# ds_tx_arbiter_flat

Figure 1. Register map, names as in the netlist (ds_tx_arbiter_flat).
Scale: 1 px per um.
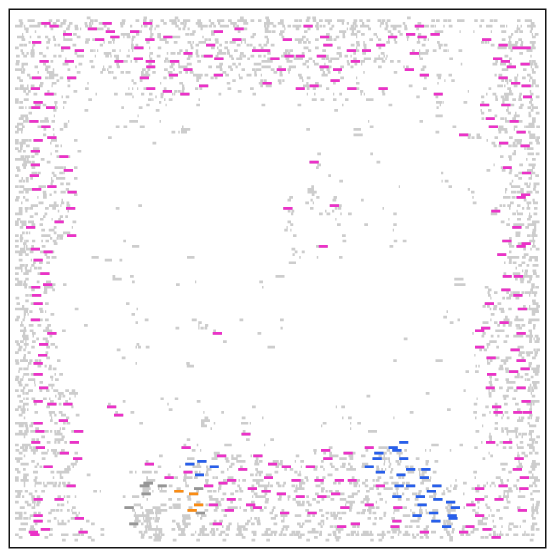

<file path="src/rtl/ds_tx_arbiter_pkg.sv">
`default_nettype none
// ============================================================================
// ds_arb_pkg : arbiter state type and round-robin pick helper
// Rev 1.0
// ============================================================================
`ifndef ACX_NAP_HORIZONTAL_DATA_WIDTH
`define ACX_NAP_HORIZONTAL_DATA_WIDTH 256
`endif
`ifndef ACX_NAP_DS_ADDR_WIDTH
`define ACX_NAP_DS_ADDR_WIDTH 4
`endif

package ds_arb_pkg;

  localparam int MAX_REQ = 8;
  localparam int MAX_IDW = 3;

  typedef enum logic [0:0] {
    IDLE   = 1'b0,
    LOCKED = 1'b1
  } arb_state_t;

  // First set bit of valid searching upward from last+1, wrapping modulo n.
  // When nothing is valid the previous index is returned; callers gate on |valid.
  function automatic logic [MAX_IDW-1:0] rr_pick(
    input logic [MAX_REQ-1:0] valid,
    input logic [MAX_IDW-1:0] last,
    input int                 n
  );
    logic [MAX_IDW-1:0] pick;
    logic               found;
    int                 idx;
    pick  = last;
    found = 1'b0;
    for (int k = 1; k <= MAX_REQ; k++) begin
      idx = (int'(last) + k) % n;
      if ((k <= n) && !found && valid[idx]) begin
        pick  = MAX_IDW'(idx);
        found = 1'b1;
      end
    end
    return pick;
  endfunction

endpackage

`default_nettype wire

</file>
<file path="src/rtl/ds_tx_arbiter_if.sv">
`default_nettype none
// ============================================================================
// ds_tx_arbiter_if : requester-side and NAP-side data-stream handshake bundle
// Rev 1.0
// ============================================================================
interface ds_tx_arbiter_if #(
  parameter int NUM_REQ    = 4,
  parameter int DATA_WIDTH = `ACX_NAP_HORIZONTAL_DATA_WIDTH,
  parameter int ADDR_WIDTH = `ACX_NAP_DS_ADDR_WIDTH
);

  logic [NUM_REQ-1:0]            req_valid;
  logic [NUM_REQ-1:0]            req_ready;
  logic [NUM_REQ*DATA_WIDTH-1:0] req_data;
  logic [NUM_REQ*ADDR_WIDTH-1:0] req_dest;
  logic [NUM_REQ-1:0]            req_eop;

  logic                          nap_valid;
  logic                          nap_ready;
  logic [DATA_WIDTH-1:0]         nap_data;
  logic [ADDR_WIDTH-1:0]         nap_addr;
  logic                          nap_sop;
  logic                          nap_eop;

  // master: the arbiter (drives the NAP and the per-requester ready)
  modport master (
    input  req_valid, req_data, req_dest, req_eop, nap_ready,
    output req_ready, nap_valid, nap_data, nap_addr, nap_sop, nap_eop
  );

  // slave: the requesters plus the NAP side, as seen from outside the arbiter
  modport slave (
    output req_valid, req_data, req_dest, req_eop, nap_ready,
    input  req_ready, nap_valid, nap_data, nap_addr, nap_sop, nap_eop
  );

endinterface

`default_nettype wire

</file>
<file path="src/rtl/ds_tx_arbiter_rr_arbiter.sv">
`default_nettype none
// ============================================================================
// rr_arbiter : combinational round-robin picker over NUM_REQ valid lines
// Rev 1.0
// ============================================================================
module rr_arbiter
  import ds_arb_pkg::*;
#(
  parameter  int NUM_REQ = 4,
  localparam int IDW     = $clog2(NUM_REQ)
) (
  input  wire  [NUM_REQ-1:0] valid,
  input  wire  [IDW-1:0]     last,
  output logic [IDW-1:0]     pick
);

  assign pick = IDW'(rr_pick(MAX_REQ'(valid), MAX_IDW'(last), NUM_REQ));

endmodule

`default_nettype wire

</file>
<file path="src/rtl/ds_tx_arbiter.sv">
`default_nettype none
// ============================================================================
// ds_tx_arbiter : packet-level round-robin share of one NAP data-stream TX port
// Rev 1.0
// ============================================================================
module ds_tx_arbiter
  import ds_arb_pkg::*;
#(
  parameter  int NUM_REQ    = 4,
  parameter  int DATA_WIDTH = `ACX_NAP_HORIZONTAL_DATA_WIDTH,
  parameter  int ADDR_WIDTH = `ACX_NAP_DS_ADDR_WIDTH,
  localparam int IDW        = $clog2(NUM_REQ)
) (
  input  wire                   clk,
  input  wire                   resetn,
  input  wire                   arb_enable,
  ds_tx_arbiter_if.master       bus,
  output logic                  busy,
  output logic [IDW-1:0]        grant_id,
  output logic [31:0]           pkt_count
);

  arb_state_t              r_state;
  arb_state_t              w_next_state;
  logic [IDW-1:0]          r_last_grant;
  logic [IDW-1:0]          r_grant_id;
  logic [IDW-1:0]          w_pick;
  logic [IDW-1:0]          w_acc_idx;
  logic                    r_nap_valid;
  logic                    r_nap_sop;
  logic                    r_nap_eop;
  logic [DATA_WIDTH-1:0]   r_nap_data;
  logic [ADDR_WIDTH-1:0]   r_nap_addr;
  logic [31:0]             r_pkt_count;
  logic                    w_slot_free;
  logic                    w_accept;
  logic                    w_acc_eop;
  logic [NUM_REQ-1:0]      w_req_ready;

  rr_arbiter #(
    .NUM_REQ (NUM_REQ)
  ) u_rr_arbiter (
    .valid (bus.req_valid),
    .last  (r_last_grant),
    .pick  (w_pick)
  );

  assign w_slot_free = !r_nap_valid || bus.nap_ready;
  assign w_acc_idx   = (r_state == IDLE) ? w_pick : r_grant_id;
  assign w_accept    = |(w_req_ready & bus.req_valid);
  assign w_acc_eop   = bus.req_eop[w_acc_idx];

  always_ff @(posedge clk or negedge resetn) begin
    if (!resetn) begin
      r_state <= IDLE;
    end else begin
      r_state <= w_next_state;
    end
  end

  always_comb begin
    w_next_state = r_state;
    case (r_state)
      IDLE:    if (w_accept && !w_acc_eop) w_next_state = LOCKED;
      LOCKED:  if (w_accept && w_acc_eop)  w_next_state = IDLE;
      default: w_next_state = IDLE;
    endcase
  end

  // The lock holder keeps its ready even with req_valid low, so a stalled
  // requester never loses the NAP mid-packet.
  always_comb begin
    w_req_ready = '0;
    busy        = 1'b0;
    case (r_state)
      IDLE: begin
        if (arb_enable && w_slot_free && (|bus.req_valid)) begin
          w_req_ready[w_pick] = 1'b1;
        end
      end
      LOCKED: begin
        w_req_ready[r_grant_id] = w_slot_free;
        busy                    = 1'b1;
      end
      default: begin
        w_req_ready = '0;
      end
    endcase
    if (!resetn) begin
      w_req_ready = '0;
    end
  end

  assign bus.req_ready = w_req_ready;

  // Single output stage: a new beat replaces the current one only when the
  // slot is free, otherwise every nap_* field is held for the NAP.
  always_ff @(posedge clk or negedge resetn) begin
    if (!resetn) begin
      r_nap_valid <= 1'b0;
      r_nap_sop   <= 1'b0;
      r_nap_eop   <= 1'b0;
      r_nap_data  <= '0;
      r_nap_addr  <= '0;
      r_grant_id  <= '0;
    end else if (w_slot_free) begin
      r_nap_valid <= w_accept;
      if (w_accept) begin
        r_nap_data <= bus.req_data[w_acc_idx*DATA_WIDTH +: DATA_WIDTH];
        r_nap_eop  <= w_acc_eop;
        if (r_state == IDLE) begin
          r_nap_addr <= bus.req_dest[w_pick*ADDR_WIDTH +: ADDR_WIDTH];
          r_nap_sop  <= 1'b1;
          r_grant_id <= w_pick;
        end else begin
          r_nap_sop  <= 1'b0;
        end
      end
    end
  end

  always_ff @(posedge clk or negedge resetn) begin
    if (!resetn) begin
      r_last_grant <= IDW'(NUM_REQ - 1);
      r_pkt_count  <= '0;
    end else begin
      if (w_accept && w_acc_eop) begin
        r_last_grant <= w_acc_idx;
      end
      if (r_nap_valid && bus.nap_ready && r_nap_eop) begin
        r_pkt_count <= r_pkt_count + 32'd1;
      end
    end
  end

  assign bus.nap_valid = r_nap_valid;
  assign bus.nap_data  = r_nap_data;
  assign bus.nap_addr  = r_nap_addr;
  assign bus.nap_sop   = r_nap_sop;
  assign bus.nap_eop   = r_nap_eop;
  assign grant_id      = r_grant_id;
  assign pkt_count     = r_pkt_count;

  a_ready_onehot: assert property (
    @(posedge clk) disable iff (!resetn) $onehot0(w_req_ready)
  );

  a_hold_under_backpressure: assert property (
    @(posedge clk) disable iff (!resetn)
    (r_nap_valid && !bus.nap_ready) |=> (r_nap_valid && $stable(r_nap_data) && $stable(r_nap_eop))
  );

endmodule

`default_nettype wire

</file>
<file path="src/flat_wrapper.sv">
// flat-port wrapper written by rule: the top's interface ports become plain ports
module ds_tx_arbiter_flat import ds_arb_pkg::*;
#(
  parameter  int NUM_REQ    = 4,
  parameter  int DATA_WIDTH = `ACX_NAP_HORIZONTAL_DATA_WIDTH,
  parameter  int ADDR_WIDTH = `ACX_NAP_DS_ADDR_WIDTH,
  localparam int IDW        = $clog2(NUM_REQ)
)
  (clk, resetn, arb_enable, busy, grant_id, pkt_count, bus_req_valid, bus_req_data, bus_req_dest, bus_req_eop, bus_nap_ready, bus_req_ready, bus_nap_valid, bus_nap_data, bus_nap_addr, bus_nap_sop, bus_nap_eop);
  ds_tx_arbiter_if #(.NUM_REQ(NUM_REQ), .DATA_WIDTH(DATA_WIDTH), .ADDR_WIDTH(ADDR_WIDTH)) bus_i ();
  input  wire clk;
  input  wire resetn;
  input  wire arb_enable;
  output logic busy;
  output logic [IDW-1:0] grant_id;
  output logic [31:0] pkt_count;
  input wire logic [$bits(bus_i.req_valid)-1:0] bus_req_valid;
  input wire logic [$bits(bus_i.req_data)-1:0] bus_req_data;
  input wire logic [$bits(bus_i.req_dest)-1:0] bus_req_dest;
  input wire logic [$bits(bus_i.req_eop)-1:0] bus_req_eop;
  input wire logic [$bits(bus_i.nap_ready)-1:0] bus_nap_ready;
  output wire logic [$bits(bus_i.req_ready)-1:0] bus_req_ready;
  output wire logic [$bits(bus_i.nap_valid)-1:0] bus_nap_valid;
  output wire logic [$bits(bus_i.nap_data)-1:0] bus_nap_data;
  output wire logic [$bits(bus_i.nap_addr)-1:0] bus_nap_addr;
  output wire logic [$bits(bus_i.nap_sop)-1:0] bus_nap_sop;
  output wire logic [$bits(bus_i.nap_eop)-1:0] bus_nap_eop;
  assign bus_i.req_valid = bus_req_valid;
  assign bus_i.req_data = bus_req_data;
  assign bus_i.req_dest = bus_req_dest;
  assign bus_i.req_eop = bus_req_eop;
  assign bus_i.nap_ready = bus_nap_ready;
  assign bus_req_ready = bus_i.req_ready;
  assign bus_nap_valid = bus_i.nap_valid;
  assign bus_nap_data = bus_i.nap_data;
  assign bus_nap_addr = bus_i.nap_addr;
  assign bus_nap_sop = bus_i.nap_sop;
  assign bus_nap_eop = bus_i.nap_eop;
  ds_tx_arbiter #(.NUM_REQ(NUM_REQ), .DATA_WIDTH(DATA_WIDTH), .ADDR_WIDTH(ADDR_WIDTH)) u_core (.clk(clk), .resetn(resetn), .arb_enable(arb_enable), .bus(bus_i), .busy(busy), .grant_id(grant_id), .pkt_count(pkt_count));
endmodule
</file>
<file path="config.mk">
export PLATFORM = sky130hd
export DESIGN_NAME = ds_tx_arbiter_flat
export DESIGN_NICKNAME = d
export VERILOG_FILES = /design/src/rtl/ds_tx_arbiter_pkg.sv /design/src/rtl/ds_tx_arbiter_if.sv /design/src/rtl/ds_tx_arbiter_rr_arbiter.sv /design/src/rtl/ds_tx_arbiter.sv /design/src/flat_wrapper.sv
export SDC_FILE = /design/constraint.sdc
export NUM_CORES = 1
export LEC_CHECK = 0
export ABC_CLOCK_PERIOD_IN_PS = 10300
export CORE_AREA = 5 5 530 532
export DETAILED_ROUTE_END_ITERATION = 10
export DIE_AREA = 0 0 535 537
export GPL_ROUTABILITY_DRIVEN = 0
export GPL_TIMING_DRIVEN = 1
export PLACE_DENSITY = 0.3
export REMOVE_ABC_BUFFERS = 1
export SLEW_MARGIN = 20
export SYNTH_ARGS = -nofsm -noshare
export SYNTH_HDL_FRONTEND = slang
export SYNTH_SLANG_ARGS = --single-unit
export TNS_END_PERCENT = 50
</file>
<file path="constraint.sdc">
create_clock -name clk -period 10.3 [get_ports clk]
set_input_delay 3.09 -clock clk [delete_from_list [all_inputs] [get_ports clk]]
set_output_delay 3.09 -clock clk [all_outputs]
set_load 0.03 [all_outputs]
</file>
# shift_seq_sfr

[src/rtl/shift_seq_sfr_pkg.sv]
// Shared definitions for the multi-mode shift SFR: mode codes, FSM state
// encoding and a constant clog2 helper for deriving field widths.
package shift_seq_sfr_pkg;

  localparam logic [2:0] MODE_LSL = 3'd0;
  localparam logic [2:0] MODE_LSR = 3'd1;
  localparam logic [2:0] MODE_ASR = 3'd2;
  localparam logic [2:0] MODE_ROL = 3'd3;
  localparam logic [2:0] MODE_ROR = 3'd4;

  typedef enum logic [1:0] {
    ST_IDLE  = 2'd0,
    ST_SHIFT = 2'd1,
    ST_DONE  = 2'd2
  } state_t;

  function automatic int clog2(input int value);
    int r;
    r = 0;
    while ((1 << r) < value) r++;
    return r;
  endfunction

endpackage

[src/rtl/shift_step.sv]
// Combinational single-step shifter: shifts i_q by i_s (1..STEP) bits in the
// selected mode and reports the bit that crossed the edge or wrap boundary.
module shift_step
  import shift_seq_sfr_pkg::*;
#(
  parameter int SIZE = 32,
  parameter int SHW  = clog2(SIZE)
) (
  input  logic [SIZE-1:0] i_q,
  input  logic [2:0]      i_mode,
  input  logic [SHW:0]    i_s,
  output logic [SIZE-1:0] o_q,
  output logic            o_carry
);

  // w_inv = SIZE - s; doubles as the rotate back-shift and the top carry index
  logic [SHW:0]   w_inv;
  logic [SHW-1:0] w_hi_idx;
  logic [SHW-1:0] w_lo_idx;

  assign w_inv    = (SHW+1)'(SIZE) - i_s;
  assign w_hi_idx = SHW'(w_inv);
  assign w_lo_idx = SHW'(i_s - (SHW+1)'(1));

  always_comb begin
    o_q     = i_q;
    o_carry = 1'b0;
    case (i_mode)
      MODE_LSL: begin
        o_q     = i_q << i_s;
        o_carry = i_q[w_hi_idx];
      end
      MODE_LSR: begin
        o_q     = i_q >> i_s;
        o_carry = i_q[w_lo_idx];
      end
      MODE_ASR: begin
        o_q     = $signed(i_q) >>> i_s;
        o_carry = i_q[w_lo_idx];
      end
      MODE_ROL: begin
        o_q     = (i_q << i_s) | (i_q >> w_inv);
        o_carry = i_q[w_hi_idx];
      end
      MODE_ROR: begin
        o_q     = (i_q >> i_s) | (i_q << w_inv);
        o_carry = i_q[w_lo_idx];
      end
      default: begin
        o_q     = i_q;
        o_carry = 1'b0;
      end
    endcase
  end

endmodule

[src/rtl/shift_seq_sfr.sv]
// Multi-mode shift SFR: shifts Q by a latched amount, up to STEP bits per
// clock, with a start/busy/done handshake, carry-out and zero flags.
// Handshake: start is sampled only in IDLE; busy is high from the accepting
// edge until done retires; done is a one-cycle pulse; ld overrides all.
module shift_seq_sfr
  import shift_seq_sfr_pkg::*;
#(
  parameter  int SIZE = 32,
  parameter  int STEP = 1,
  localparam int SHW  = clog2(SIZE)
) (
  input  logic            clk,
  input  logic            rst,
  input  logic            ld,
  input  logic [SIZE-1:0] D,
  input  logic            start,
  input  logic [2:0]      mode,
  input  logic [SHW-1:0]  amt,
  output logic [SIZE-1:0] Q,
  output logic            busy,
  output logic            done,
  output logic            carry,
  output logic            zero,
  output state_t          o_dbg_state
);

  state_t          r_state;
  logic [SIZE-1:0] r_q;
  logic [SHW-1:0]  r_cnt;
  logic [2:0]      r_mode;
  logic            r_carry;
  logic            r_busy;
  logic            r_done;

  logic [SHW:0]    w_cnt_ext;
  logic [SHW:0]    w_s;
  logic            w_last;
  logic [SIZE-1:0] w_q_next;
  logic            w_carry_next;

  // Step size is min(STEP, remaining); the final step may be partial
  assign w_cnt_ext = {1'b0, r_cnt};
  assign w_s       = (w_cnt_ext < (SHW+1)'(STEP)) ? w_cnt_ext : (SHW+1)'(STEP);
  assign w_last    = (w_cnt_ext <= (SHW+1)'(STEP));

  shift_step #(.SIZE(SIZE), .SHW(SHW)) u_step (
    .i_q    (r_q),
    .i_mode (r_mode),
    .i_s    (w_s),
    .o_q    (w_q_next),
    .o_carry(w_carry_next)
  );

  always_ff @(posedge clk or posedge rst) begin
    if (rst) begin
      r_state <= ST_IDLE;
      r_q     <= '0;
      r_cnt   <= '0;
      r_mode  <= MODE_LSL;
      r_carry <= 1'b0;
      r_busy  <= 1'b0;
      r_done  <= 1'b0;
    end else if (ld) begin
      r_state <= ST_IDLE;
      r_q     <= D;
      r_carry <= 1'b0;
      r_busy  <= 1'b0;
      r_done  <= 1'b0;
    end else begin
      case (r_state)
        ST_IDLE: begin
          r_done <= 1'b0;
          if (start) begin
            r_mode  <= mode;
            r_cnt   <= amt;
            r_carry <= 1'b0;
            r_busy  <= 1'b1;
            if ((amt != '0) && (mode <= MODE_ROR)) begin
              r_state <= ST_SHIFT;
            end else begin
              r_state <= ST_DONE;
              r_done  <= 1'b1;
            end
          end
        end
        ST_SHIFT: begin
          r_q     <= w_q_next;
          r_carry <= w_carry_next;
          r_cnt   <= SHW'(w_cnt_ext - w_s);
          if (w_last) begin
            r_state <= ST_DONE;
            r_done  <= 1'b1;
          end
        end
        ST_DONE: begin
          r_state <= ST_IDLE;
          r_busy  <= 1'b0;
          r_done  <= 1'b0;
        end
        default: begin
          r_state <= ST_IDLE;
          r_busy  <= 1'b0;
          r_done  <= 1'b0;
        end
      endcase
    end
  end

  assign Q           = r_q;
  assign busy        = r_busy;
  assign done        = r_done;
  assign carry       = r_carry;
  assign zero        = ~|r_q;
  assign o_dbg_state = r_state;

endmodule

[config.mk]
export PLATFORM = sky130hd
export DESIGN_NAME = shift_seq_sfr
export DESIGN_NICKNAME = d
export VERILOG_FILES = /design/src/rtl/shift_seq_sfr_pkg.sv /design/src/rtl/shift_step.sv /design/src/rtl/shift_seq_sfr.sv
export SDC_FILE = /design/constraint.sdc
export NUM_CORES = 1
export LEC_CHECK = 0
export ABC_AREA = 1
export CELL_PAD_IN_SITES_DETAIL_PLACEMENT = 0
export CELL_PAD_IN_SITES_GLOBAL_PLACEMENT = 1
export CORE_MARGIN = 2
export CORE_UTILIZATION = 33
export CTS_CLUSTER_SIZE = 40
export DETAILED_ROUTE_END_ITERATION = 12
export PLACE_DENSITY_LB_ADDON = 0.1
export RECOVER_POWER = 100
export SLEW_MARGIN = 20
export SYNTH_ARGS = -nofsm -noshare
export SYNTH_HDL_FRONTEND = slang
export SYNTH_SLANG_ARGS = --single-unit
[constraint.sdc]
create_clock -name clk -period 2.4 [get_ports clk]
set_clock_uncertainty 0.15 [all_clocks]
set_input_delay 0.6 -clock clk [delete_from_list [all_inputs] [get_ports clk]]
set_output_delay 0.6 -clock clk [all_outputs]
set_load 0.1 [all_outputs]
# key_repeat_filter

===== src/rtl/key_pkg.sv =====
// Shared types and timing defaults for the key repeat filter.
package key_pkg;

    // Width of the debounce counter and the hold/repeat timer.
    localparam int KCW = 8;

    // Default timing, counted in clk190hz cycles.
    localparam int DEF_DEBOUNCE      = 4;   // about 21 ms of stable level
    localparam int DEF_HOLD_DELAY    = 95;  // about 0.5 s before the first repeat
    localparam int DEF_REPEAT_PERIOD = 19;  // about 0.1 s between repeats

    // Per-channel press state.
    typedef enum logic [1:0] {
        IDLE,
        HOLD,
        REPEAT
    } key_state_t;

    // Counter values are loaded as N-1 so that the event fires on the Nth edge.
    function automatic logic [KCW-1:0] cycles_to_load(input int n);
        return KCW'(n - 1);
    endfunction

endpackage


===== src/rtl/key_channel.sv =====
// One button channel: two-flop synchroniser, level debouncer and
// press/auto-repeat pulse generator.
module key_channel
    import key_pkg::*;
#(
    parameter int DEBOUNCE      = DEF_DEBOUNCE,
    parameter int HOLD_DELAY    = DEF_HOLD_DELAY,
    parameter int REPEAT_PERIOD = DEF_REPEAT_PERIOD,
    parameter int REPEAT_EN     = 1
) (
    input  logic clk190hz,
    input  logic rst,
    input  logic key_raw,
    output logic pulse,
    output logic held
);

    localparam logic [KCW-1:0] DB_LAST   = cycles_to_load(DEBOUNCE);
    localparam logic [KCW-1:0] HOLD_LOAD = cycles_to_load(HOLD_DELAY);
    localparam logic [KCW-1:0] REP_LOAD  = cycles_to_load(REPEAT_PERIOD);

    logic           s1;
    logic           s2;
    logic           stable;
    logic [KCW-1:0] db_cnt;

    key_state_t     state;
    key_state_t     state_nx;
    logic [KCW-1:0] timer;
    logic [KCW-1:0] timer_nx;
    logic           pulse_q;
    logic           pulse_nx;
    logic           armed;
    logic           armed_nx;

    // Bring the asynchronous button level into the clock domain.
    always_ff @(posedge clk190hz) begin
        if (rst) begin
            s1 <= 1'b0;
            s2 <= 1'b0;
        end else begin
            s1 <= key_raw;
            s2 <= s1;
        end
    end

    // Accept a new level only after it has persisted DEBOUNCE cycles.
    always_ff @(posedge clk190hz) begin
        if (rst) begin
            stable <= 1'b0;
            db_cnt <= '0;
        end else if (s2 == stable) begin
            db_cnt <= '0;
        end else if (db_cnt == DB_LAST) begin
            stable <= s2;
            db_cnt <= '0;
        end else begin
            db_cnt <= db_cnt + 1'b1;
        end
    end

    // Press state, timer and the registered pulse.
    always_ff @(posedge clk190hz) begin
        if (rst) begin
            state   <= IDLE;
            timer   <= '0;
            pulse_q <= 1'b0;
            armed   <= 1'b0;
        end else begin
            state   <= state_nx;
            timer   <= timer_nx;
            pulse_q <= pulse_nx;
            armed   <= armed_nx;
        end
    end

    // Release always wins; otherwise pulse on press and on each timer expiry.
    // 'armed' remembers a press already reported when auto-repeat is off.
    always_comb begin
        state_nx = state;
        timer_nx = timer;
        pulse_nx = 1'b0;
        armed_nx = armed;
        if (!stable) begin
            state_nx = IDLE;
            timer_nx = '0;
            armed_nx = 1'b0;
        end else begin
            case (state)
                IDLE: begin
                    if (!armed) begin
                        pulse_nx = 1'b1;
                        if (REPEAT_EN != 0) begin
                            state_nx = HOLD;
                            timer_nx = HOLD_LOAD;
                        end else begin
                            armed_nx = 1'b1;
                        end
                    end
                end
                HOLD, REPEAT: begin
                    if (timer == '0) begin
                        pulse_nx = 1'b1;
                        timer_nx = REP_LOAD;
                        state_nx = REPEAT;
                    end else begin
                        timer_nx = timer - 1'b1;
                    end
                end
                default: begin
                    state_nx = IDLE;
                    timer_nx = '0;
                end
            endcase
        end
    end

    assign pulse = pulse_q;
    assign held  = stable;

endmodule


===== src/rtl/key_repeat_filter.sv =====
// Multi-button front end: one independent key_channel per button.
module key_repeat_filter
    import key_pkg::*;
#(
    parameter int KEYS          = 3,
    parameter int DEBOUNCE      = DEF_DEBOUNCE,
    parameter int HOLD_DELAY    = DEF_HOLD_DELAY,
    parameter int REPEAT_PERIOD = DEF_REPEAT_PERIOD,
    parameter int REPEAT_EN     = 1
) (
    input  logic            clk190hz,
    input  logic            rst,
    input  logic [KEYS-1:0] key_in,
    output logic [KEYS-1:0] key_pulse,
    output logic [KEYS-1:0] key_held
);

    // Channels share nothing but the clock and reset.
    for (genvar i = 0; i < KEYS; i++) begin : g_ch
        key_channel #(
            .DEBOUNCE      (DEBOUNCE),
            .HOLD_DELAY    (HOLD_DELAY),
            .REPEAT_PERIOD (REPEAT_PERIOD),
            .REPEAT_EN     (REPEAT_EN)
        ) u_ch (
            .clk190hz (clk190hz),
            .rst      (rst),
            .key_raw  (key_in[i]),
            .pulse    (key_pulse[i]),
            .held     (key_held[i])
        );
    end

endmodule


===== config.mk =====
export PLATFORM = sky130hd
export DESIGN_NAME = key_repeat_filter
export DESIGN_NICKNAME = d
export VERILOG_FILES = /design/src/rtl/key_pkg.sv /design/src/rtl/key_channel.sv /design/src/rtl/key_repeat_filter.sv
export SDC_FILE = /design/constraint.sdc
export NUM_CORES = 1
export LEC_CHECK = 0
export CAP_MARGIN = 20
export CORE_MARGIN = 2
export CORE_UTILIZATION = 47
export DETAILED_ROUTE_END_ITERATION = 8
export MAX_ROUTING_LAYER = met4
export PLACE_DENSITY_LB_ADDON = 0.08
export SLEW_MARGIN = 25
export SYNTH_ARGS = -nofsm -noshare
export SYNTH_HDL_FRONTEND = slang
export SYNTH_SLANG_ARGS = --single-unit

===== constraint.sdc =====
create_clock -name clk190hz -period 2.59 [get_ports clk190hz]
set_input_delay 0.518 -clock clk190hz [delete_from_list [all_inputs] [get_ports clk190hz]]
set_output_delay 0.518 -clock clk190hz [all_outputs]
set_load 0.05 [all_outputs]

# ir_nec_transmitter_flat

==> src/rtl/ir_nec_if.sv <==
// Handshake and output bundle for the NEC infrared transmitter.
// The master side requests frames. The slave side is the transmitter itself.
interface ir_nec_if;
    logic       start_i;
    logic       repeat_code_i;
    logic [7:0] addr_i;
    logic [7:0] cmd_i;
    logic       busy_o;
    logic       done_o;
    logic       ir_env_o;
    logic       ir_tx_o;

    modport master (
        output start_i, repeat_code_i, addr_i, cmd_i,
        input  busy_o, done_o, ir_env_o, ir_tx_o
    );

    modport slave (
        input  start_i, repeat_code_i, addr_i, cmd_i,
        output busy_o, done_o, ir_env_o, ir_tx_o
    );
endinterface

==> src/rtl/ir_nec_transmitter.sv <==
// NEC infrared transmitter.
// It serialises a full 32-bit frame {~cmd, cmd, ~addr, addr}, LSB first, or a
// repeat code. It drives an unmodulated envelope and a carrier-gated LED output.
// Every state lasts a whole number of units, and each unit is UNIT_CYCLES clocks.
// Outputs come from registers, which are loaded from the next-state values.
module ir_nec_transmitter #(
    parameter int UNIT_CYCLES  = 28125,
    parameter int CARRIER_HALF = 658
) (
    input  logic    clk,
    input  logic    rst,
    ir_nec_if.slave bus
);
    localparam int UW = (UNIT_CYCLES  > 1) ? $clog2(UNIT_CYCLES)  : 1;
    localparam int CW = (CARRIER_HALF > 1) ? $clog2(CARRIER_HALF) : 1;
    localparam logic [UW-1:0] UNIT_LAST = UW'(UNIT_CYCLES - 1);
    localparam logic [CW-1:0] CAR_LAST  = CW'(CARRIER_HALF - 1);

    typedef enum logic [2:0] {
        IDLE       = 3'd0,
        LEAD_MARK  = 3'd1,
        LEAD_SPACE = 3'd2,
        BIT_MARK   = 3'd3,
        BIT_SPACE  = 3'd4,
        STOP_MARK  = 3'd5
    } state_t;

    state_t        state_q,    state_d;
    logic [UW-1:0] unit_cnt_q, unit_cnt_d;
    logic [4:0]    units_q,    units_d;     // units remaining in the current state
    logic [4:0]    bit_idx_q,  bit_idx_d;
    logic [31:0]   frame_q,    frame_d;
    logic          rep_q,      rep_d;
    logic [CW-1:0] car_cnt_q,  car_cnt_d;
    logic          carrier_q,  carrier_d;
    logic          busy_q,     busy_d;
    logic          done_q,     done_d;
    logic          env_q,      env_d;
    logic          tx_q,       tx_d;

    logic          unit_last_s;
    logic          state_end_s;
    logic          enter_mark_s;

    // Next-state logic for the frame sequencer, the carrier phase and the outputs.
    always_comb begin
        state_d    = state_q;
        units_d    = units_q;
        bit_idx_d  = bit_idx_q;
        frame_d    = frame_q;
        rep_d      = rep_q;
        done_d     = 1'b0;

        unit_last_s = (unit_cnt_q == UNIT_LAST);
        state_end_s = unit_last_s && (units_q == 5'd1);

        if (state_q == IDLE) begin
            unit_cnt_d = {UW{1'b0}};
        end else if (unit_last_s) begin
            unit_cnt_d = {UW{1'b0}};
        end else begin
            unit_cnt_d = unit_cnt_q + UW'(1);
        end

        if (state_q != IDLE && unit_last_s && !state_end_s) begin
            units_d = units_q - 5'd1;
        end else begin
            units_d = units_q;
        end

        case (state_q)
            IDLE: begin
                if (bus.start_i) begin
                    frame_d = {~bus.cmd_i, bus.cmd_i, ~bus.addr_i, bus.addr_i};
                    rep_d   = bus.repeat_code_i;
                    units_d = 5'd16;
                    state_d = LEAD_MARK;
                end else begin
                    state_d = IDLE;
                end
            end
            LEAD_MARK: begin
                if (state_end_s) begin
                    units_d = rep_q ? 5'd4 : 5'd8;
                    state_d = LEAD_SPACE;
                end else begin
                    state_d = LEAD_MARK;
                end
            end
            LEAD_SPACE: begin
                if (state_end_s) begin
                    units_d   = 5'd1;
                    bit_idx_d = 5'd0;
                    state_d   = rep_q ? STOP_MARK : BIT_MARK;
                end else begin
                    state_d = LEAD_SPACE;
                end
            end
            BIT_MARK: begin
                if (state_end_s) begin
                    units_d = frame_q[bit_idx_q] ? 5'd3 : 5'd1;
                    state_d = BIT_SPACE;
                end else begin
                    state_d = BIT_MARK;
                end
            end
            BIT_SPACE: begin
                if (state_end_s) begin
                    units_d = 5'd1;
                    if (bit_idx_q == 5'd31) begin
                        state_d = STOP_MARK;
                    end else begin
                        bit_idx_d = bit_idx_q + 5'd1;
                        state_d   = BIT_MARK;
                    end
                end else begin
                    state_d = BIT_SPACE;
                end
            end
            STOP_MARK: begin
                if (state_end_s) begin
                    done_d  = 1'b1;
                    state_d = IDLE;
                end else begin
                    state_d = STOP_MARK;
                end
            end
            default: begin
                state_d = IDLE;
            end
        endcase

        busy_d = (state_d != IDLE);
        env_d  = (state_d == LEAD_MARK) || (state_d == BIT_MARK) || (state_d == STOP_MARK);

        // Restart the carrier phase on entry to a mark so that each mark opens with a high half-period.
        enter_mark_s = env_d && (state_d != state_q);
        if (enter_mark_s) begin
            car_cnt_d = {CW{1'b0}};
            carrier_d = 1'b1;
        end else if (car_cnt_q == CAR_LAST) begin
            car_cnt_d = {CW{1'b0}};
            carrier_d = ~carrier_q;
        end else begin
            car_cnt_d = car_cnt_q + CW'(1);
            carrier_d = carrier_q;
        end

        tx_d = env_d & carrier_d;
    end

    // State, counter and output registers, with synchronous reset.
    always_ff @(posedge clk) begin
        if (rst) begin
            state_q    <= IDLE;
            unit_cnt_q <= {UW{1'b0}};
            units_q    <= 5'd0;
            bit_idx_q  <= 5'd0;
            frame_q    <= 32'd0;
            rep_q      <= 1'b0;
            car_cnt_q  <= {CW{1'b0}};
            carrier_q  <= 1'b0;
            busy_q     <= 1'b0;
            done_q     <= 1'b0;
            env_q      <= 1'b0;
            tx_q       <= 1'b0;
        end else begin
            state_q    <= state_d;
            unit_cnt_q <= unit_cnt_d;
            units_q    <= units_d;
            bit_idx_q  <= bit_idx_d;
            frame_q    <= frame_d;
            rep_q      <= rep_d;
            car_cnt_q  <= car_cnt_d;
            carrier_q  <= carrier_d;
            busy_q     <= busy_d;
            done_q     <= done_d;
            env_q      <= env_d;
            tx_q       <= tx_d;
        end
    end

    assign bus.busy_o   = busy_q;
    assign bus.done_o   = done_q;
    assign bus.ir_env_o = env_q;
    assign bus.ir_tx_o  = tx_q;
endmodule
==> src/flat_wrapper.sv <==
// flat-port wrapper written by rule: the top's interface ports become plain ports
module ir_nec_transmitter_flat 
#(
    parameter int UNIT_CYCLES  = 28125,
    parameter int CARRIER_HALF = 658
)
  (clk, rst, bus_start_i, bus_repeat_code_i, bus_addr_i, bus_cmd_i, bus_busy_o, bus_done_o, bus_ir_env_o, bus_ir_tx_o);
  ir_nec_if bus_i ();
  input  logic clk;
  input  logic rst;
  input wire logic [$bits(bus_i.start_i)-1:0] bus_start_i;
  input wire logic [$bits(bus_i.repeat_code_i)-1:0] bus_repeat_code_i;
  input wire logic [$bits(bus_i.addr_i)-1:0] bus_addr_i;
  input wire logic [$bits(bus_i.cmd_i)-1:0] bus_cmd_i;
  output wire logic [$bits(bus_i.busy_o)-1:0] bus_busy_o;
  output wire logic [$bits(bus_i.done_o)-1:0] bus_done_o;
  output wire logic [$bits(bus_i.ir_env_o)-1:0] bus_ir_env_o;
  output wire logic [$bits(bus_i.ir_tx_o)-1:0] bus_ir_tx_o;
  assign bus_i.start_i = bus_start_i;
  assign bus_i.repeat_code_i = bus_repeat_code_i;
  assign bus_i.addr_i = bus_addr_i;
  assign bus_i.cmd_i = bus_cmd_i;
  assign bus_busy_o = bus_i.busy_o;
  assign bus_done_o = bus_i.done_o;
  assign bus_ir_env_o = bus_i.ir_env_o;
  assign bus_ir_tx_o = bus_i.ir_tx_o;
  ir_nec_transmitter #(.UNIT_CYCLES(UNIT_CYCLES), .CARRIER_HALF(CARRIER_HALF)) u_core (.clk(clk), .rst(rst), .bus(bus_i));
endmodule
==> config.mk <==
export PLATFORM = sky130hd
export DESIGN_NAME = ir_nec_transmitter_flat
export DESIGN_NICKNAME = d
export VERILOG_FILES = /design/src/rtl/ir_nec_if.sv /design/src/rtl/ir_nec_transmitter.sv /design/src/flat_wrapper.sv
export SDC_FILE = /design/constraint.sdc
export NUM_CORES = 1
export LEC_CHECK = 0
export CAP_MARGIN = 20
export CORE_AREA = 3 3 98 100
export CTS_CLUSTER_SIZE = 12
export DETAILED_ROUTE_END_ITERATION = 8
export DIE_AREA = 0 0 101 103
export PLACE_DENSITY = 0.56
export SLEW_MARGIN = 0
export SYNTH_ARGS = -nofsm -noshare
export SYNTH_HDL_FRONTEND = slang
export SYNTH_SLANG_ARGS = --single-unit
==> constraint.sdc <==
create_clock -name clk -period 2.5 [get_ports clk]
set_clock_uncertainty 0.2 [all_clocks]
set_input_delay 0.5 -clock clk [delete_from_list [all_inputs] [get_ports clk]]
set_output_delay 0.5 -clock clk [all_outputs]
set_load 0.1 [all_outputs]
Figure 2. Routed metal, one color a layer (ds_tx_arbiter_flat).
Scale: 1 px per um. Two of the layers only.
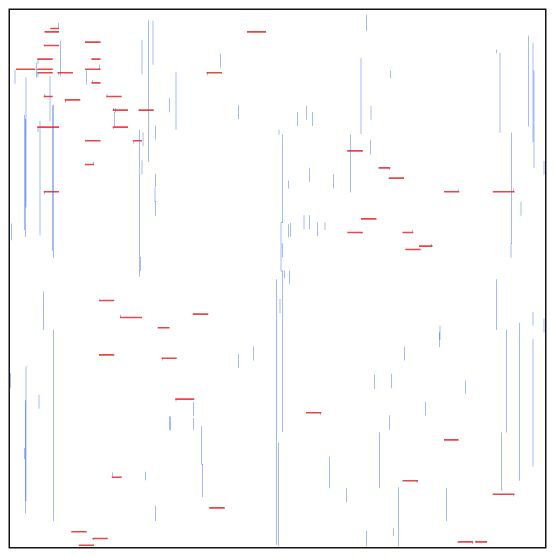
Key: red = metal 5 [wire length 705 um]; blue = metal 4 [wire length 4710 um]
Avg WL per Cell: 27.7 um
DRT Wirelength: 199000 um
All-Layer GR Usage: 13.2%
Vias: 24000

## Picture notes: Figure 1
Key: orange = u_core.bus.nap_addr [placed flops 4]; magenta = u_core.bus.nap_data [placed flops 256, where widely spread]; blue = u_core.pkt_count [placed flops 32]
area of all sequential standard cells: 7510 um2
Util after Layout: 14.0%
Seq. pwr: 2.10 mW

==> results.toml, ds_tx_arbiter_flat <==
# generated from flow reports
[status]
outcome = "completed"

[hold_path]
worstHoldPathType = "flop to flop"

[power]
peakVddDrop_v = 0.000188

[critical_path]
crit_type = "input port to output pin"
worst_path_max_delay_cell = "clkdlybuf4s50_1"
critPathLaunchType = "input port"
cp.required_ns = 7.21
crit_path_end = "bus_req_ready[1]"

[global_routing]
use_met3_pct = 5.74
grt_pass1_vias = 25400

[detailed_routing]
vias_per_cell = 3.33
met1_length_um = 80300
drt_iter0_markers = 1526

[final_layout]
logic_area_um2 = 10800
lay_top_count = "clkdlybuf4s50_1"
largest_register_ffs = 256

[run]
tool_warnings = 41

[synthesis]
top_cell = "nand2_1"
yosys.area.top_type_share_pct = 38.8
ys_sh_aoi_pct = 32.7
yosys.area_share.simple_pct = 20.6
logic_family = "AND-OR/OR-AND gates"

[placed_design]
port_buffers = 1353
dp.cells = 7087

[cts]
cts_setup_buffers = 0

[final_timing]
skew_ns = 0.0342
-- ds_tx_arbiter_flat: through the flow --
step,setup WS [ns],setup TNS [ns],utilization (%)
global placement,1.42,0,13.4
detailed placement,1.52,0,13.4
CTS,1.51,0,14.0
finish,1.50,0,14.0
floorplan,-15.21,-3877.29,-
global route,1.42,0,14.0
-- ds_tx_arbiter_flat: power by group --
group | total, mW | switching, mW | internal (mW)
sequential | 2.10 | 0.381 | 1.72
clock | 1.82 | 0.768 | 1.05
combinational | 7.84 | 5.08 | 2.76
total | 11.8 | 6.23 | 5.53
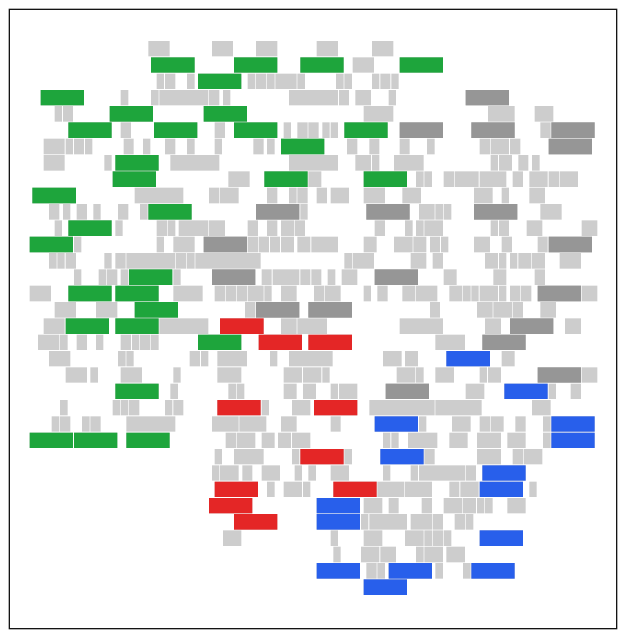
Figure 3: ir_nec_transmitter_flat, register map, names as in the netlist.
Scale: 6 px per um.
Key: blue = u_core.unit_cnt_q [placed flops 15]; red = u_core.car_cnt_q [placed flops 10]; green = u_core.frame_q [placed flops 32]
Seq area share: 37.5%
area of all sequential standard cells: 1520 um2
Seq. pwr: 1.28 mW
Util after Layout: 46.3%

==> results.toml, ir_nec_transmitter_flat <==
# generated from flow reports
[status]
outcome = "completed"

[synthesis]
area_leaders = "dfxtp_1 (44%), nor2_1 (6.8%), a21oi_1 (5.3%), mux4_2 (5.2%), nand2_1 (4.9%)"
top_cell = "dfxtp_1"
postSynthCellCount = 400
logic_family = "simple AND/OR/NAND/NOR gates"
synth-area-yosys_um2 = 3470
ys_sh_mux_pct = 6.09

[final_layout]
comb_cells = 293
syn2layout_area_growth_pct = 16.8
fin_nets = 449
seq_cells = 76

[power]
clock_power_share_pct = 42.5
power_per_cell_area_nw_per_um2 = 637
p_int_mw = 1.92
power.leakage_nw = 1.44

[detailed_routing]
drt_iter0_markers = 110
wl_per_cell_um = 13.2
route.detailed.drc = 0
first_pass_iters = 5

[critical_path]
critPathTopFamily = "simple AND/OR/NAND/NOR gates"
worstPathArrival_ns = 2.23

[final_timing]
max_freq_ghz = 0.460
finalSetupTns_ns = 0
fin_crit_sh_pct = 87.0

[run]
maxCapViolCount = 0

[hold_path]
worstHoldPathType = "flop to flop"

[global_routing]
met2_usage_pct = 23.1

[floorplanning]
die_h_um = 103

[placed_design]
dp_slack_ns = 0.242
[ir_nec_transmitter_flat: flip-flops by register name, indices dropped and copies added (netlist names)]
name and flops:
u_core.frame_q 32, u_core.bit_idx_q 5, u_core.bus.busy_o 1, u_core.bus.ir_tx_o 1, u_core.car_cnt_q 10, u_core.bus.ir_env_o 1
u_core.unit_cnt_q 15, u_core.rep_q 1, u_core.state_q 3, u_core.bus.done_o 1, u_core.carrier_q 1, u_core.units_q 5
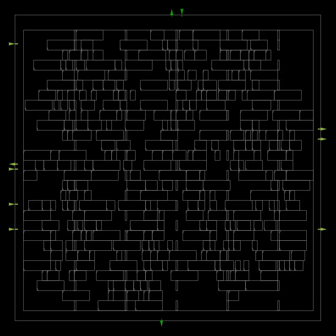
Figure 4: key_repeat_filter, cell placement.
Layout Cells excl Fill: 408
Rows: 28
Util after Layout: 54.2%
TAP cells: 75
flip-flops: 66

==> results.toml, key_repeat_filter <==
# generated from flow reports
[critical_path]
worst_path_max_delay_cell = "clkdlybuf4s50_1"
cp.depth = 1

[synthesis]
ys_sh_aoi_pct = 7.94
synth_warnings = 0
synth.avg_cell_area_um2 = 9.31

[detailed_routing]
drt_iter0_markers = 96
first_pass_iters = 4
wl_um = 4700

[placed_design]
gp_congestion = 0.767

[power]
power_leader = "sequential cells"
swShare_pct = 20.7
powerComb_mw = 0.0246

[final_layout]
drive_gt1_share_pct = 6.01

[final_timing]
maxSlewHeadroom_pct = 65.1
hold_viol_final = 0

[status]
outcome = "completed"
key_repeat_filter: cell type report:
class                      count  area [um2]
clock buffer                  11         141
clock inverter                 3        17.5
fill                         566        2740
inverter                      15        56.3
multi-input combinational    226        1500
sequential                    66        1320
tap                           75        93.8
timing repair buffer          12         115
key_repeat_filter: metrics by stage:
step	hold slack, ns	instances	power, mW	utilization (%)
after floorplan	0.414	315	1.06	-
after global placement	0.424	394	1.07	51.5
after detailed placement	0.420	394	1.07	51.5
after CTS	0.438	408	1.80	54.2
after global routing	0.450	408	1.84	54.2
final	0.437	408	1.76	54.2
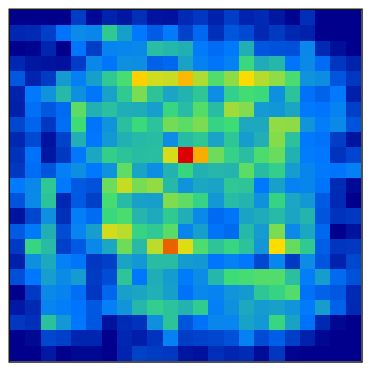
Figure 5: shift_seq_sfr, wire density map.
Scale: 3 px per um. 23 x 23 tiles, from dark blue (low) to red (high), scaled to the fullest tile. Values are wire area over tile area, all layers added.
7.2% of the tiles are nearly empty. The mean over all tiles is 0.19. 11% of the tiles are over half the peak. The fullest tile reaches 0.69. The densest ninth of the die: center. The emptiest ninth of the die: lower left.
DRT Wirelength: 16900 um
Avg WL per Cell: 17.3 um
All-Layer GR Usage: 25.4%
Vias: 5112

==> results.toml, shift_seq_sfr <==
# generated from flow reports
[detailed_routing]
first_pass_iters = 7
ant_nets = 0

[final_timing]
rsz0062_at_grt = "true"
setup_viol = 1
fin_ws_ns = -0.167

[hold_path]
whs_endpoint = "Q[0]$_DFFE_PP0P_"

[status]
violations = "negative setup slack"
outcome = "complete, but fails checks"

[synthesis]
yosys.area.top_type_share_pct = 26.7
yosys_cells = 702

[critical_path]
worstPathArrival_ns = 1.82
cp.depth = 5
critPathMaxStageDelay_ns = 0.49

[global_routing]
use_met3_pct = 3.30
grt_pass1_wl_um = 26500
## shift_seq_sfr: power breakdown
part	internal [mW]	switching, mW	leakage, nW	total (mW)
logic	1.46	3.79	2.08	5.25
clock network	0.384	0.321	0.0706	0.705
registers	1.02	0.250	0.531	1.27
## shift_seq_sfr: final cells by class
type                            instances  area, um2  area share (%)
Multi-Input combinational cell        545       2710            48.0
Sequential cell                        45       1170            20.7
Timing Repair Buffer                  130       1120            19.9
Inverter                               76        285            5.06
Tap cell                              172        215            3.82
Clock buffer                            6        129            2.29
Clock inverter                          2       10.0           0.178

==> screenshots <==
Port wiring.
image #1
Scale: 1 px per um.
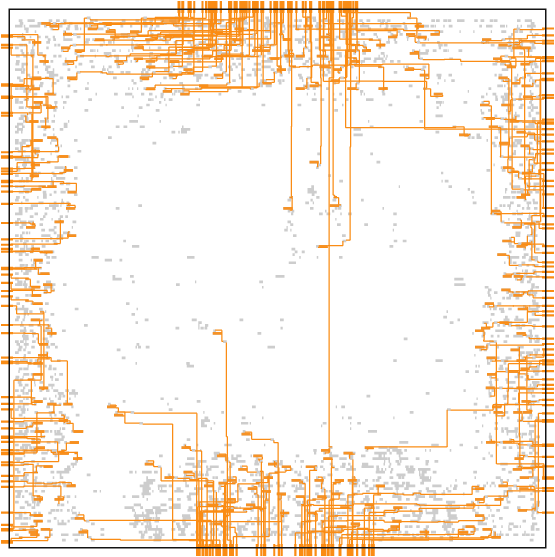
image #2
Scale: 4 px per um.
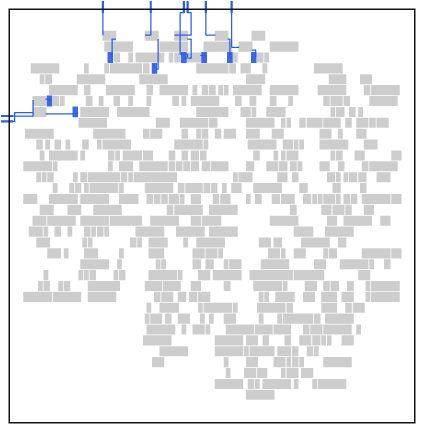
image #3
Scale: 6 px per um.
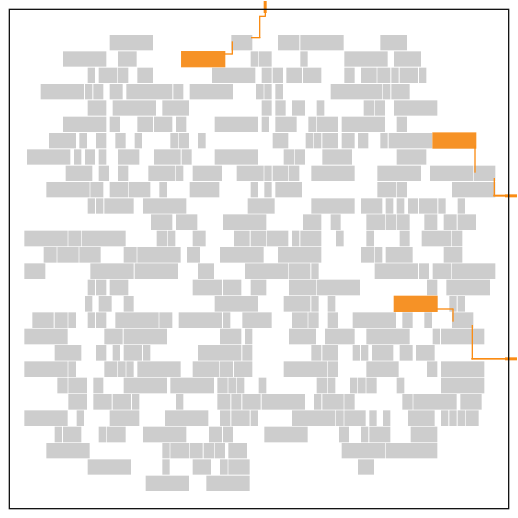
image #4
Scale: 4 px per um.
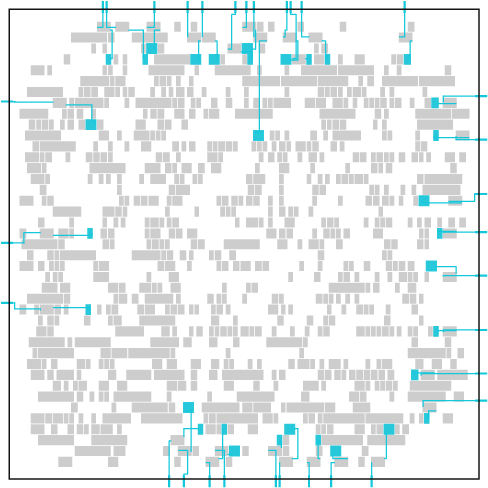
Of these, smallest die: image #3
Of these, largest die: image #1
key_repeat_filter -> image #3
shift_seq_sfr -> image #4
ir_nec_transmitter_flat -> image #2
ds_tx_arbiter_flat -> image #1


# gpio_poll_ctrl

===== src/rtl/gpio_poll_ctrl.sv =====
// rtl/gpio_poll_ctrl.sv - AXI4-Lite master that polls GPIO switches, debounces them and drives the LEDs
// Timer-driven poll: read switch word, debounce, optionally write LED pattern, wait for the write response.
module gpio_poll_ctrl #(
  parameter int unsigned POLL_CYCLES = 1000,
  parameter int unsigned DEBOUNCE    = 3,
  parameter logic [31:0] SW_ADDR     = 32'h0,
  parameter logic [31:0] LED_ADDR    = 32'h4,
  parameter int unsigned TIMEOUT     = 255
) (
  input  logic        clk,
  input  logic        rst,
  input  logic        enable,
  output logic [31:0] axi_araddr,
  output logic        axi_arvalid,
  input  logic        axi_arready,
  input  logic [31:0] axi_rdata,
  input  logic        axi_rvalid,
  output logic        axi_rready,
  output logic [31:0] axi_awaddr,
  output logic        axi_awvalid,
  input  logic        axi_awready,
  output logic [31:0] axi_wdata,
  output logic        axi_wvalid,
  input  logic        axi_wready,
  output logic        b_ready,
  input  logic        b_valid,
  input  logic [1:0]  b_response,
  output logic [3:0]  sw_stable,
  output logic        busy,
  output logic        err
);

  localparam int TW = $clog2(POLL_CYCLES);
  localparam int DW = $clog2(DEBOUNCE + 1);
  localparam int WW = $clog2(TIMEOUT + 2);
  localparam logic [TW-1:0] TIMER_RELOAD = TW'(POLL_CYCLES - 1);
  localparam logic [DW-1:0] DBC_MAX      = DW'(DEBOUNCE);
  localparam logic [WW-1:0] WAIT_MAX     = WW'(TIMEOUT);

  typedef enum logic [2:0] {IDLE, RD_A, RD_D, WR, WR_B} state_e;

  state_e        state_q, state_d;
  logic [TW-1:0] timer_q, timer_d;
  logic [3:0]    cand_q, cand_d;
  logic [DW-1:0] dbc_q, dbc_d;
  logic [3:0]    sw_stable_q, sw_stable_d;
  logic [7:0]    led_cnt_q, led_cnt_d;
  logic [7:0]    wdata_q, wdata_d;
  logic          awvalid_q, awvalid_d;
  logic          wvalid_q, wvalid_d;
  logic [WW-1:0] wait_q, wait_d;
  logic          err_q, err_d;
  logic          aw_hs, w_hs, changed;
  logic [3:0]    s;
  logic          unused_rdata;

  assign unused_rdata = ^axi_rdata[31:4];

  always_comb begin
    state_d     = state_q;
    timer_d     = timer_q;
    cand_d      = cand_q;
    dbc_d       = dbc_q;
    sw_stable_d = sw_stable_q;
    led_cnt_d   = led_cnt_q;
    wdata_d     = wdata_q;
    awvalid_d   = awvalid_q;
    wvalid_d    = wvalid_q;
    wait_d      = wait_q;
    err_d       = err_q;
    changed     = 1'b0;
    s           = axi_rdata[3:0];
    aw_hs       = awvalid_q & axi_awready;
    w_hs        = wvalid_q & axi_wready;

    case (state_q)
      IDLE: begin
        if (enable) begin
          if (timer_q == '0) begin
            state_d = RD_A;
            timer_d = TIMER_RELOAD;
          end else begin
            timer_d = timer_q - TW'(1);
          end
        end
      end
      RD_A: if (axi_arready) state_d = RD_D;
      RD_D: begin
        if (axi_rvalid) begin
          if (s == cand_q) begin
            dbc_d = (dbc_q == DBC_MAX) ? dbc_q : dbc_q + DW'(1);
          end else begin
            cand_d = s;
            dbc_d  = DW'(1);
          end
          changed = (dbc_d == DBC_MAX) && (cand_d != sw_stable_q);
          if (changed) sw_stable_d = cand_d;
          // Counter mode writes on every poll, otherwise only on a debounced change.
          if (changed || sw_stable_d[3]) begin
            state_d   = WR;
            awvalid_d = 1'b1;
            wvalid_d  = 1'b1;
            wdata_d   = sw_stable_d[3] ? led_cnt_q : {sw_stable_d, sw_stable_d};
          end else begin
            state_d = IDLE;
          end
        end
      end
      WR: begin
        if (aw_hs) awvalid_d = 1'b0;
        if (w_hs)  wvalid_d  = 1'b0;
        if ((!awvalid_q || aw_hs) && (!wvalid_q || w_hs)) state_d = WR_B;
      end
      WR_B: begin
        if (b_valid) begin
          if (b_response != 2'b00) err_d = 1'b1;
          if (sw_stable_q[3]) led_cnt_d = led_cnt_q + 8'd1;
          state_d = IDLE;
        end
      end
      default: state_d = IDLE;
    endcase

    // Wait counter saturates; err fires once a state has stalled more than TIMEOUT cycles.
    if (state_q == IDLE || state_d != state_q) begin
      wait_d = '0;
    end else if (wait_q >= WAIT_MAX) begin
      err_d = 1'b1;
    end else begin
      wait_d = wait_q + WW'(1);
    end
  end

  always_ff @(posedge clk or negedge rst) begin
    if (!rst) begin
      state_q     <= IDLE;
      timer_q     <= TIMER_RELOAD;
      cand_q      <= '0;
      dbc_q       <= '0;
      sw_stable_q <= '0;
      led_cnt_q   <= '0;
      wdata_q     <= '0;
      awvalid_q   <= 1'b0;
      wvalid_q    <= 1'b0;
      wait_q      <= '0;
      err_q       <= 1'b0;
    end else begin
      state_q     <= state_d;
      timer_q     <= timer_d;
      cand_q      <= cand_d;
      dbc_q       <= dbc_d;
      sw_stable_q <= sw_stable_d;
      led_cnt_q   <= led_cnt_d;
      wdata_q     <= wdata_d;
      awvalid_q   <= awvalid_d;
      wvalid_q    <= wvalid_d;
      wait_q      <= wait_d;
      err_q       <= err_d;
    end
  end

  assign axi_araddr  = SW_ADDR;
  assign axi_awaddr  = LED_ADDR;
  assign axi_wdata   = {24'd0, wdata_q};
  assign axi_arvalid = (state_q == RD_A);
  assign axi_rready  = (state_q == RD_D);
  assign axi_awvalid = awvalid_q;
  assign axi_wvalid  = wvalid_q;
  assign b_ready     = (state_q == WR_B);
  assign sw_stable   = sw_stable_q;
  assign busy        = (state_q != IDLE);
  assign err         = err_q;

endmodule

===== config.mk =====
export PLATFORM = sky130hd
export DESIGN_NAME = gpio_poll_ctrl
export DESIGN_NICKNAME = d
export VERILOG_FILES = /design/src/rtl/gpio_poll_ctrl.sv
export SDC_FILE = /design/constraint.sdc
export NUM_CORES = 1
export LEC_CHECK = 0
export CAP_MARGIN = 20
export CELL_PAD_IN_SITES_DETAIL_PLACEMENT = 0
export CELL_PAD_IN_SITES_GLOBAL_PLACEMENT = 1
export CORE_MARGIN = 1.5
export CORE_UTILIZATION = 34
export CTS_BUF_LIST = sky130_fd_sc_hd__clkbuf_2
export DETAILED_ROUTE_END_ITERATION = 6
export PLACE_DENSITY = 0.93
export SYNTH_ARGS = -nofsm -noshare
export SYNTH_HDL_FRONTEND = slang
export SYNTH_SLANG_ARGS = --single-unit

===== constraint.sdc =====
create_clock -name clk -period 2.97 [get_ports clk]
set_input_delay 0.594 -clock clk [delete_from_list [all_inputs] [get_ports clk]]
set_output_delay 0.594 -clock clk [all_outputs]
set_load 0.02 [all_outputs]

# multi_port_fifo

===== src/rtl/multi_port_fifo.sv =====
// rtl/multi_port_fifo.sv - multi-lane in-order FIFO with FWFT read lanes, credits and flush
//
// Purpose: buffers up to WR_PORTS pushes and retires up to RD_PORTS pops per
// cycle, strictly in order, for front-end pipeline queues.
//
// Ports:
//   clk_i          clock, all state on the rising edge
//   rst_i          synchronous active-high reset
//   flush_i        synchronous discard of all contents (pushes/pops ignored)
//   wr_num_i       number of write lanes offered (lanes 0..wr_num_i-1)
//   data_in_i      packed write lanes, lane i at [i*WIDTH +: WIDTH]
//   wr_accepted_o  number of lanes actually written this cycle
//   rd_num_i       number of entries the consumer takes this cycle
//   data_out_o     FWFT read lanes, lane i = entry at rd_ptr+i
//   rd_valid_o     lane i valid iff i < count
//   count_o        occupied entries
//   free_cnt_o     DEPTH - count
//   empty_o        count == 0
//   full_o         count == DEPTH
module multi_port_fifo #(
   parameter int WIDTH    = 32,
   parameter int DEPTH    = 16,
   parameter int WR_PORTS = 3,
   parameter int RD_PORTS = 3
) (
   input  logic                              clk_i,
   input  logic                              rst_i,
   input  logic                              flush_i,
   input  logic [$clog2(WR_PORTS+1)-1:0]     wr_num_i,
   input  logic [WR_PORTS*WIDTH-1:0]         data_in_i,
   output logic [$clog2(WR_PORTS+1)-1:0]     wr_accepted_o,
   input  logic [$clog2(RD_PORTS+1)-1:0]     rd_num_i,
   output logic [RD_PORTS*WIDTH-1:0]         data_out_o,
   output logic [RD_PORTS-1:0]               rd_valid_o,
   output logic [$clog2(DEPTH+1)-1:0]        count_o,
   output logic [$clog2(DEPTH+1)-1:0]        free_cnt_o,
   output logic                              empty_o,
   output logic                              full_o
);

   localparam int PW  = $clog2(DEPTH);
   localparam int CW  = $clog2(DEPTH+1);
   localparam int WNW = $clog2(WR_PORTS+1);
   localparam int RNW = $clog2(RD_PORTS+1);
   // Common comparison widths so min() never truncates either operand.
   localparam int XW  = (CW > WNW) ? CW : WNW;
   localparam int YW  = (CW > RNW) ? CW : RNW;

   logic [WIDTH-1:0] mem_q [DEPTH];
   logic [PW-1:0]    wr_ptr_q, wr_ptr_d;
   logic [PW-1:0]    rd_ptr_q, rd_ptr_d;
   logic [CW-1:0]    count_q,  count_d;

   logic [CW-1:0]    free_cnt;
   logic [XW-1:0]    wr_num_x, free_x, acc_x;
   logic [YW-1:0]    rd_num_y, count_y, take_y;
   logic [WNW-1:0]   wr_accepted;
   logic [RNW-1:0]   rd_taken;

   // Write room comes only from the registered count; same-cycle pops do not
   // free space, which keeps rd_num_i off every write-side path.
   always_comb begin
      free_cnt    = CW'(DEPTH) - count_q;
      wr_num_x    = XW'(wr_num_i);
      free_x      = XW'(free_cnt);
      acc_x       = (wr_num_x < free_x) ? wr_num_x : free_x;
      wr_accepted = (rst_i || flush_i) ? '0 : WNW'(acc_x);

      rd_num_y    = YW'(rd_num_i);
      count_y     = YW'(count_q);
      take_y      = (rd_num_y < count_y) ? rd_num_y : count_y;
      rd_taken    = RNW'(take_y);

      // Pointer sums truncate to PW bits, giving the modulo-DEPTH wrap.
      wr_ptr_d    = wr_ptr_q + PW'(wr_accepted);
      rd_ptr_d    = rd_ptr_q + PW'(rd_taken);
      count_d     = count_q + CW'(wr_accepted) - CW'(rd_taken);
   end

   always_ff @(posedge clk_i) begin
      if (rst_i || flush_i) begin
         wr_ptr_q <= '0;
         rd_ptr_q <= '0;
         count_q  <= '0;
      end else begin
         wr_ptr_q <= wr_ptr_d;
         rd_ptr_q <= rd_ptr_d;
         count_q  <= count_d;
      end
   end

   // Storage is not reset; wr_accepted is already zero under rst/flush.
   always_ff @(posedge clk_i) begin
      for (int i = 0; i < WR_PORTS; i++) begin
         if (WNW'(i) < wr_accepted) begin
            mem_q[wr_ptr_q + PW'(i)] <= data_in_i[i*WIDTH +: WIDTH];
         end
      end
   end

   // FWFT lanes read straight from the array; no write-to-read bypass.
   always_comb begin
      for (int i = 0; i < RD_PORTS; i++) begin
         data_out_o[i*WIDTH +: WIDTH] = mem_q[rd_ptr_q + PW'(i)];
         rd_valid_o[i]                = (CW'(i) < count_q);
      end
   end

   assign wr_accepted_o = wr_accepted;
   assign count_o       = count_q;
   assign free_cnt_o    = free_cnt;
   assign empty_o       = (count_q == '0);
   assign full_o        = (count_q == CW'(DEPTH));

endmodule


===== config.mk =====
export PLATFORM = sky130hd
export DESIGN_NAME = multi_port_fifo
export DESIGN_NICKNAME = d
export VERILOG_FILES = /design/src/rtl/multi_port_fifo.sv
export SDC_FILE = /design/constraint.sdc
export NUM_CORES = 2
export LEC_CHECK = 0
export CAP_MARGIN = 10
export CORE_MARGIN = 4
export CORE_UTILIZATION = 55
export DETAILED_ROUTE_END_ITERATION = 8
export PLACE_DENSITY = 0.74
export SLEW_MARGIN = 30
export SYNTH_ARGS = -nofsm -noshare
export SYNTH_HDL_FRONTEND = slang
export SYNTH_SLANG_ARGS = --single-unit

===== constraint.sdc =====
create_clock -name clk_i -period 6.83 [get_ports clk_i]
set_input_delay 1.366 -clock clk_i [delete_from_list [all_inputs] [get_ports clk_i]]
set_output_delay 1.366 -clock clk_i [all_outputs]
set_load 0.01 [all_outputs]

# mips_multicycle_ctrl

--- src/rtl/mips_multicycle_ctrl.sv ---
// Multicycle MIPS main control FSM.
// Sequences fetch/decode/execute and drives datapath enables and selects.
module mips_multicycle_ctrl #(
  parameter int ILLEGAL_TRAP = 0
) (
  input  logic       clk,
  input  logic       rst_n,
  input  logic [5:0] opcode,
  input  logic       mem_ready,
  output logic       pc_write,
  output logic       pc_write_cond,
  output logic       i_or_d,
  output logic       mem_read,
  output logic       mem_write,
  output logic       mem_to_reg,
  output logic       ir_write,
  output logic       reg_write,
  output logic       reg_dst,
  output logic       alu_src_a,
  output logic       zero_ext,
  output logic [1:0] pc_source,
  output logic [1:0] alu_src_b,
  output logic [2:0] alu_op,
  output logic       illegal_op,
  output logic       halted,
  output logic [3:0] state
);

  typedef enum logic [3:0] {
    S_FETCH     = 4'd0,
    S_DECODE    = 4'd1,
    S_MEM_ADDR  = 4'd2,
    S_MEM_READ  = 4'd3,
    S_MEM_WB    = 4'd4,
    S_MEM_WRITE = 4'd5,
    S_R_EXEC    = 4'd6,
    S_R_WB      = 4'd7,
    S_BRANCH    = 4'd8,
    S_JUMP      = 4'd9,
    S_I_EXEC    = 4'd10,
    S_I_WB      = 4'd11,
    S_HALT      = 4'd12
  } state_t;

  localparam logic [5:0] OP_R    = 6'b000000;
  localparam logic [5:0] OP_LW   = 6'b100011;
  localparam logic [5:0] OP_SW   = 6'b101011;
  localparam logic [5:0] OP_BEQ  = 6'b000100;
  localparam logic [5:0] OP_J    = 6'b000010;
  localparam logic [5:0] OP_ADDI = 6'b001000;
  localparam logic [5:0] OP_ANDI = 6'b001100;
  localparam logic [5:0] OP_ORI  = 6'b001101;

  state_t     cur;
  state_t     nxt;
  logic [5:0] op_q;

  assign state = cur;

  // State register; opcode latched while decoding.
  always_ff @(posedge clk or negedge rst_n) begin
    if (!rst_n) begin
      cur  <= S_FETCH;
      op_q <= 6'd0;
    end else begin
      cur <= nxt;
      if (cur == S_DECODE) op_q <= opcode;
    end
  end

  // Next-state and output decode.
  always_comb begin
    nxt           = S_FETCH;
    pc_write      = 1'b0;
    pc_write_cond = 1'b0;
    i_or_d        = 1'b0;
    mem_read      = 1'b0;
    mem_write     = 1'b0;
    mem_to_reg    = 1'b0;
    ir_write      = 1'b0;
    reg_write     = 1'b0;
    reg_dst       = 1'b0;
    alu_src_a     = 1'b0;
    zero_ext      = 1'b0;
    pc_source     = 2'b00;
    alu_src_b     = 2'b00;
    alu_op        = 3'b000;
    illegal_op    = 1'b0;
    halted        = 1'b0;
    unique case (cur)
      S_FETCH: begin
        mem_read  = 1'b1;
        alu_src_b = 2'b01;
        ir_write  = mem_ready;
        pc_write  = mem_ready;
        nxt       = mem_ready ? S_DECODE : S_FETCH;
      end
      S_DECODE: begin
        alu_src_b = 2'b11;
        unique case (opcode)
          OP_R:                   nxt = S_R_EXEC;
          OP_LW, OP_SW:           nxt = S_MEM_ADDR;
          OP_BEQ:                 nxt = S_BRANCH;
          OP_J:                   nxt = S_JUMP;
          OP_ADDI, OP_ANDI, OP_ORI: nxt = S_I_EXEC;
          default: begin
            illegal_op = 1'b1;
            nxt = (ILLEGAL_TRAP != 0) ? S_HALT : S_FETCH;
          end
        endcase
      end
      S_MEM_ADDR: begin
        alu_src_a = 1'b1;
        alu_src_b = 2'b10;
        nxt = (op_q == OP_LW) ? S_MEM_READ : S_MEM_WRITE;
      end
      S_MEM_READ: begin
        mem_read = 1'b1;
        i_or_d   = 1'b1;
        nxt      = mem_ready ? S_MEM_WB : S_MEM_READ;
      end
      S_MEM_WB: begin
        reg_write  = 1'b1;
        mem_to_reg = 1'b1;
      end
      S_MEM_WRITE: begin
        mem_write = 1'b1;
        i_or_d    = 1'b1;
        nxt       = mem_ready ? S_FETCH : S_MEM_WRITE;
      end
      S_R_EXEC: begin
        alu_src_a = 1'b1;
        alu_op    = 3'b010;
        nxt       = S_R_WB;
      end
      S_R_WB: begin
        reg_write = 1'b1;
        reg_dst   = 1'b1;
      end
      S_BRANCH: begin
        alu_src_a     = 1'b1;
        alu_op        = 3'b001;
        pc_write_cond = 1'b1;
        pc_source     = 2'b01;
      end
      S_JUMP: begin
        pc_write  = 1'b1;
        pc_source = 2'b10;
      end
      S_I_EXEC: begin
        alu_src_a = 1'b1;
        alu_src_b = 2'b10;
        nxt       = S_I_WB;
        if (op_q == OP_ANDI) begin
          alu_op   = 3'b011;
          zero_ext = 1'b1;
        end else if (op_q == OP_ORI) begin
          alu_op   = 3'b100;
          zero_ext = 1'b1;
        end
      end
      S_I_WB: begin
        reg_write = 1'b1;
      end
      S_HALT: begin
        halted = 1'b1;
        nxt    = S_HALT;
      end
      default: nxt = S_FETCH;
    endcase
  end

endmodule
--- config.mk ---
export PLATFORM = sky130hd
export DESIGN_NAME = mips_multicycle_ctrl
export DESIGN_NICKNAME = d
export VERILOG_FILES = /design/src/rtl/mips_multicycle_ctrl.sv
export SDC_FILE = /design/constraint.sdc
export NUM_CORES = 1
export LEC_CHECK = 0
export ABC_AREA = 1
export CAP_MARGIN = 10
export CORE_MARGIN = 10
export CORE_UTILIZATION = 35
export DETAILED_ROUTE_END_ITERATION = 8
export GPL_ROUTABILITY_DRIVEN = 0
export PLACE_DENSITY = 0.67
export SYNTH_ARGS = -nofsm -noshare
export SYNTH_HDL_FRONTEND = slang
export SYNTH_SLANG_ARGS = --single-unit
--- constraint.sdc ---
create_clock -name clk -period 1.9 [get_ports clk]
set_input_delay 0.57 -clock clk [delete_from_list [all_inputs] [get_ports clk]]
set_output_delay 0.57 -clock clk [all_outputs]
set_load 0.02 [all_outputs]
# second_game_player_ctrl

--- config.mk ---
export PLATFORM = sky130hd
export DESIGN_NAME = second_game_player_ctrl
export DESIGN_NICKNAME = d
export VERILOG_FILES = /design/src/rtl/second_game_player_ctrl.sv
export SDC_FILE = /design/constraint.sdc
export NUM_CORES = 1
export LEC_CHECK = 0
export ABC_AREA = 1
export CAP_MARGIN = 25
export CORE_ASPECT_RATIO = 1.1
export CORE_MARGIN = 10
export CORE_UTILIZATION = 35
export DETAILED_ROUTE_END_ITERATION = 10
export DONT_BUFFER_PORTS = 1
export SLEW_MARGIN = 20
export SYNTH_ARGS = -nofsm -noshare
export SYNTH_HDL_FRONTEND = slang
export SYNTH_SLANG_ARGS = --single-unit
--- constraint.sdc ---
create_clock -name i_clk -period 4.7 [get_ports i_clk]
set_input_delay 0.47 -clock i_clk [delete_from_list [all_inputs] [get_ports i_clk]]
set_output_delay 0.47 -clock i_clk [all_outputs]
set_load 0.005 [all_outputs]
--- src/rtl/second_game_player_ctrl.sv ---
// Player square controller: per-frame movement, collision capture and IDLE/PLAY/DEAD game state.
// Optional macro SECOND_GAME_WRAP_X_EN: x wraps at the playfield edges instead of clamping.
module second_game_player_ctrl #(
    parameter int SECOND_GAME_SCREEN_WIDTH  = 400,
    parameter int SECOND_GAME_SCREEN_HEIGHT = 600,
    parameter int SECOND_GAME_PLAYER_SIZE   = 20,
    parameter int SECOND_GAME_INIT_X        = 200,
    parameter int SECOND_GAME_INIT_Y        = 500,
    parameter int SECOND_GAME_STEP          = 4,
    parameter int XW = $clog2(SECOND_GAME_SCREEN_WIDTH),
    parameter int YW = $clog2(SECOND_GAME_SCREEN_HEIGHT)
) (
    input  logic          i_clk,
    input  logic          i_rst,
    input  logic          i_frame_tick,
    input  logic          i_start,
    input  logic          i_btn_left,
    input  logic          i_btn_right,
    input  logic          i_btn_up,
    input  logic          i_btn_down,
    input  logic          i_disp_enbl,
    input  logic [10:0]   i_h_coord,
    input  logic [9:0]    i_v_coord,
    input  logic          i_is_obstacle,
    output logic [XW-1:0] o_screen_square_x,
    output logic [YW-1:0] o_screen_square_y,
    output logic [1:0]    o_game_state,
    output logic          o_game_over,
    output logic [15:0]   o_score
);

    typedef enum logic [1:0] {
        S_IDLE = 2'd0,
        S_PLAY = 2'd1,
        S_DEAD = 2'd2
    } state_t;

    localparam logic signed [11:0] C_SIZE  = 12'(SECOND_GAME_PLAYER_SIZE);
    localparam logic signed [11:0] C_STEP  = 12'(SECOND_GAME_STEP);
    localparam logic signed [11:0] C_X_MAX = 12'(SECOND_GAME_SCREEN_WIDTH - 1 - SECOND_GAME_PLAYER_SIZE);
    localparam logic signed [11:0] C_Y_MAX = 12'(SECOND_GAME_SCREEN_HEIGHT - 1 - SECOND_GAME_PLAYER_SIZE);
    localparam logic [11:0]        C_USIZE = 12'(SECOND_GAME_PLAYER_SIZE);
    localparam logic [XW-1:0]      C_INIT_X = XW'(SECOND_GAME_INIT_X);
    localparam logic [YW-1:0]      C_INIT_Y = YW'(SECOND_GAME_INIT_Y);

    state_t         r_state, w_state_nx;
    logic [XW-1:0]  r_x, w_x_nx;
    logic [YW-1:0]  r_y, w_y_nx;
    logic [15:0]    r_score, w_score_nx;
    logic           r_hit_pending, w_hit_nx;
    logic           r_start_prev;
    logic           r_game_over;

    logic               w_start_edge;
    logic               w_hit_now;
    logic               w_hit_any;
    logic [11:0]        w_x_ext, w_y_ext, w_h_ext, w_v_ext;
    logic signed [11:0] w_dx, w_dy, w_x_sum, w_y_sum, w_x_lim, w_y_lim;

    assign w_start_edge = i_start & ~r_start_prev;

    assign w_x_ext = 12'(r_x);
    assign w_y_ext = 12'(r_y);
    assign w_h_ext = 12'(i_h_coord);
    assign w_v_ext = 12'(i_v_coord);

    // Clamping keeps the centre at least SIZE from zero, so the lower box bound cannot underflow.
    assign w_hit_now = (r_state == S_PLAY) && i_disp_enbl && i_is_obstacle
                    && (w_h_ext >= w_x_ext - C_USIZE) && (w_h_ext <= w_x_ext + C_USIZE)
                    && (w_v_ext >= w_y_ext - C_USIZE) && (w_v_ext <= w_y_ext + C_USIZE);
    assign w_hit_any = r_hit_pending | w_hit_now;

    always_comb begin
        w_dx = '0;
        if (i_btn_right && !i_btn_left)      w_dx = C_STEP;
        else if (i_btn_left && !i_btn_right) w_dx = -C_STEP;
        w_dy = '0;
        if (i_btn_down && !i_btn_up)         w_dy = C_STEP;
        else if (i_btn_up && !i_btn_down)    w_dy = -C_STEP;

        w_x_sum = $signed(w_x_ext) + w_dx;
        w_y_sum = $signed(w_y_ext) + w_dy;

`ifdef SECOND_GAME_WRAP_X_EN
        if (w_x_sum < C_SIZE)       w_x_lim = C_X_MAX;
        else if (w_x_sum > C_X_MAX) w_x_lim = C_SIZE;
        else                        w_x_lim = w_x_sum;
`else
        if (w_x_sum < C_SIZE)       w_x_lim = C_SIZE;
        else if (w_x_sum > C_X_MAX) w_x_lim = C_X_MAX;
        else                        w_x_lim = w_x_sum;
`endif
        if (w_y_sum < C_SIZE)       w_y_lim = C_SIZE;
        else if (w_y_sum > C_Y_MAX) w_y_lim = C_Y_MAX;
        else                        w_y_lim = w_y_sum;
    end

    always_comb begin
        w_state_nx = r_state;
        w_x_nx     = r_x;
        w_y_nx     = r_y;
        w_score_nx = r_score;
        // The tick consumes the accumulated hit (including this cycle's) and then clears it.
        w_hit_nx   = i_frame_tick ? 1'b0 : w_hit_any;

        case (r_state)
            S_IDLE: begin
                if (w_start_edge) begin
                    w_state_nx = S_PLAY;
                    w_score_nx = '0;
                    w_hit_nx   = 1'b0;
                end
            end
            S_PLAY: begin
                if (i_frame_tick) begin
                    if (w_hit_any) begin
                        w_state_nx = S_DEAD;
                    end else begin
                        w_x_nx = XW'(w_x_lim);
                        w_y_nx = YW'(w_y_lim);
                        if (r_score != '1) w_score_nx = r_score + 16'd1;
                    end
                end
            end
            S_DEAD: begin
                if (w_start_edge) begin
                    w_state_nx = S_IDLE;
                    w_x_nx     = C_INIT_X;
                    w_y_nx     = C_INIT_Y;
                end
            end
            default: w_state_nx = S_IDLE;
        endcase
    end

    always_ff @(posedge i_clk) begin
        if (i_rst) begin
            r_state       <= S_IDLE;
            r_x           <= C_INIT_X;
            r_y           <= C_INIT_Y;
            r_score       <= '0;
            r_hit_pending <= 1'b0;
            r_start_prev  <= 1'b0;
            r_game_over   <= 1'b0;
        end else begin
            r_state       <= w_state_nx;
            r_x           <= w_x_nx;
            r_y           <= w_y_nx;
            r_score       <= w_score_nx;
            r_hit_pending <= w_hit_nx;
            r_start_prev  <= i_start;
            r_game_over   <= (w_state_nx == S_DEAD);
        end
    end

    assign o_screen_square_x = r_x;
    assign o_screen_square_y = r_y;
    assign o_game_state      = r_state;
    assign o_game_over       = r_game_over;
    assign o_score           = r_score;

endmodule

Figure 6. Register map, names as in the netlist (gpio_poll_ctrl).
Scale: 6 px per um.
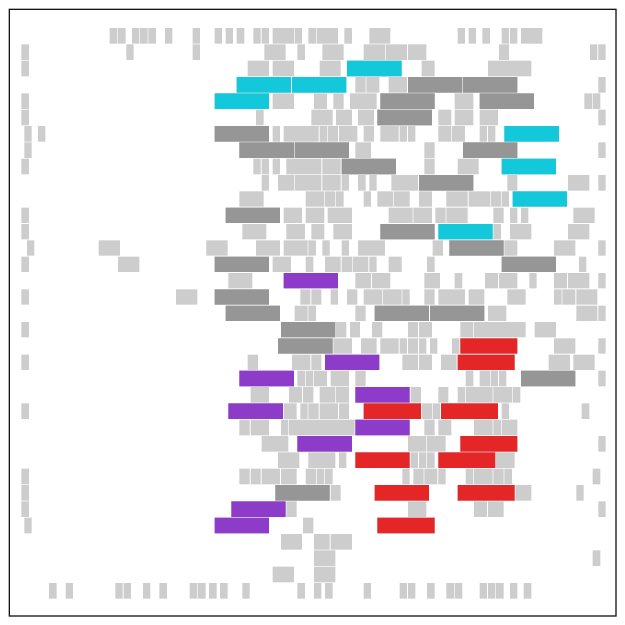
Key: cyan = wdata_q [placed flops 8]; purple = wait_q [placed flops 9]; red = timer_q [placed flops 10, where lower right]
Another 24 sequential cells are not colored.

==> results.toml, gpio_poll_ctrl <==
# generated from flow reports
[status]
outcome = "completed"

[synthesis]
ys_sh_mux_pct = 3.61
area_leaders = "dfrtp_1 (33%), buf_4 (20%), dfstp_2 (6.5%), nand2_1 (3.8%), xnor2_1 (3.5%)"
ff_type = "dfrtp_1"
top_area_cell = "dfrtp_1"

[critical_path]
r2r_slack_ns = 0.82
path_buffers = 1
crit_chain = "nor3b_2, clkdlybuf4s50_1"

[power]
power_leader = "sequential cells"
p_clk_mw = 0.368
pg_seq_mw = 0.919
swShare_pct = 33.5
clock_power_share_pct = 21.5

[final_timing]
setup_viol = 0
tightest_slew_ns = 0.500
skew_ns = 0.0265

[cts]
path_clk_slew_ns = 0.27
cts_resized = 1

[final_layout]
syn2layout_area_growth_pct = 7.95
final_area_um2 = 3520
ff_latch_area_um2 = 1290

[placed_design]
hpwl_um = 4390
gp_congestion = 0.777
dp_slack_ns = 0.245

[floorplanning]
num_tap_cells = 129

[detailed_routing]
vias = 2145
wl_per_cell_um = 11.2

[global_routing]
grt.total_usage_pct = 11.6
==> gpio_poll_ctrl: routing by layer <==
metal / GRT usage, % / share of wire, % / vias up
met4: 4.55 / 1.1 / 0
met2: 20.0 / 50 / 70
met1: 13.9 / 43 / 1022
li1: - / - / 1049
met3: 2.64 / 5.9 / 4
met5: 0 / 0 / -
==> gpio_poll_ctrl: flip-flops by register name, indices dropped and copies added (netlist names) <==
name,flops
wait_q,9
err,1
cand_q,4
sw_stable,4
timer_q,10
axi_wvalid,1
led_cnt_q,8
wdata_q,8
dbc_q,2
state_q,3
axi_awvalid,1
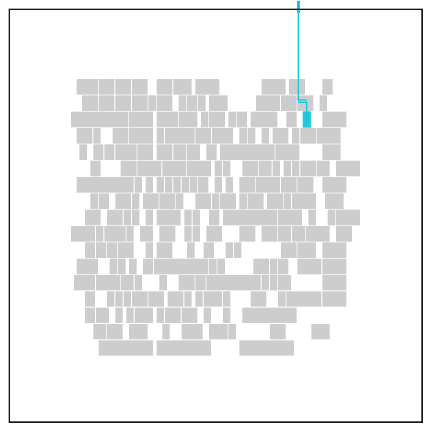
Figure 7: mips_multicycle_ctrl, port wiring.
Scale: 6 px per um.
Key: cyan = mem_read [bits 1, direction output, edge top, end cells 1, buffers 1, wire 21.0 um]

==> results.toml, mips_multicycle_ctrl <==
# generated from flow reports
[synthesis]
ys_sh_mux_pct = 0
enable_flop_cells = 0
ys.flops = 10

[placed_design]
port_buffers = 32
dpl_cell_area_um2 = 1410

[power]
power_leader = "combinational logic"
power_per_cell_area_nw_per_um2 = 814
p_seq_share_pct = 24.9

[final_timing]
fin_ws_ns = -0.104
setup_viol = 11
max_freq_ghz = 0.499

[global_routing]
grt_antenna_before_repair = 0
grt_pass1_wl_um = 4640

[detailed_routing]
wl_um = 3120
vias = 1105
ant_nets = 0

[floorplanning]
fp_util_pct = 37.0

[final_layout]
final_cells = 243
lay_top_count = "buf_4"
largest_class = "buffers"
seq_area_share_pct = 15.4
final_area_um2 = 1640

[cts]
clk_path_buf_depth = 2
path_clk_slew_ns = 0.08
cts_sinks = 10

[status]
violations = "negative setup slack"
outcome = "complete, but fails checks"

[critical_path]
cp.required_ns = 1.33
crit_type = "flop to output pin"
[mips_multicycle_ctrl: routing by layer]
metal | vias to the layer above | GRT usage [%] | wire (um)
met2 | 35 | 22.1 | 1690
met1 | 494 | 14.6 | 1220
met5 | - | 0 | 0
met4 | 0 | 5.78 | 28
li1 | 574 | - | -
met3 | 2 | 1.77 | 181
[mips_multicycle_ctrl: stage by stage]
| step | TNS, ns | utilization (%) |
|---|---|---|
| after CTS | -0.283 | 66.0 |
| final | -0.633 | 73.4 |
| after detailed placement | -5.11 | 63.1 |
| after global placement | -4.71 | 63.1 |
| after global routing | -1.86 | 73.4 |
| after floorplan | -0.103 | - |
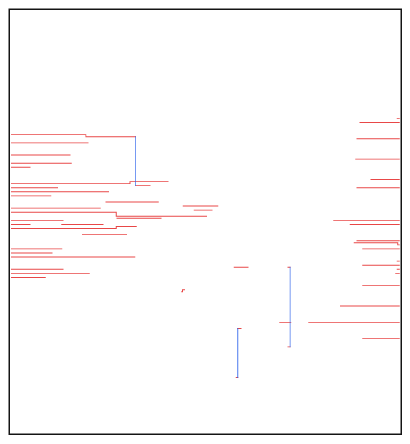
Figure 8: second_game_player_ctrl, routed metal, one color a layer.
Scale: 3 px per um. Two of the layers only.
Key: blue = metal 4 [wire length 59.2 um]; red = metal 3 [wire length 846 um]

==> results.toml, second_game_player_ctrl <==
# generated from flow reports
[power]
peakVddDrop_v = 0.000179
p_comb_share_pct = 45.9
pg_seq_mw = 0.390

[final_layout]
buffers = 0
num_antenna_cells = 0
lay_top_count = "nand2_1"
drive_gt1_share_pct = 2.94
comb_share_pct = 68.9
ff_latch_area_um2 = 761
seq_cells = 38

[synthesis]
fp_nets = 855
yosys.area.top_type_share_pct = 17.8
synth-area-yosys_um2 = 4670
netlist_top_cells_count = "nand2_1 (221), inv_1 (109), nor2_1 (75)"

[critical_path]
cp.depth = 19
critPathMaxStageDelay_ns = 0.50

[cts]
cts_htree_levels = 2
ctsHoldBuffers = 0
ctsRootBufferMaster = "clkbuf_16"

[floorplanning]
die_w_um = 130

[status]
outcome = "completed"

[placed_design]
gp_congestion = 0.893

[detailed_routing]
wl_um = 12400

[final_timing]
finalSetupTns_ns = 0

[hold_path]
worstHoldPathType = "input port to flop"
-- second_game_player_ctrl: stage by stage --
stage / setup WS [ns] / utilization (%) / std cells
after global placement: 1.50 / 36.2 / 904
after floorplan: 1.95 / - / 759
after detailed placement: 1.44 / 36.2 / 904
after CTS: 1.43 / 37.3 / 910
final: 1.43 / 37.3 / 910
after global routing: 1.07 / 37.3 / 910
-- second_game_player_ctrl: state kept, by name (all words and copies together) (netlist names) --
signal             cells
o_game_over            1
o_game_state           2
o_score               16
o_screen_square_x      8
o_screen_square_y      9
r_hit_pending          1
r_start_prev           1
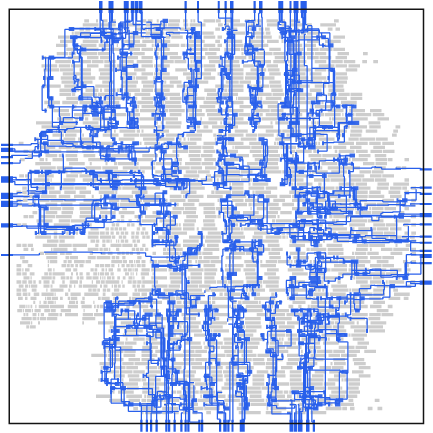
Figure 9: multi_port_fifo, port wiring.
Scale: 1.5 px per um.
Key: blue = data_in_i [bits 96, direction input, edge 34 top, 30 bottom, 17 left, 15 right, end cells 1051, buffers 96, wire 17300 um]
port bufs: 215
# IOs: 216

==> results.toml, multi_port_fifo <==
# generated from flow reports
[final_layout]
buffers = 316
inv_count = 44
most-common-layout-cells = "edfxtp_1 (512), mux4_2 (480), a21oi_1 (441)"
largest_class = "combinational gates"

[final_timing]
tightest_slew_ns = 1.14
finalSetupTns_ns = 0
hold_viol_final = 0

[critical_path]
cp.depth = 8
critPathTopFamily = "AND-OR/OR-AND gates"

[hold_path]
whs_path_depth = 2

[floorplanning]
die_w_um = 275

[cts]
clk_path_buf_depth = 3

[synthesis]
netlist_top_cells_count = "edfxtp_1 (512), mux4_2 (480), a21oi_1 (442)"

[run]
maxCapViolCount = 0

[placed_design]
gp_congestion = 0.980

[status]
outcome = "completed"
multi_port_fifo: kinds of logic after synthesis:
| group | count (synthesis) | share of synthesized area (%) |
|---|---|---|
| flops | 525 | 39.8 |
| mux | 642 | 31.7 |
| compound gates | 891 | 15.1 |
| xor+xnor | 13 | 0.357 |
| simple gates | 636 | 6.67 |
| buf+inv | 512 | 5.52 |
| fa+ha+maj | 23 | 0.790 |
multi_port_fifo: per-layer routing:
metal,wire length (um),up-vias
li1,-,12900
met1,46300,16000
met2,63500,3908
met3,29500,793
met4,10500,10
met5,72,-


==> layout pictures side by side <==
Routed metal, one color a layer.
shot_01.png
Scale: 4 px per um. Two of the layers only.
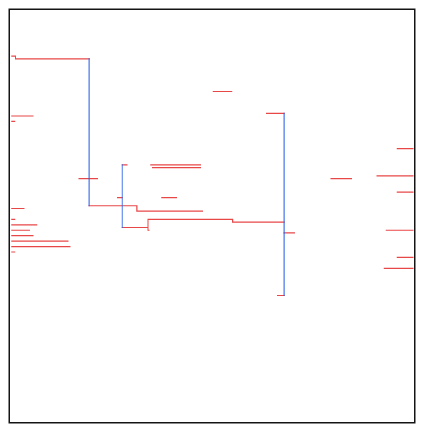
shot_02.png
Scale: 6 px per um. Two of the layers only.
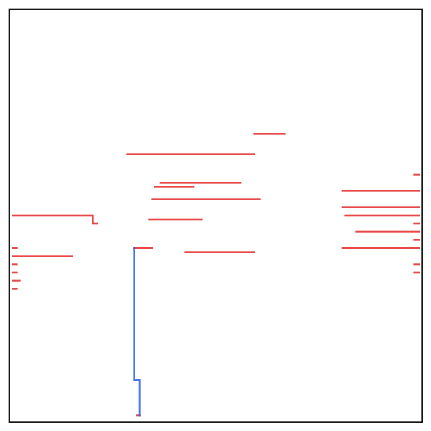
shot_03.png
Scale: 3 px per um. Two of the layers only.
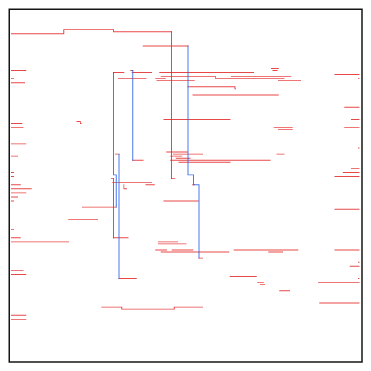
shot_04.png
Scale: 1.5 px per um. Two of the layers only.
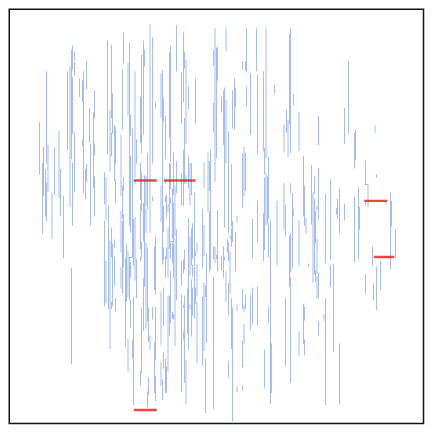
shot_05.png
Scale: 4 px per um. Two of the layers only.
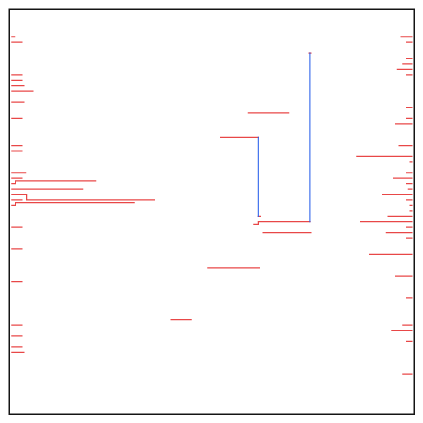
shot_06.png
Scale: 4 px per um. Two of the layers only.
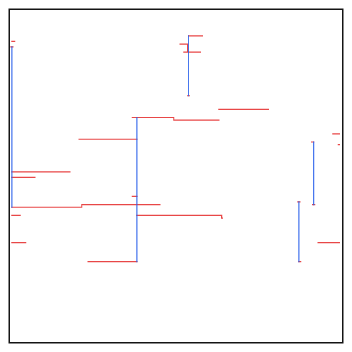
Of these, largest die: shot_04.png
Of these, least wire: shot_02.png
multi_port_fifo -> shot_04.png
ir_nec_transmitter_flat -> shot_01.png
key_repeat_filter -> shot_06.png
gpio_poll_ctrl -> shot_05.png
shift_seq_sfr -> shot_03.png
mips_multicycle_ctrl -> shot_02.png

Key to shot_03.png:
Key: red = metal 3 [wire length 727 um]; blue = metal 4 [wire length 260 um]


## Gallery

Register map, names as in the netlist.
picture 1
Scale: 2 px per um.
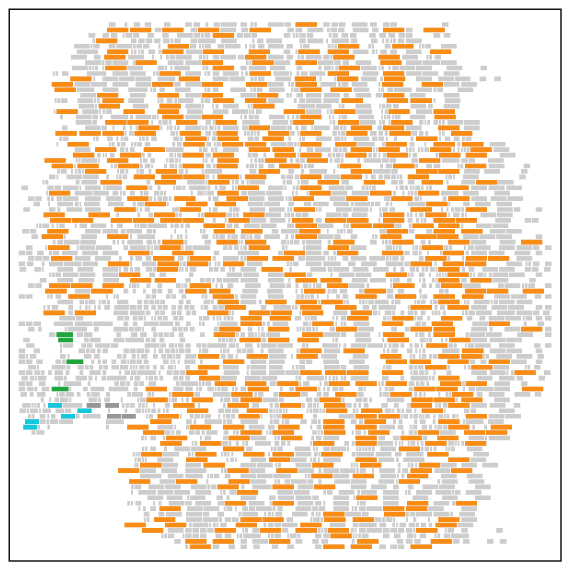
picture 2
Scale: 8 px per um.
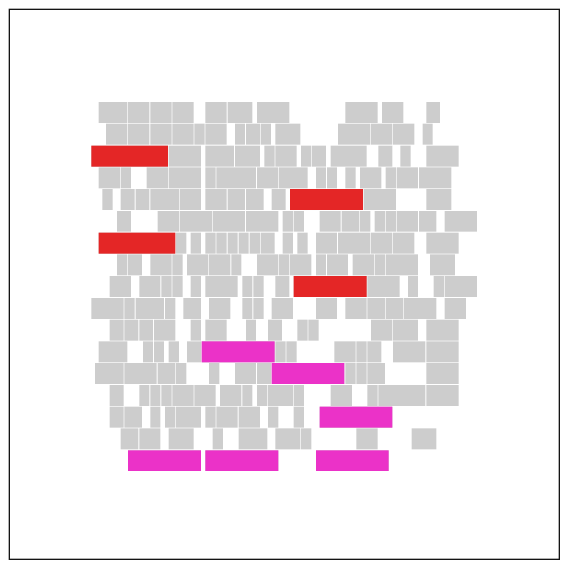
picture 3
Scale: 4 px per um.
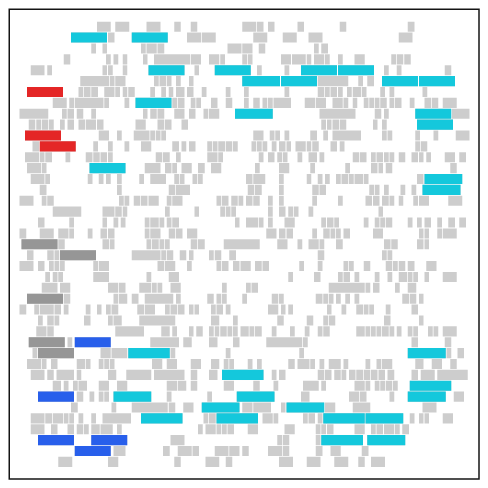
picture 4
Scale: 4 px per um.
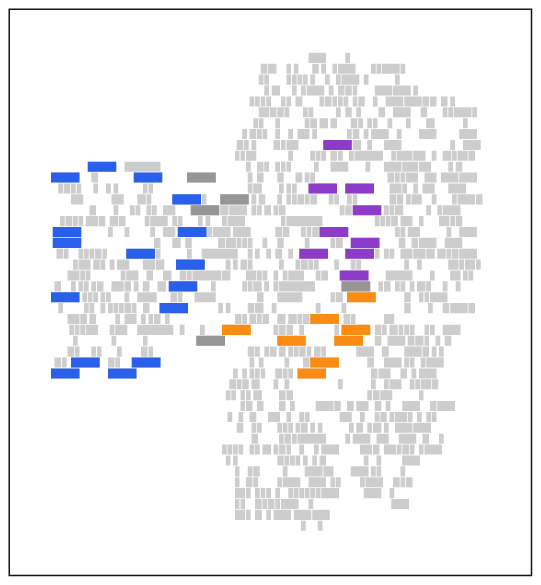
picture 5
Scale: 6 px per um.
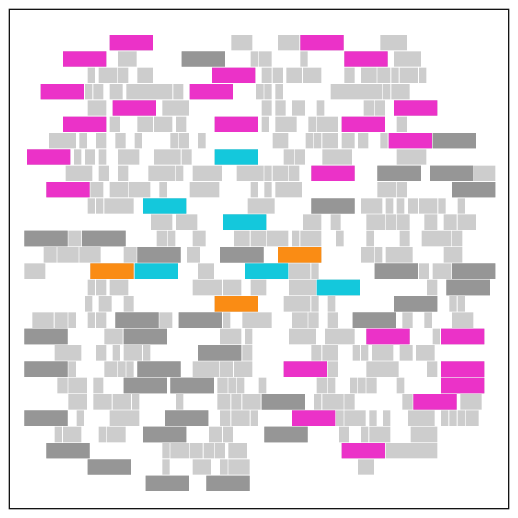
Picture 3 is shift_seq_sfr.
Picture 2 is mips_multicycle_ctrl.
Picture 4 is second_game_player_ctrl.
Picture 1 is multi_port_fifo.
Picture 5 is key_repeat_filter.
The one with the most cells is picture 1.
The one with the fewest sequential cells is picture 2.

No activity file was given, so power comes from the tool's default toggle rates.
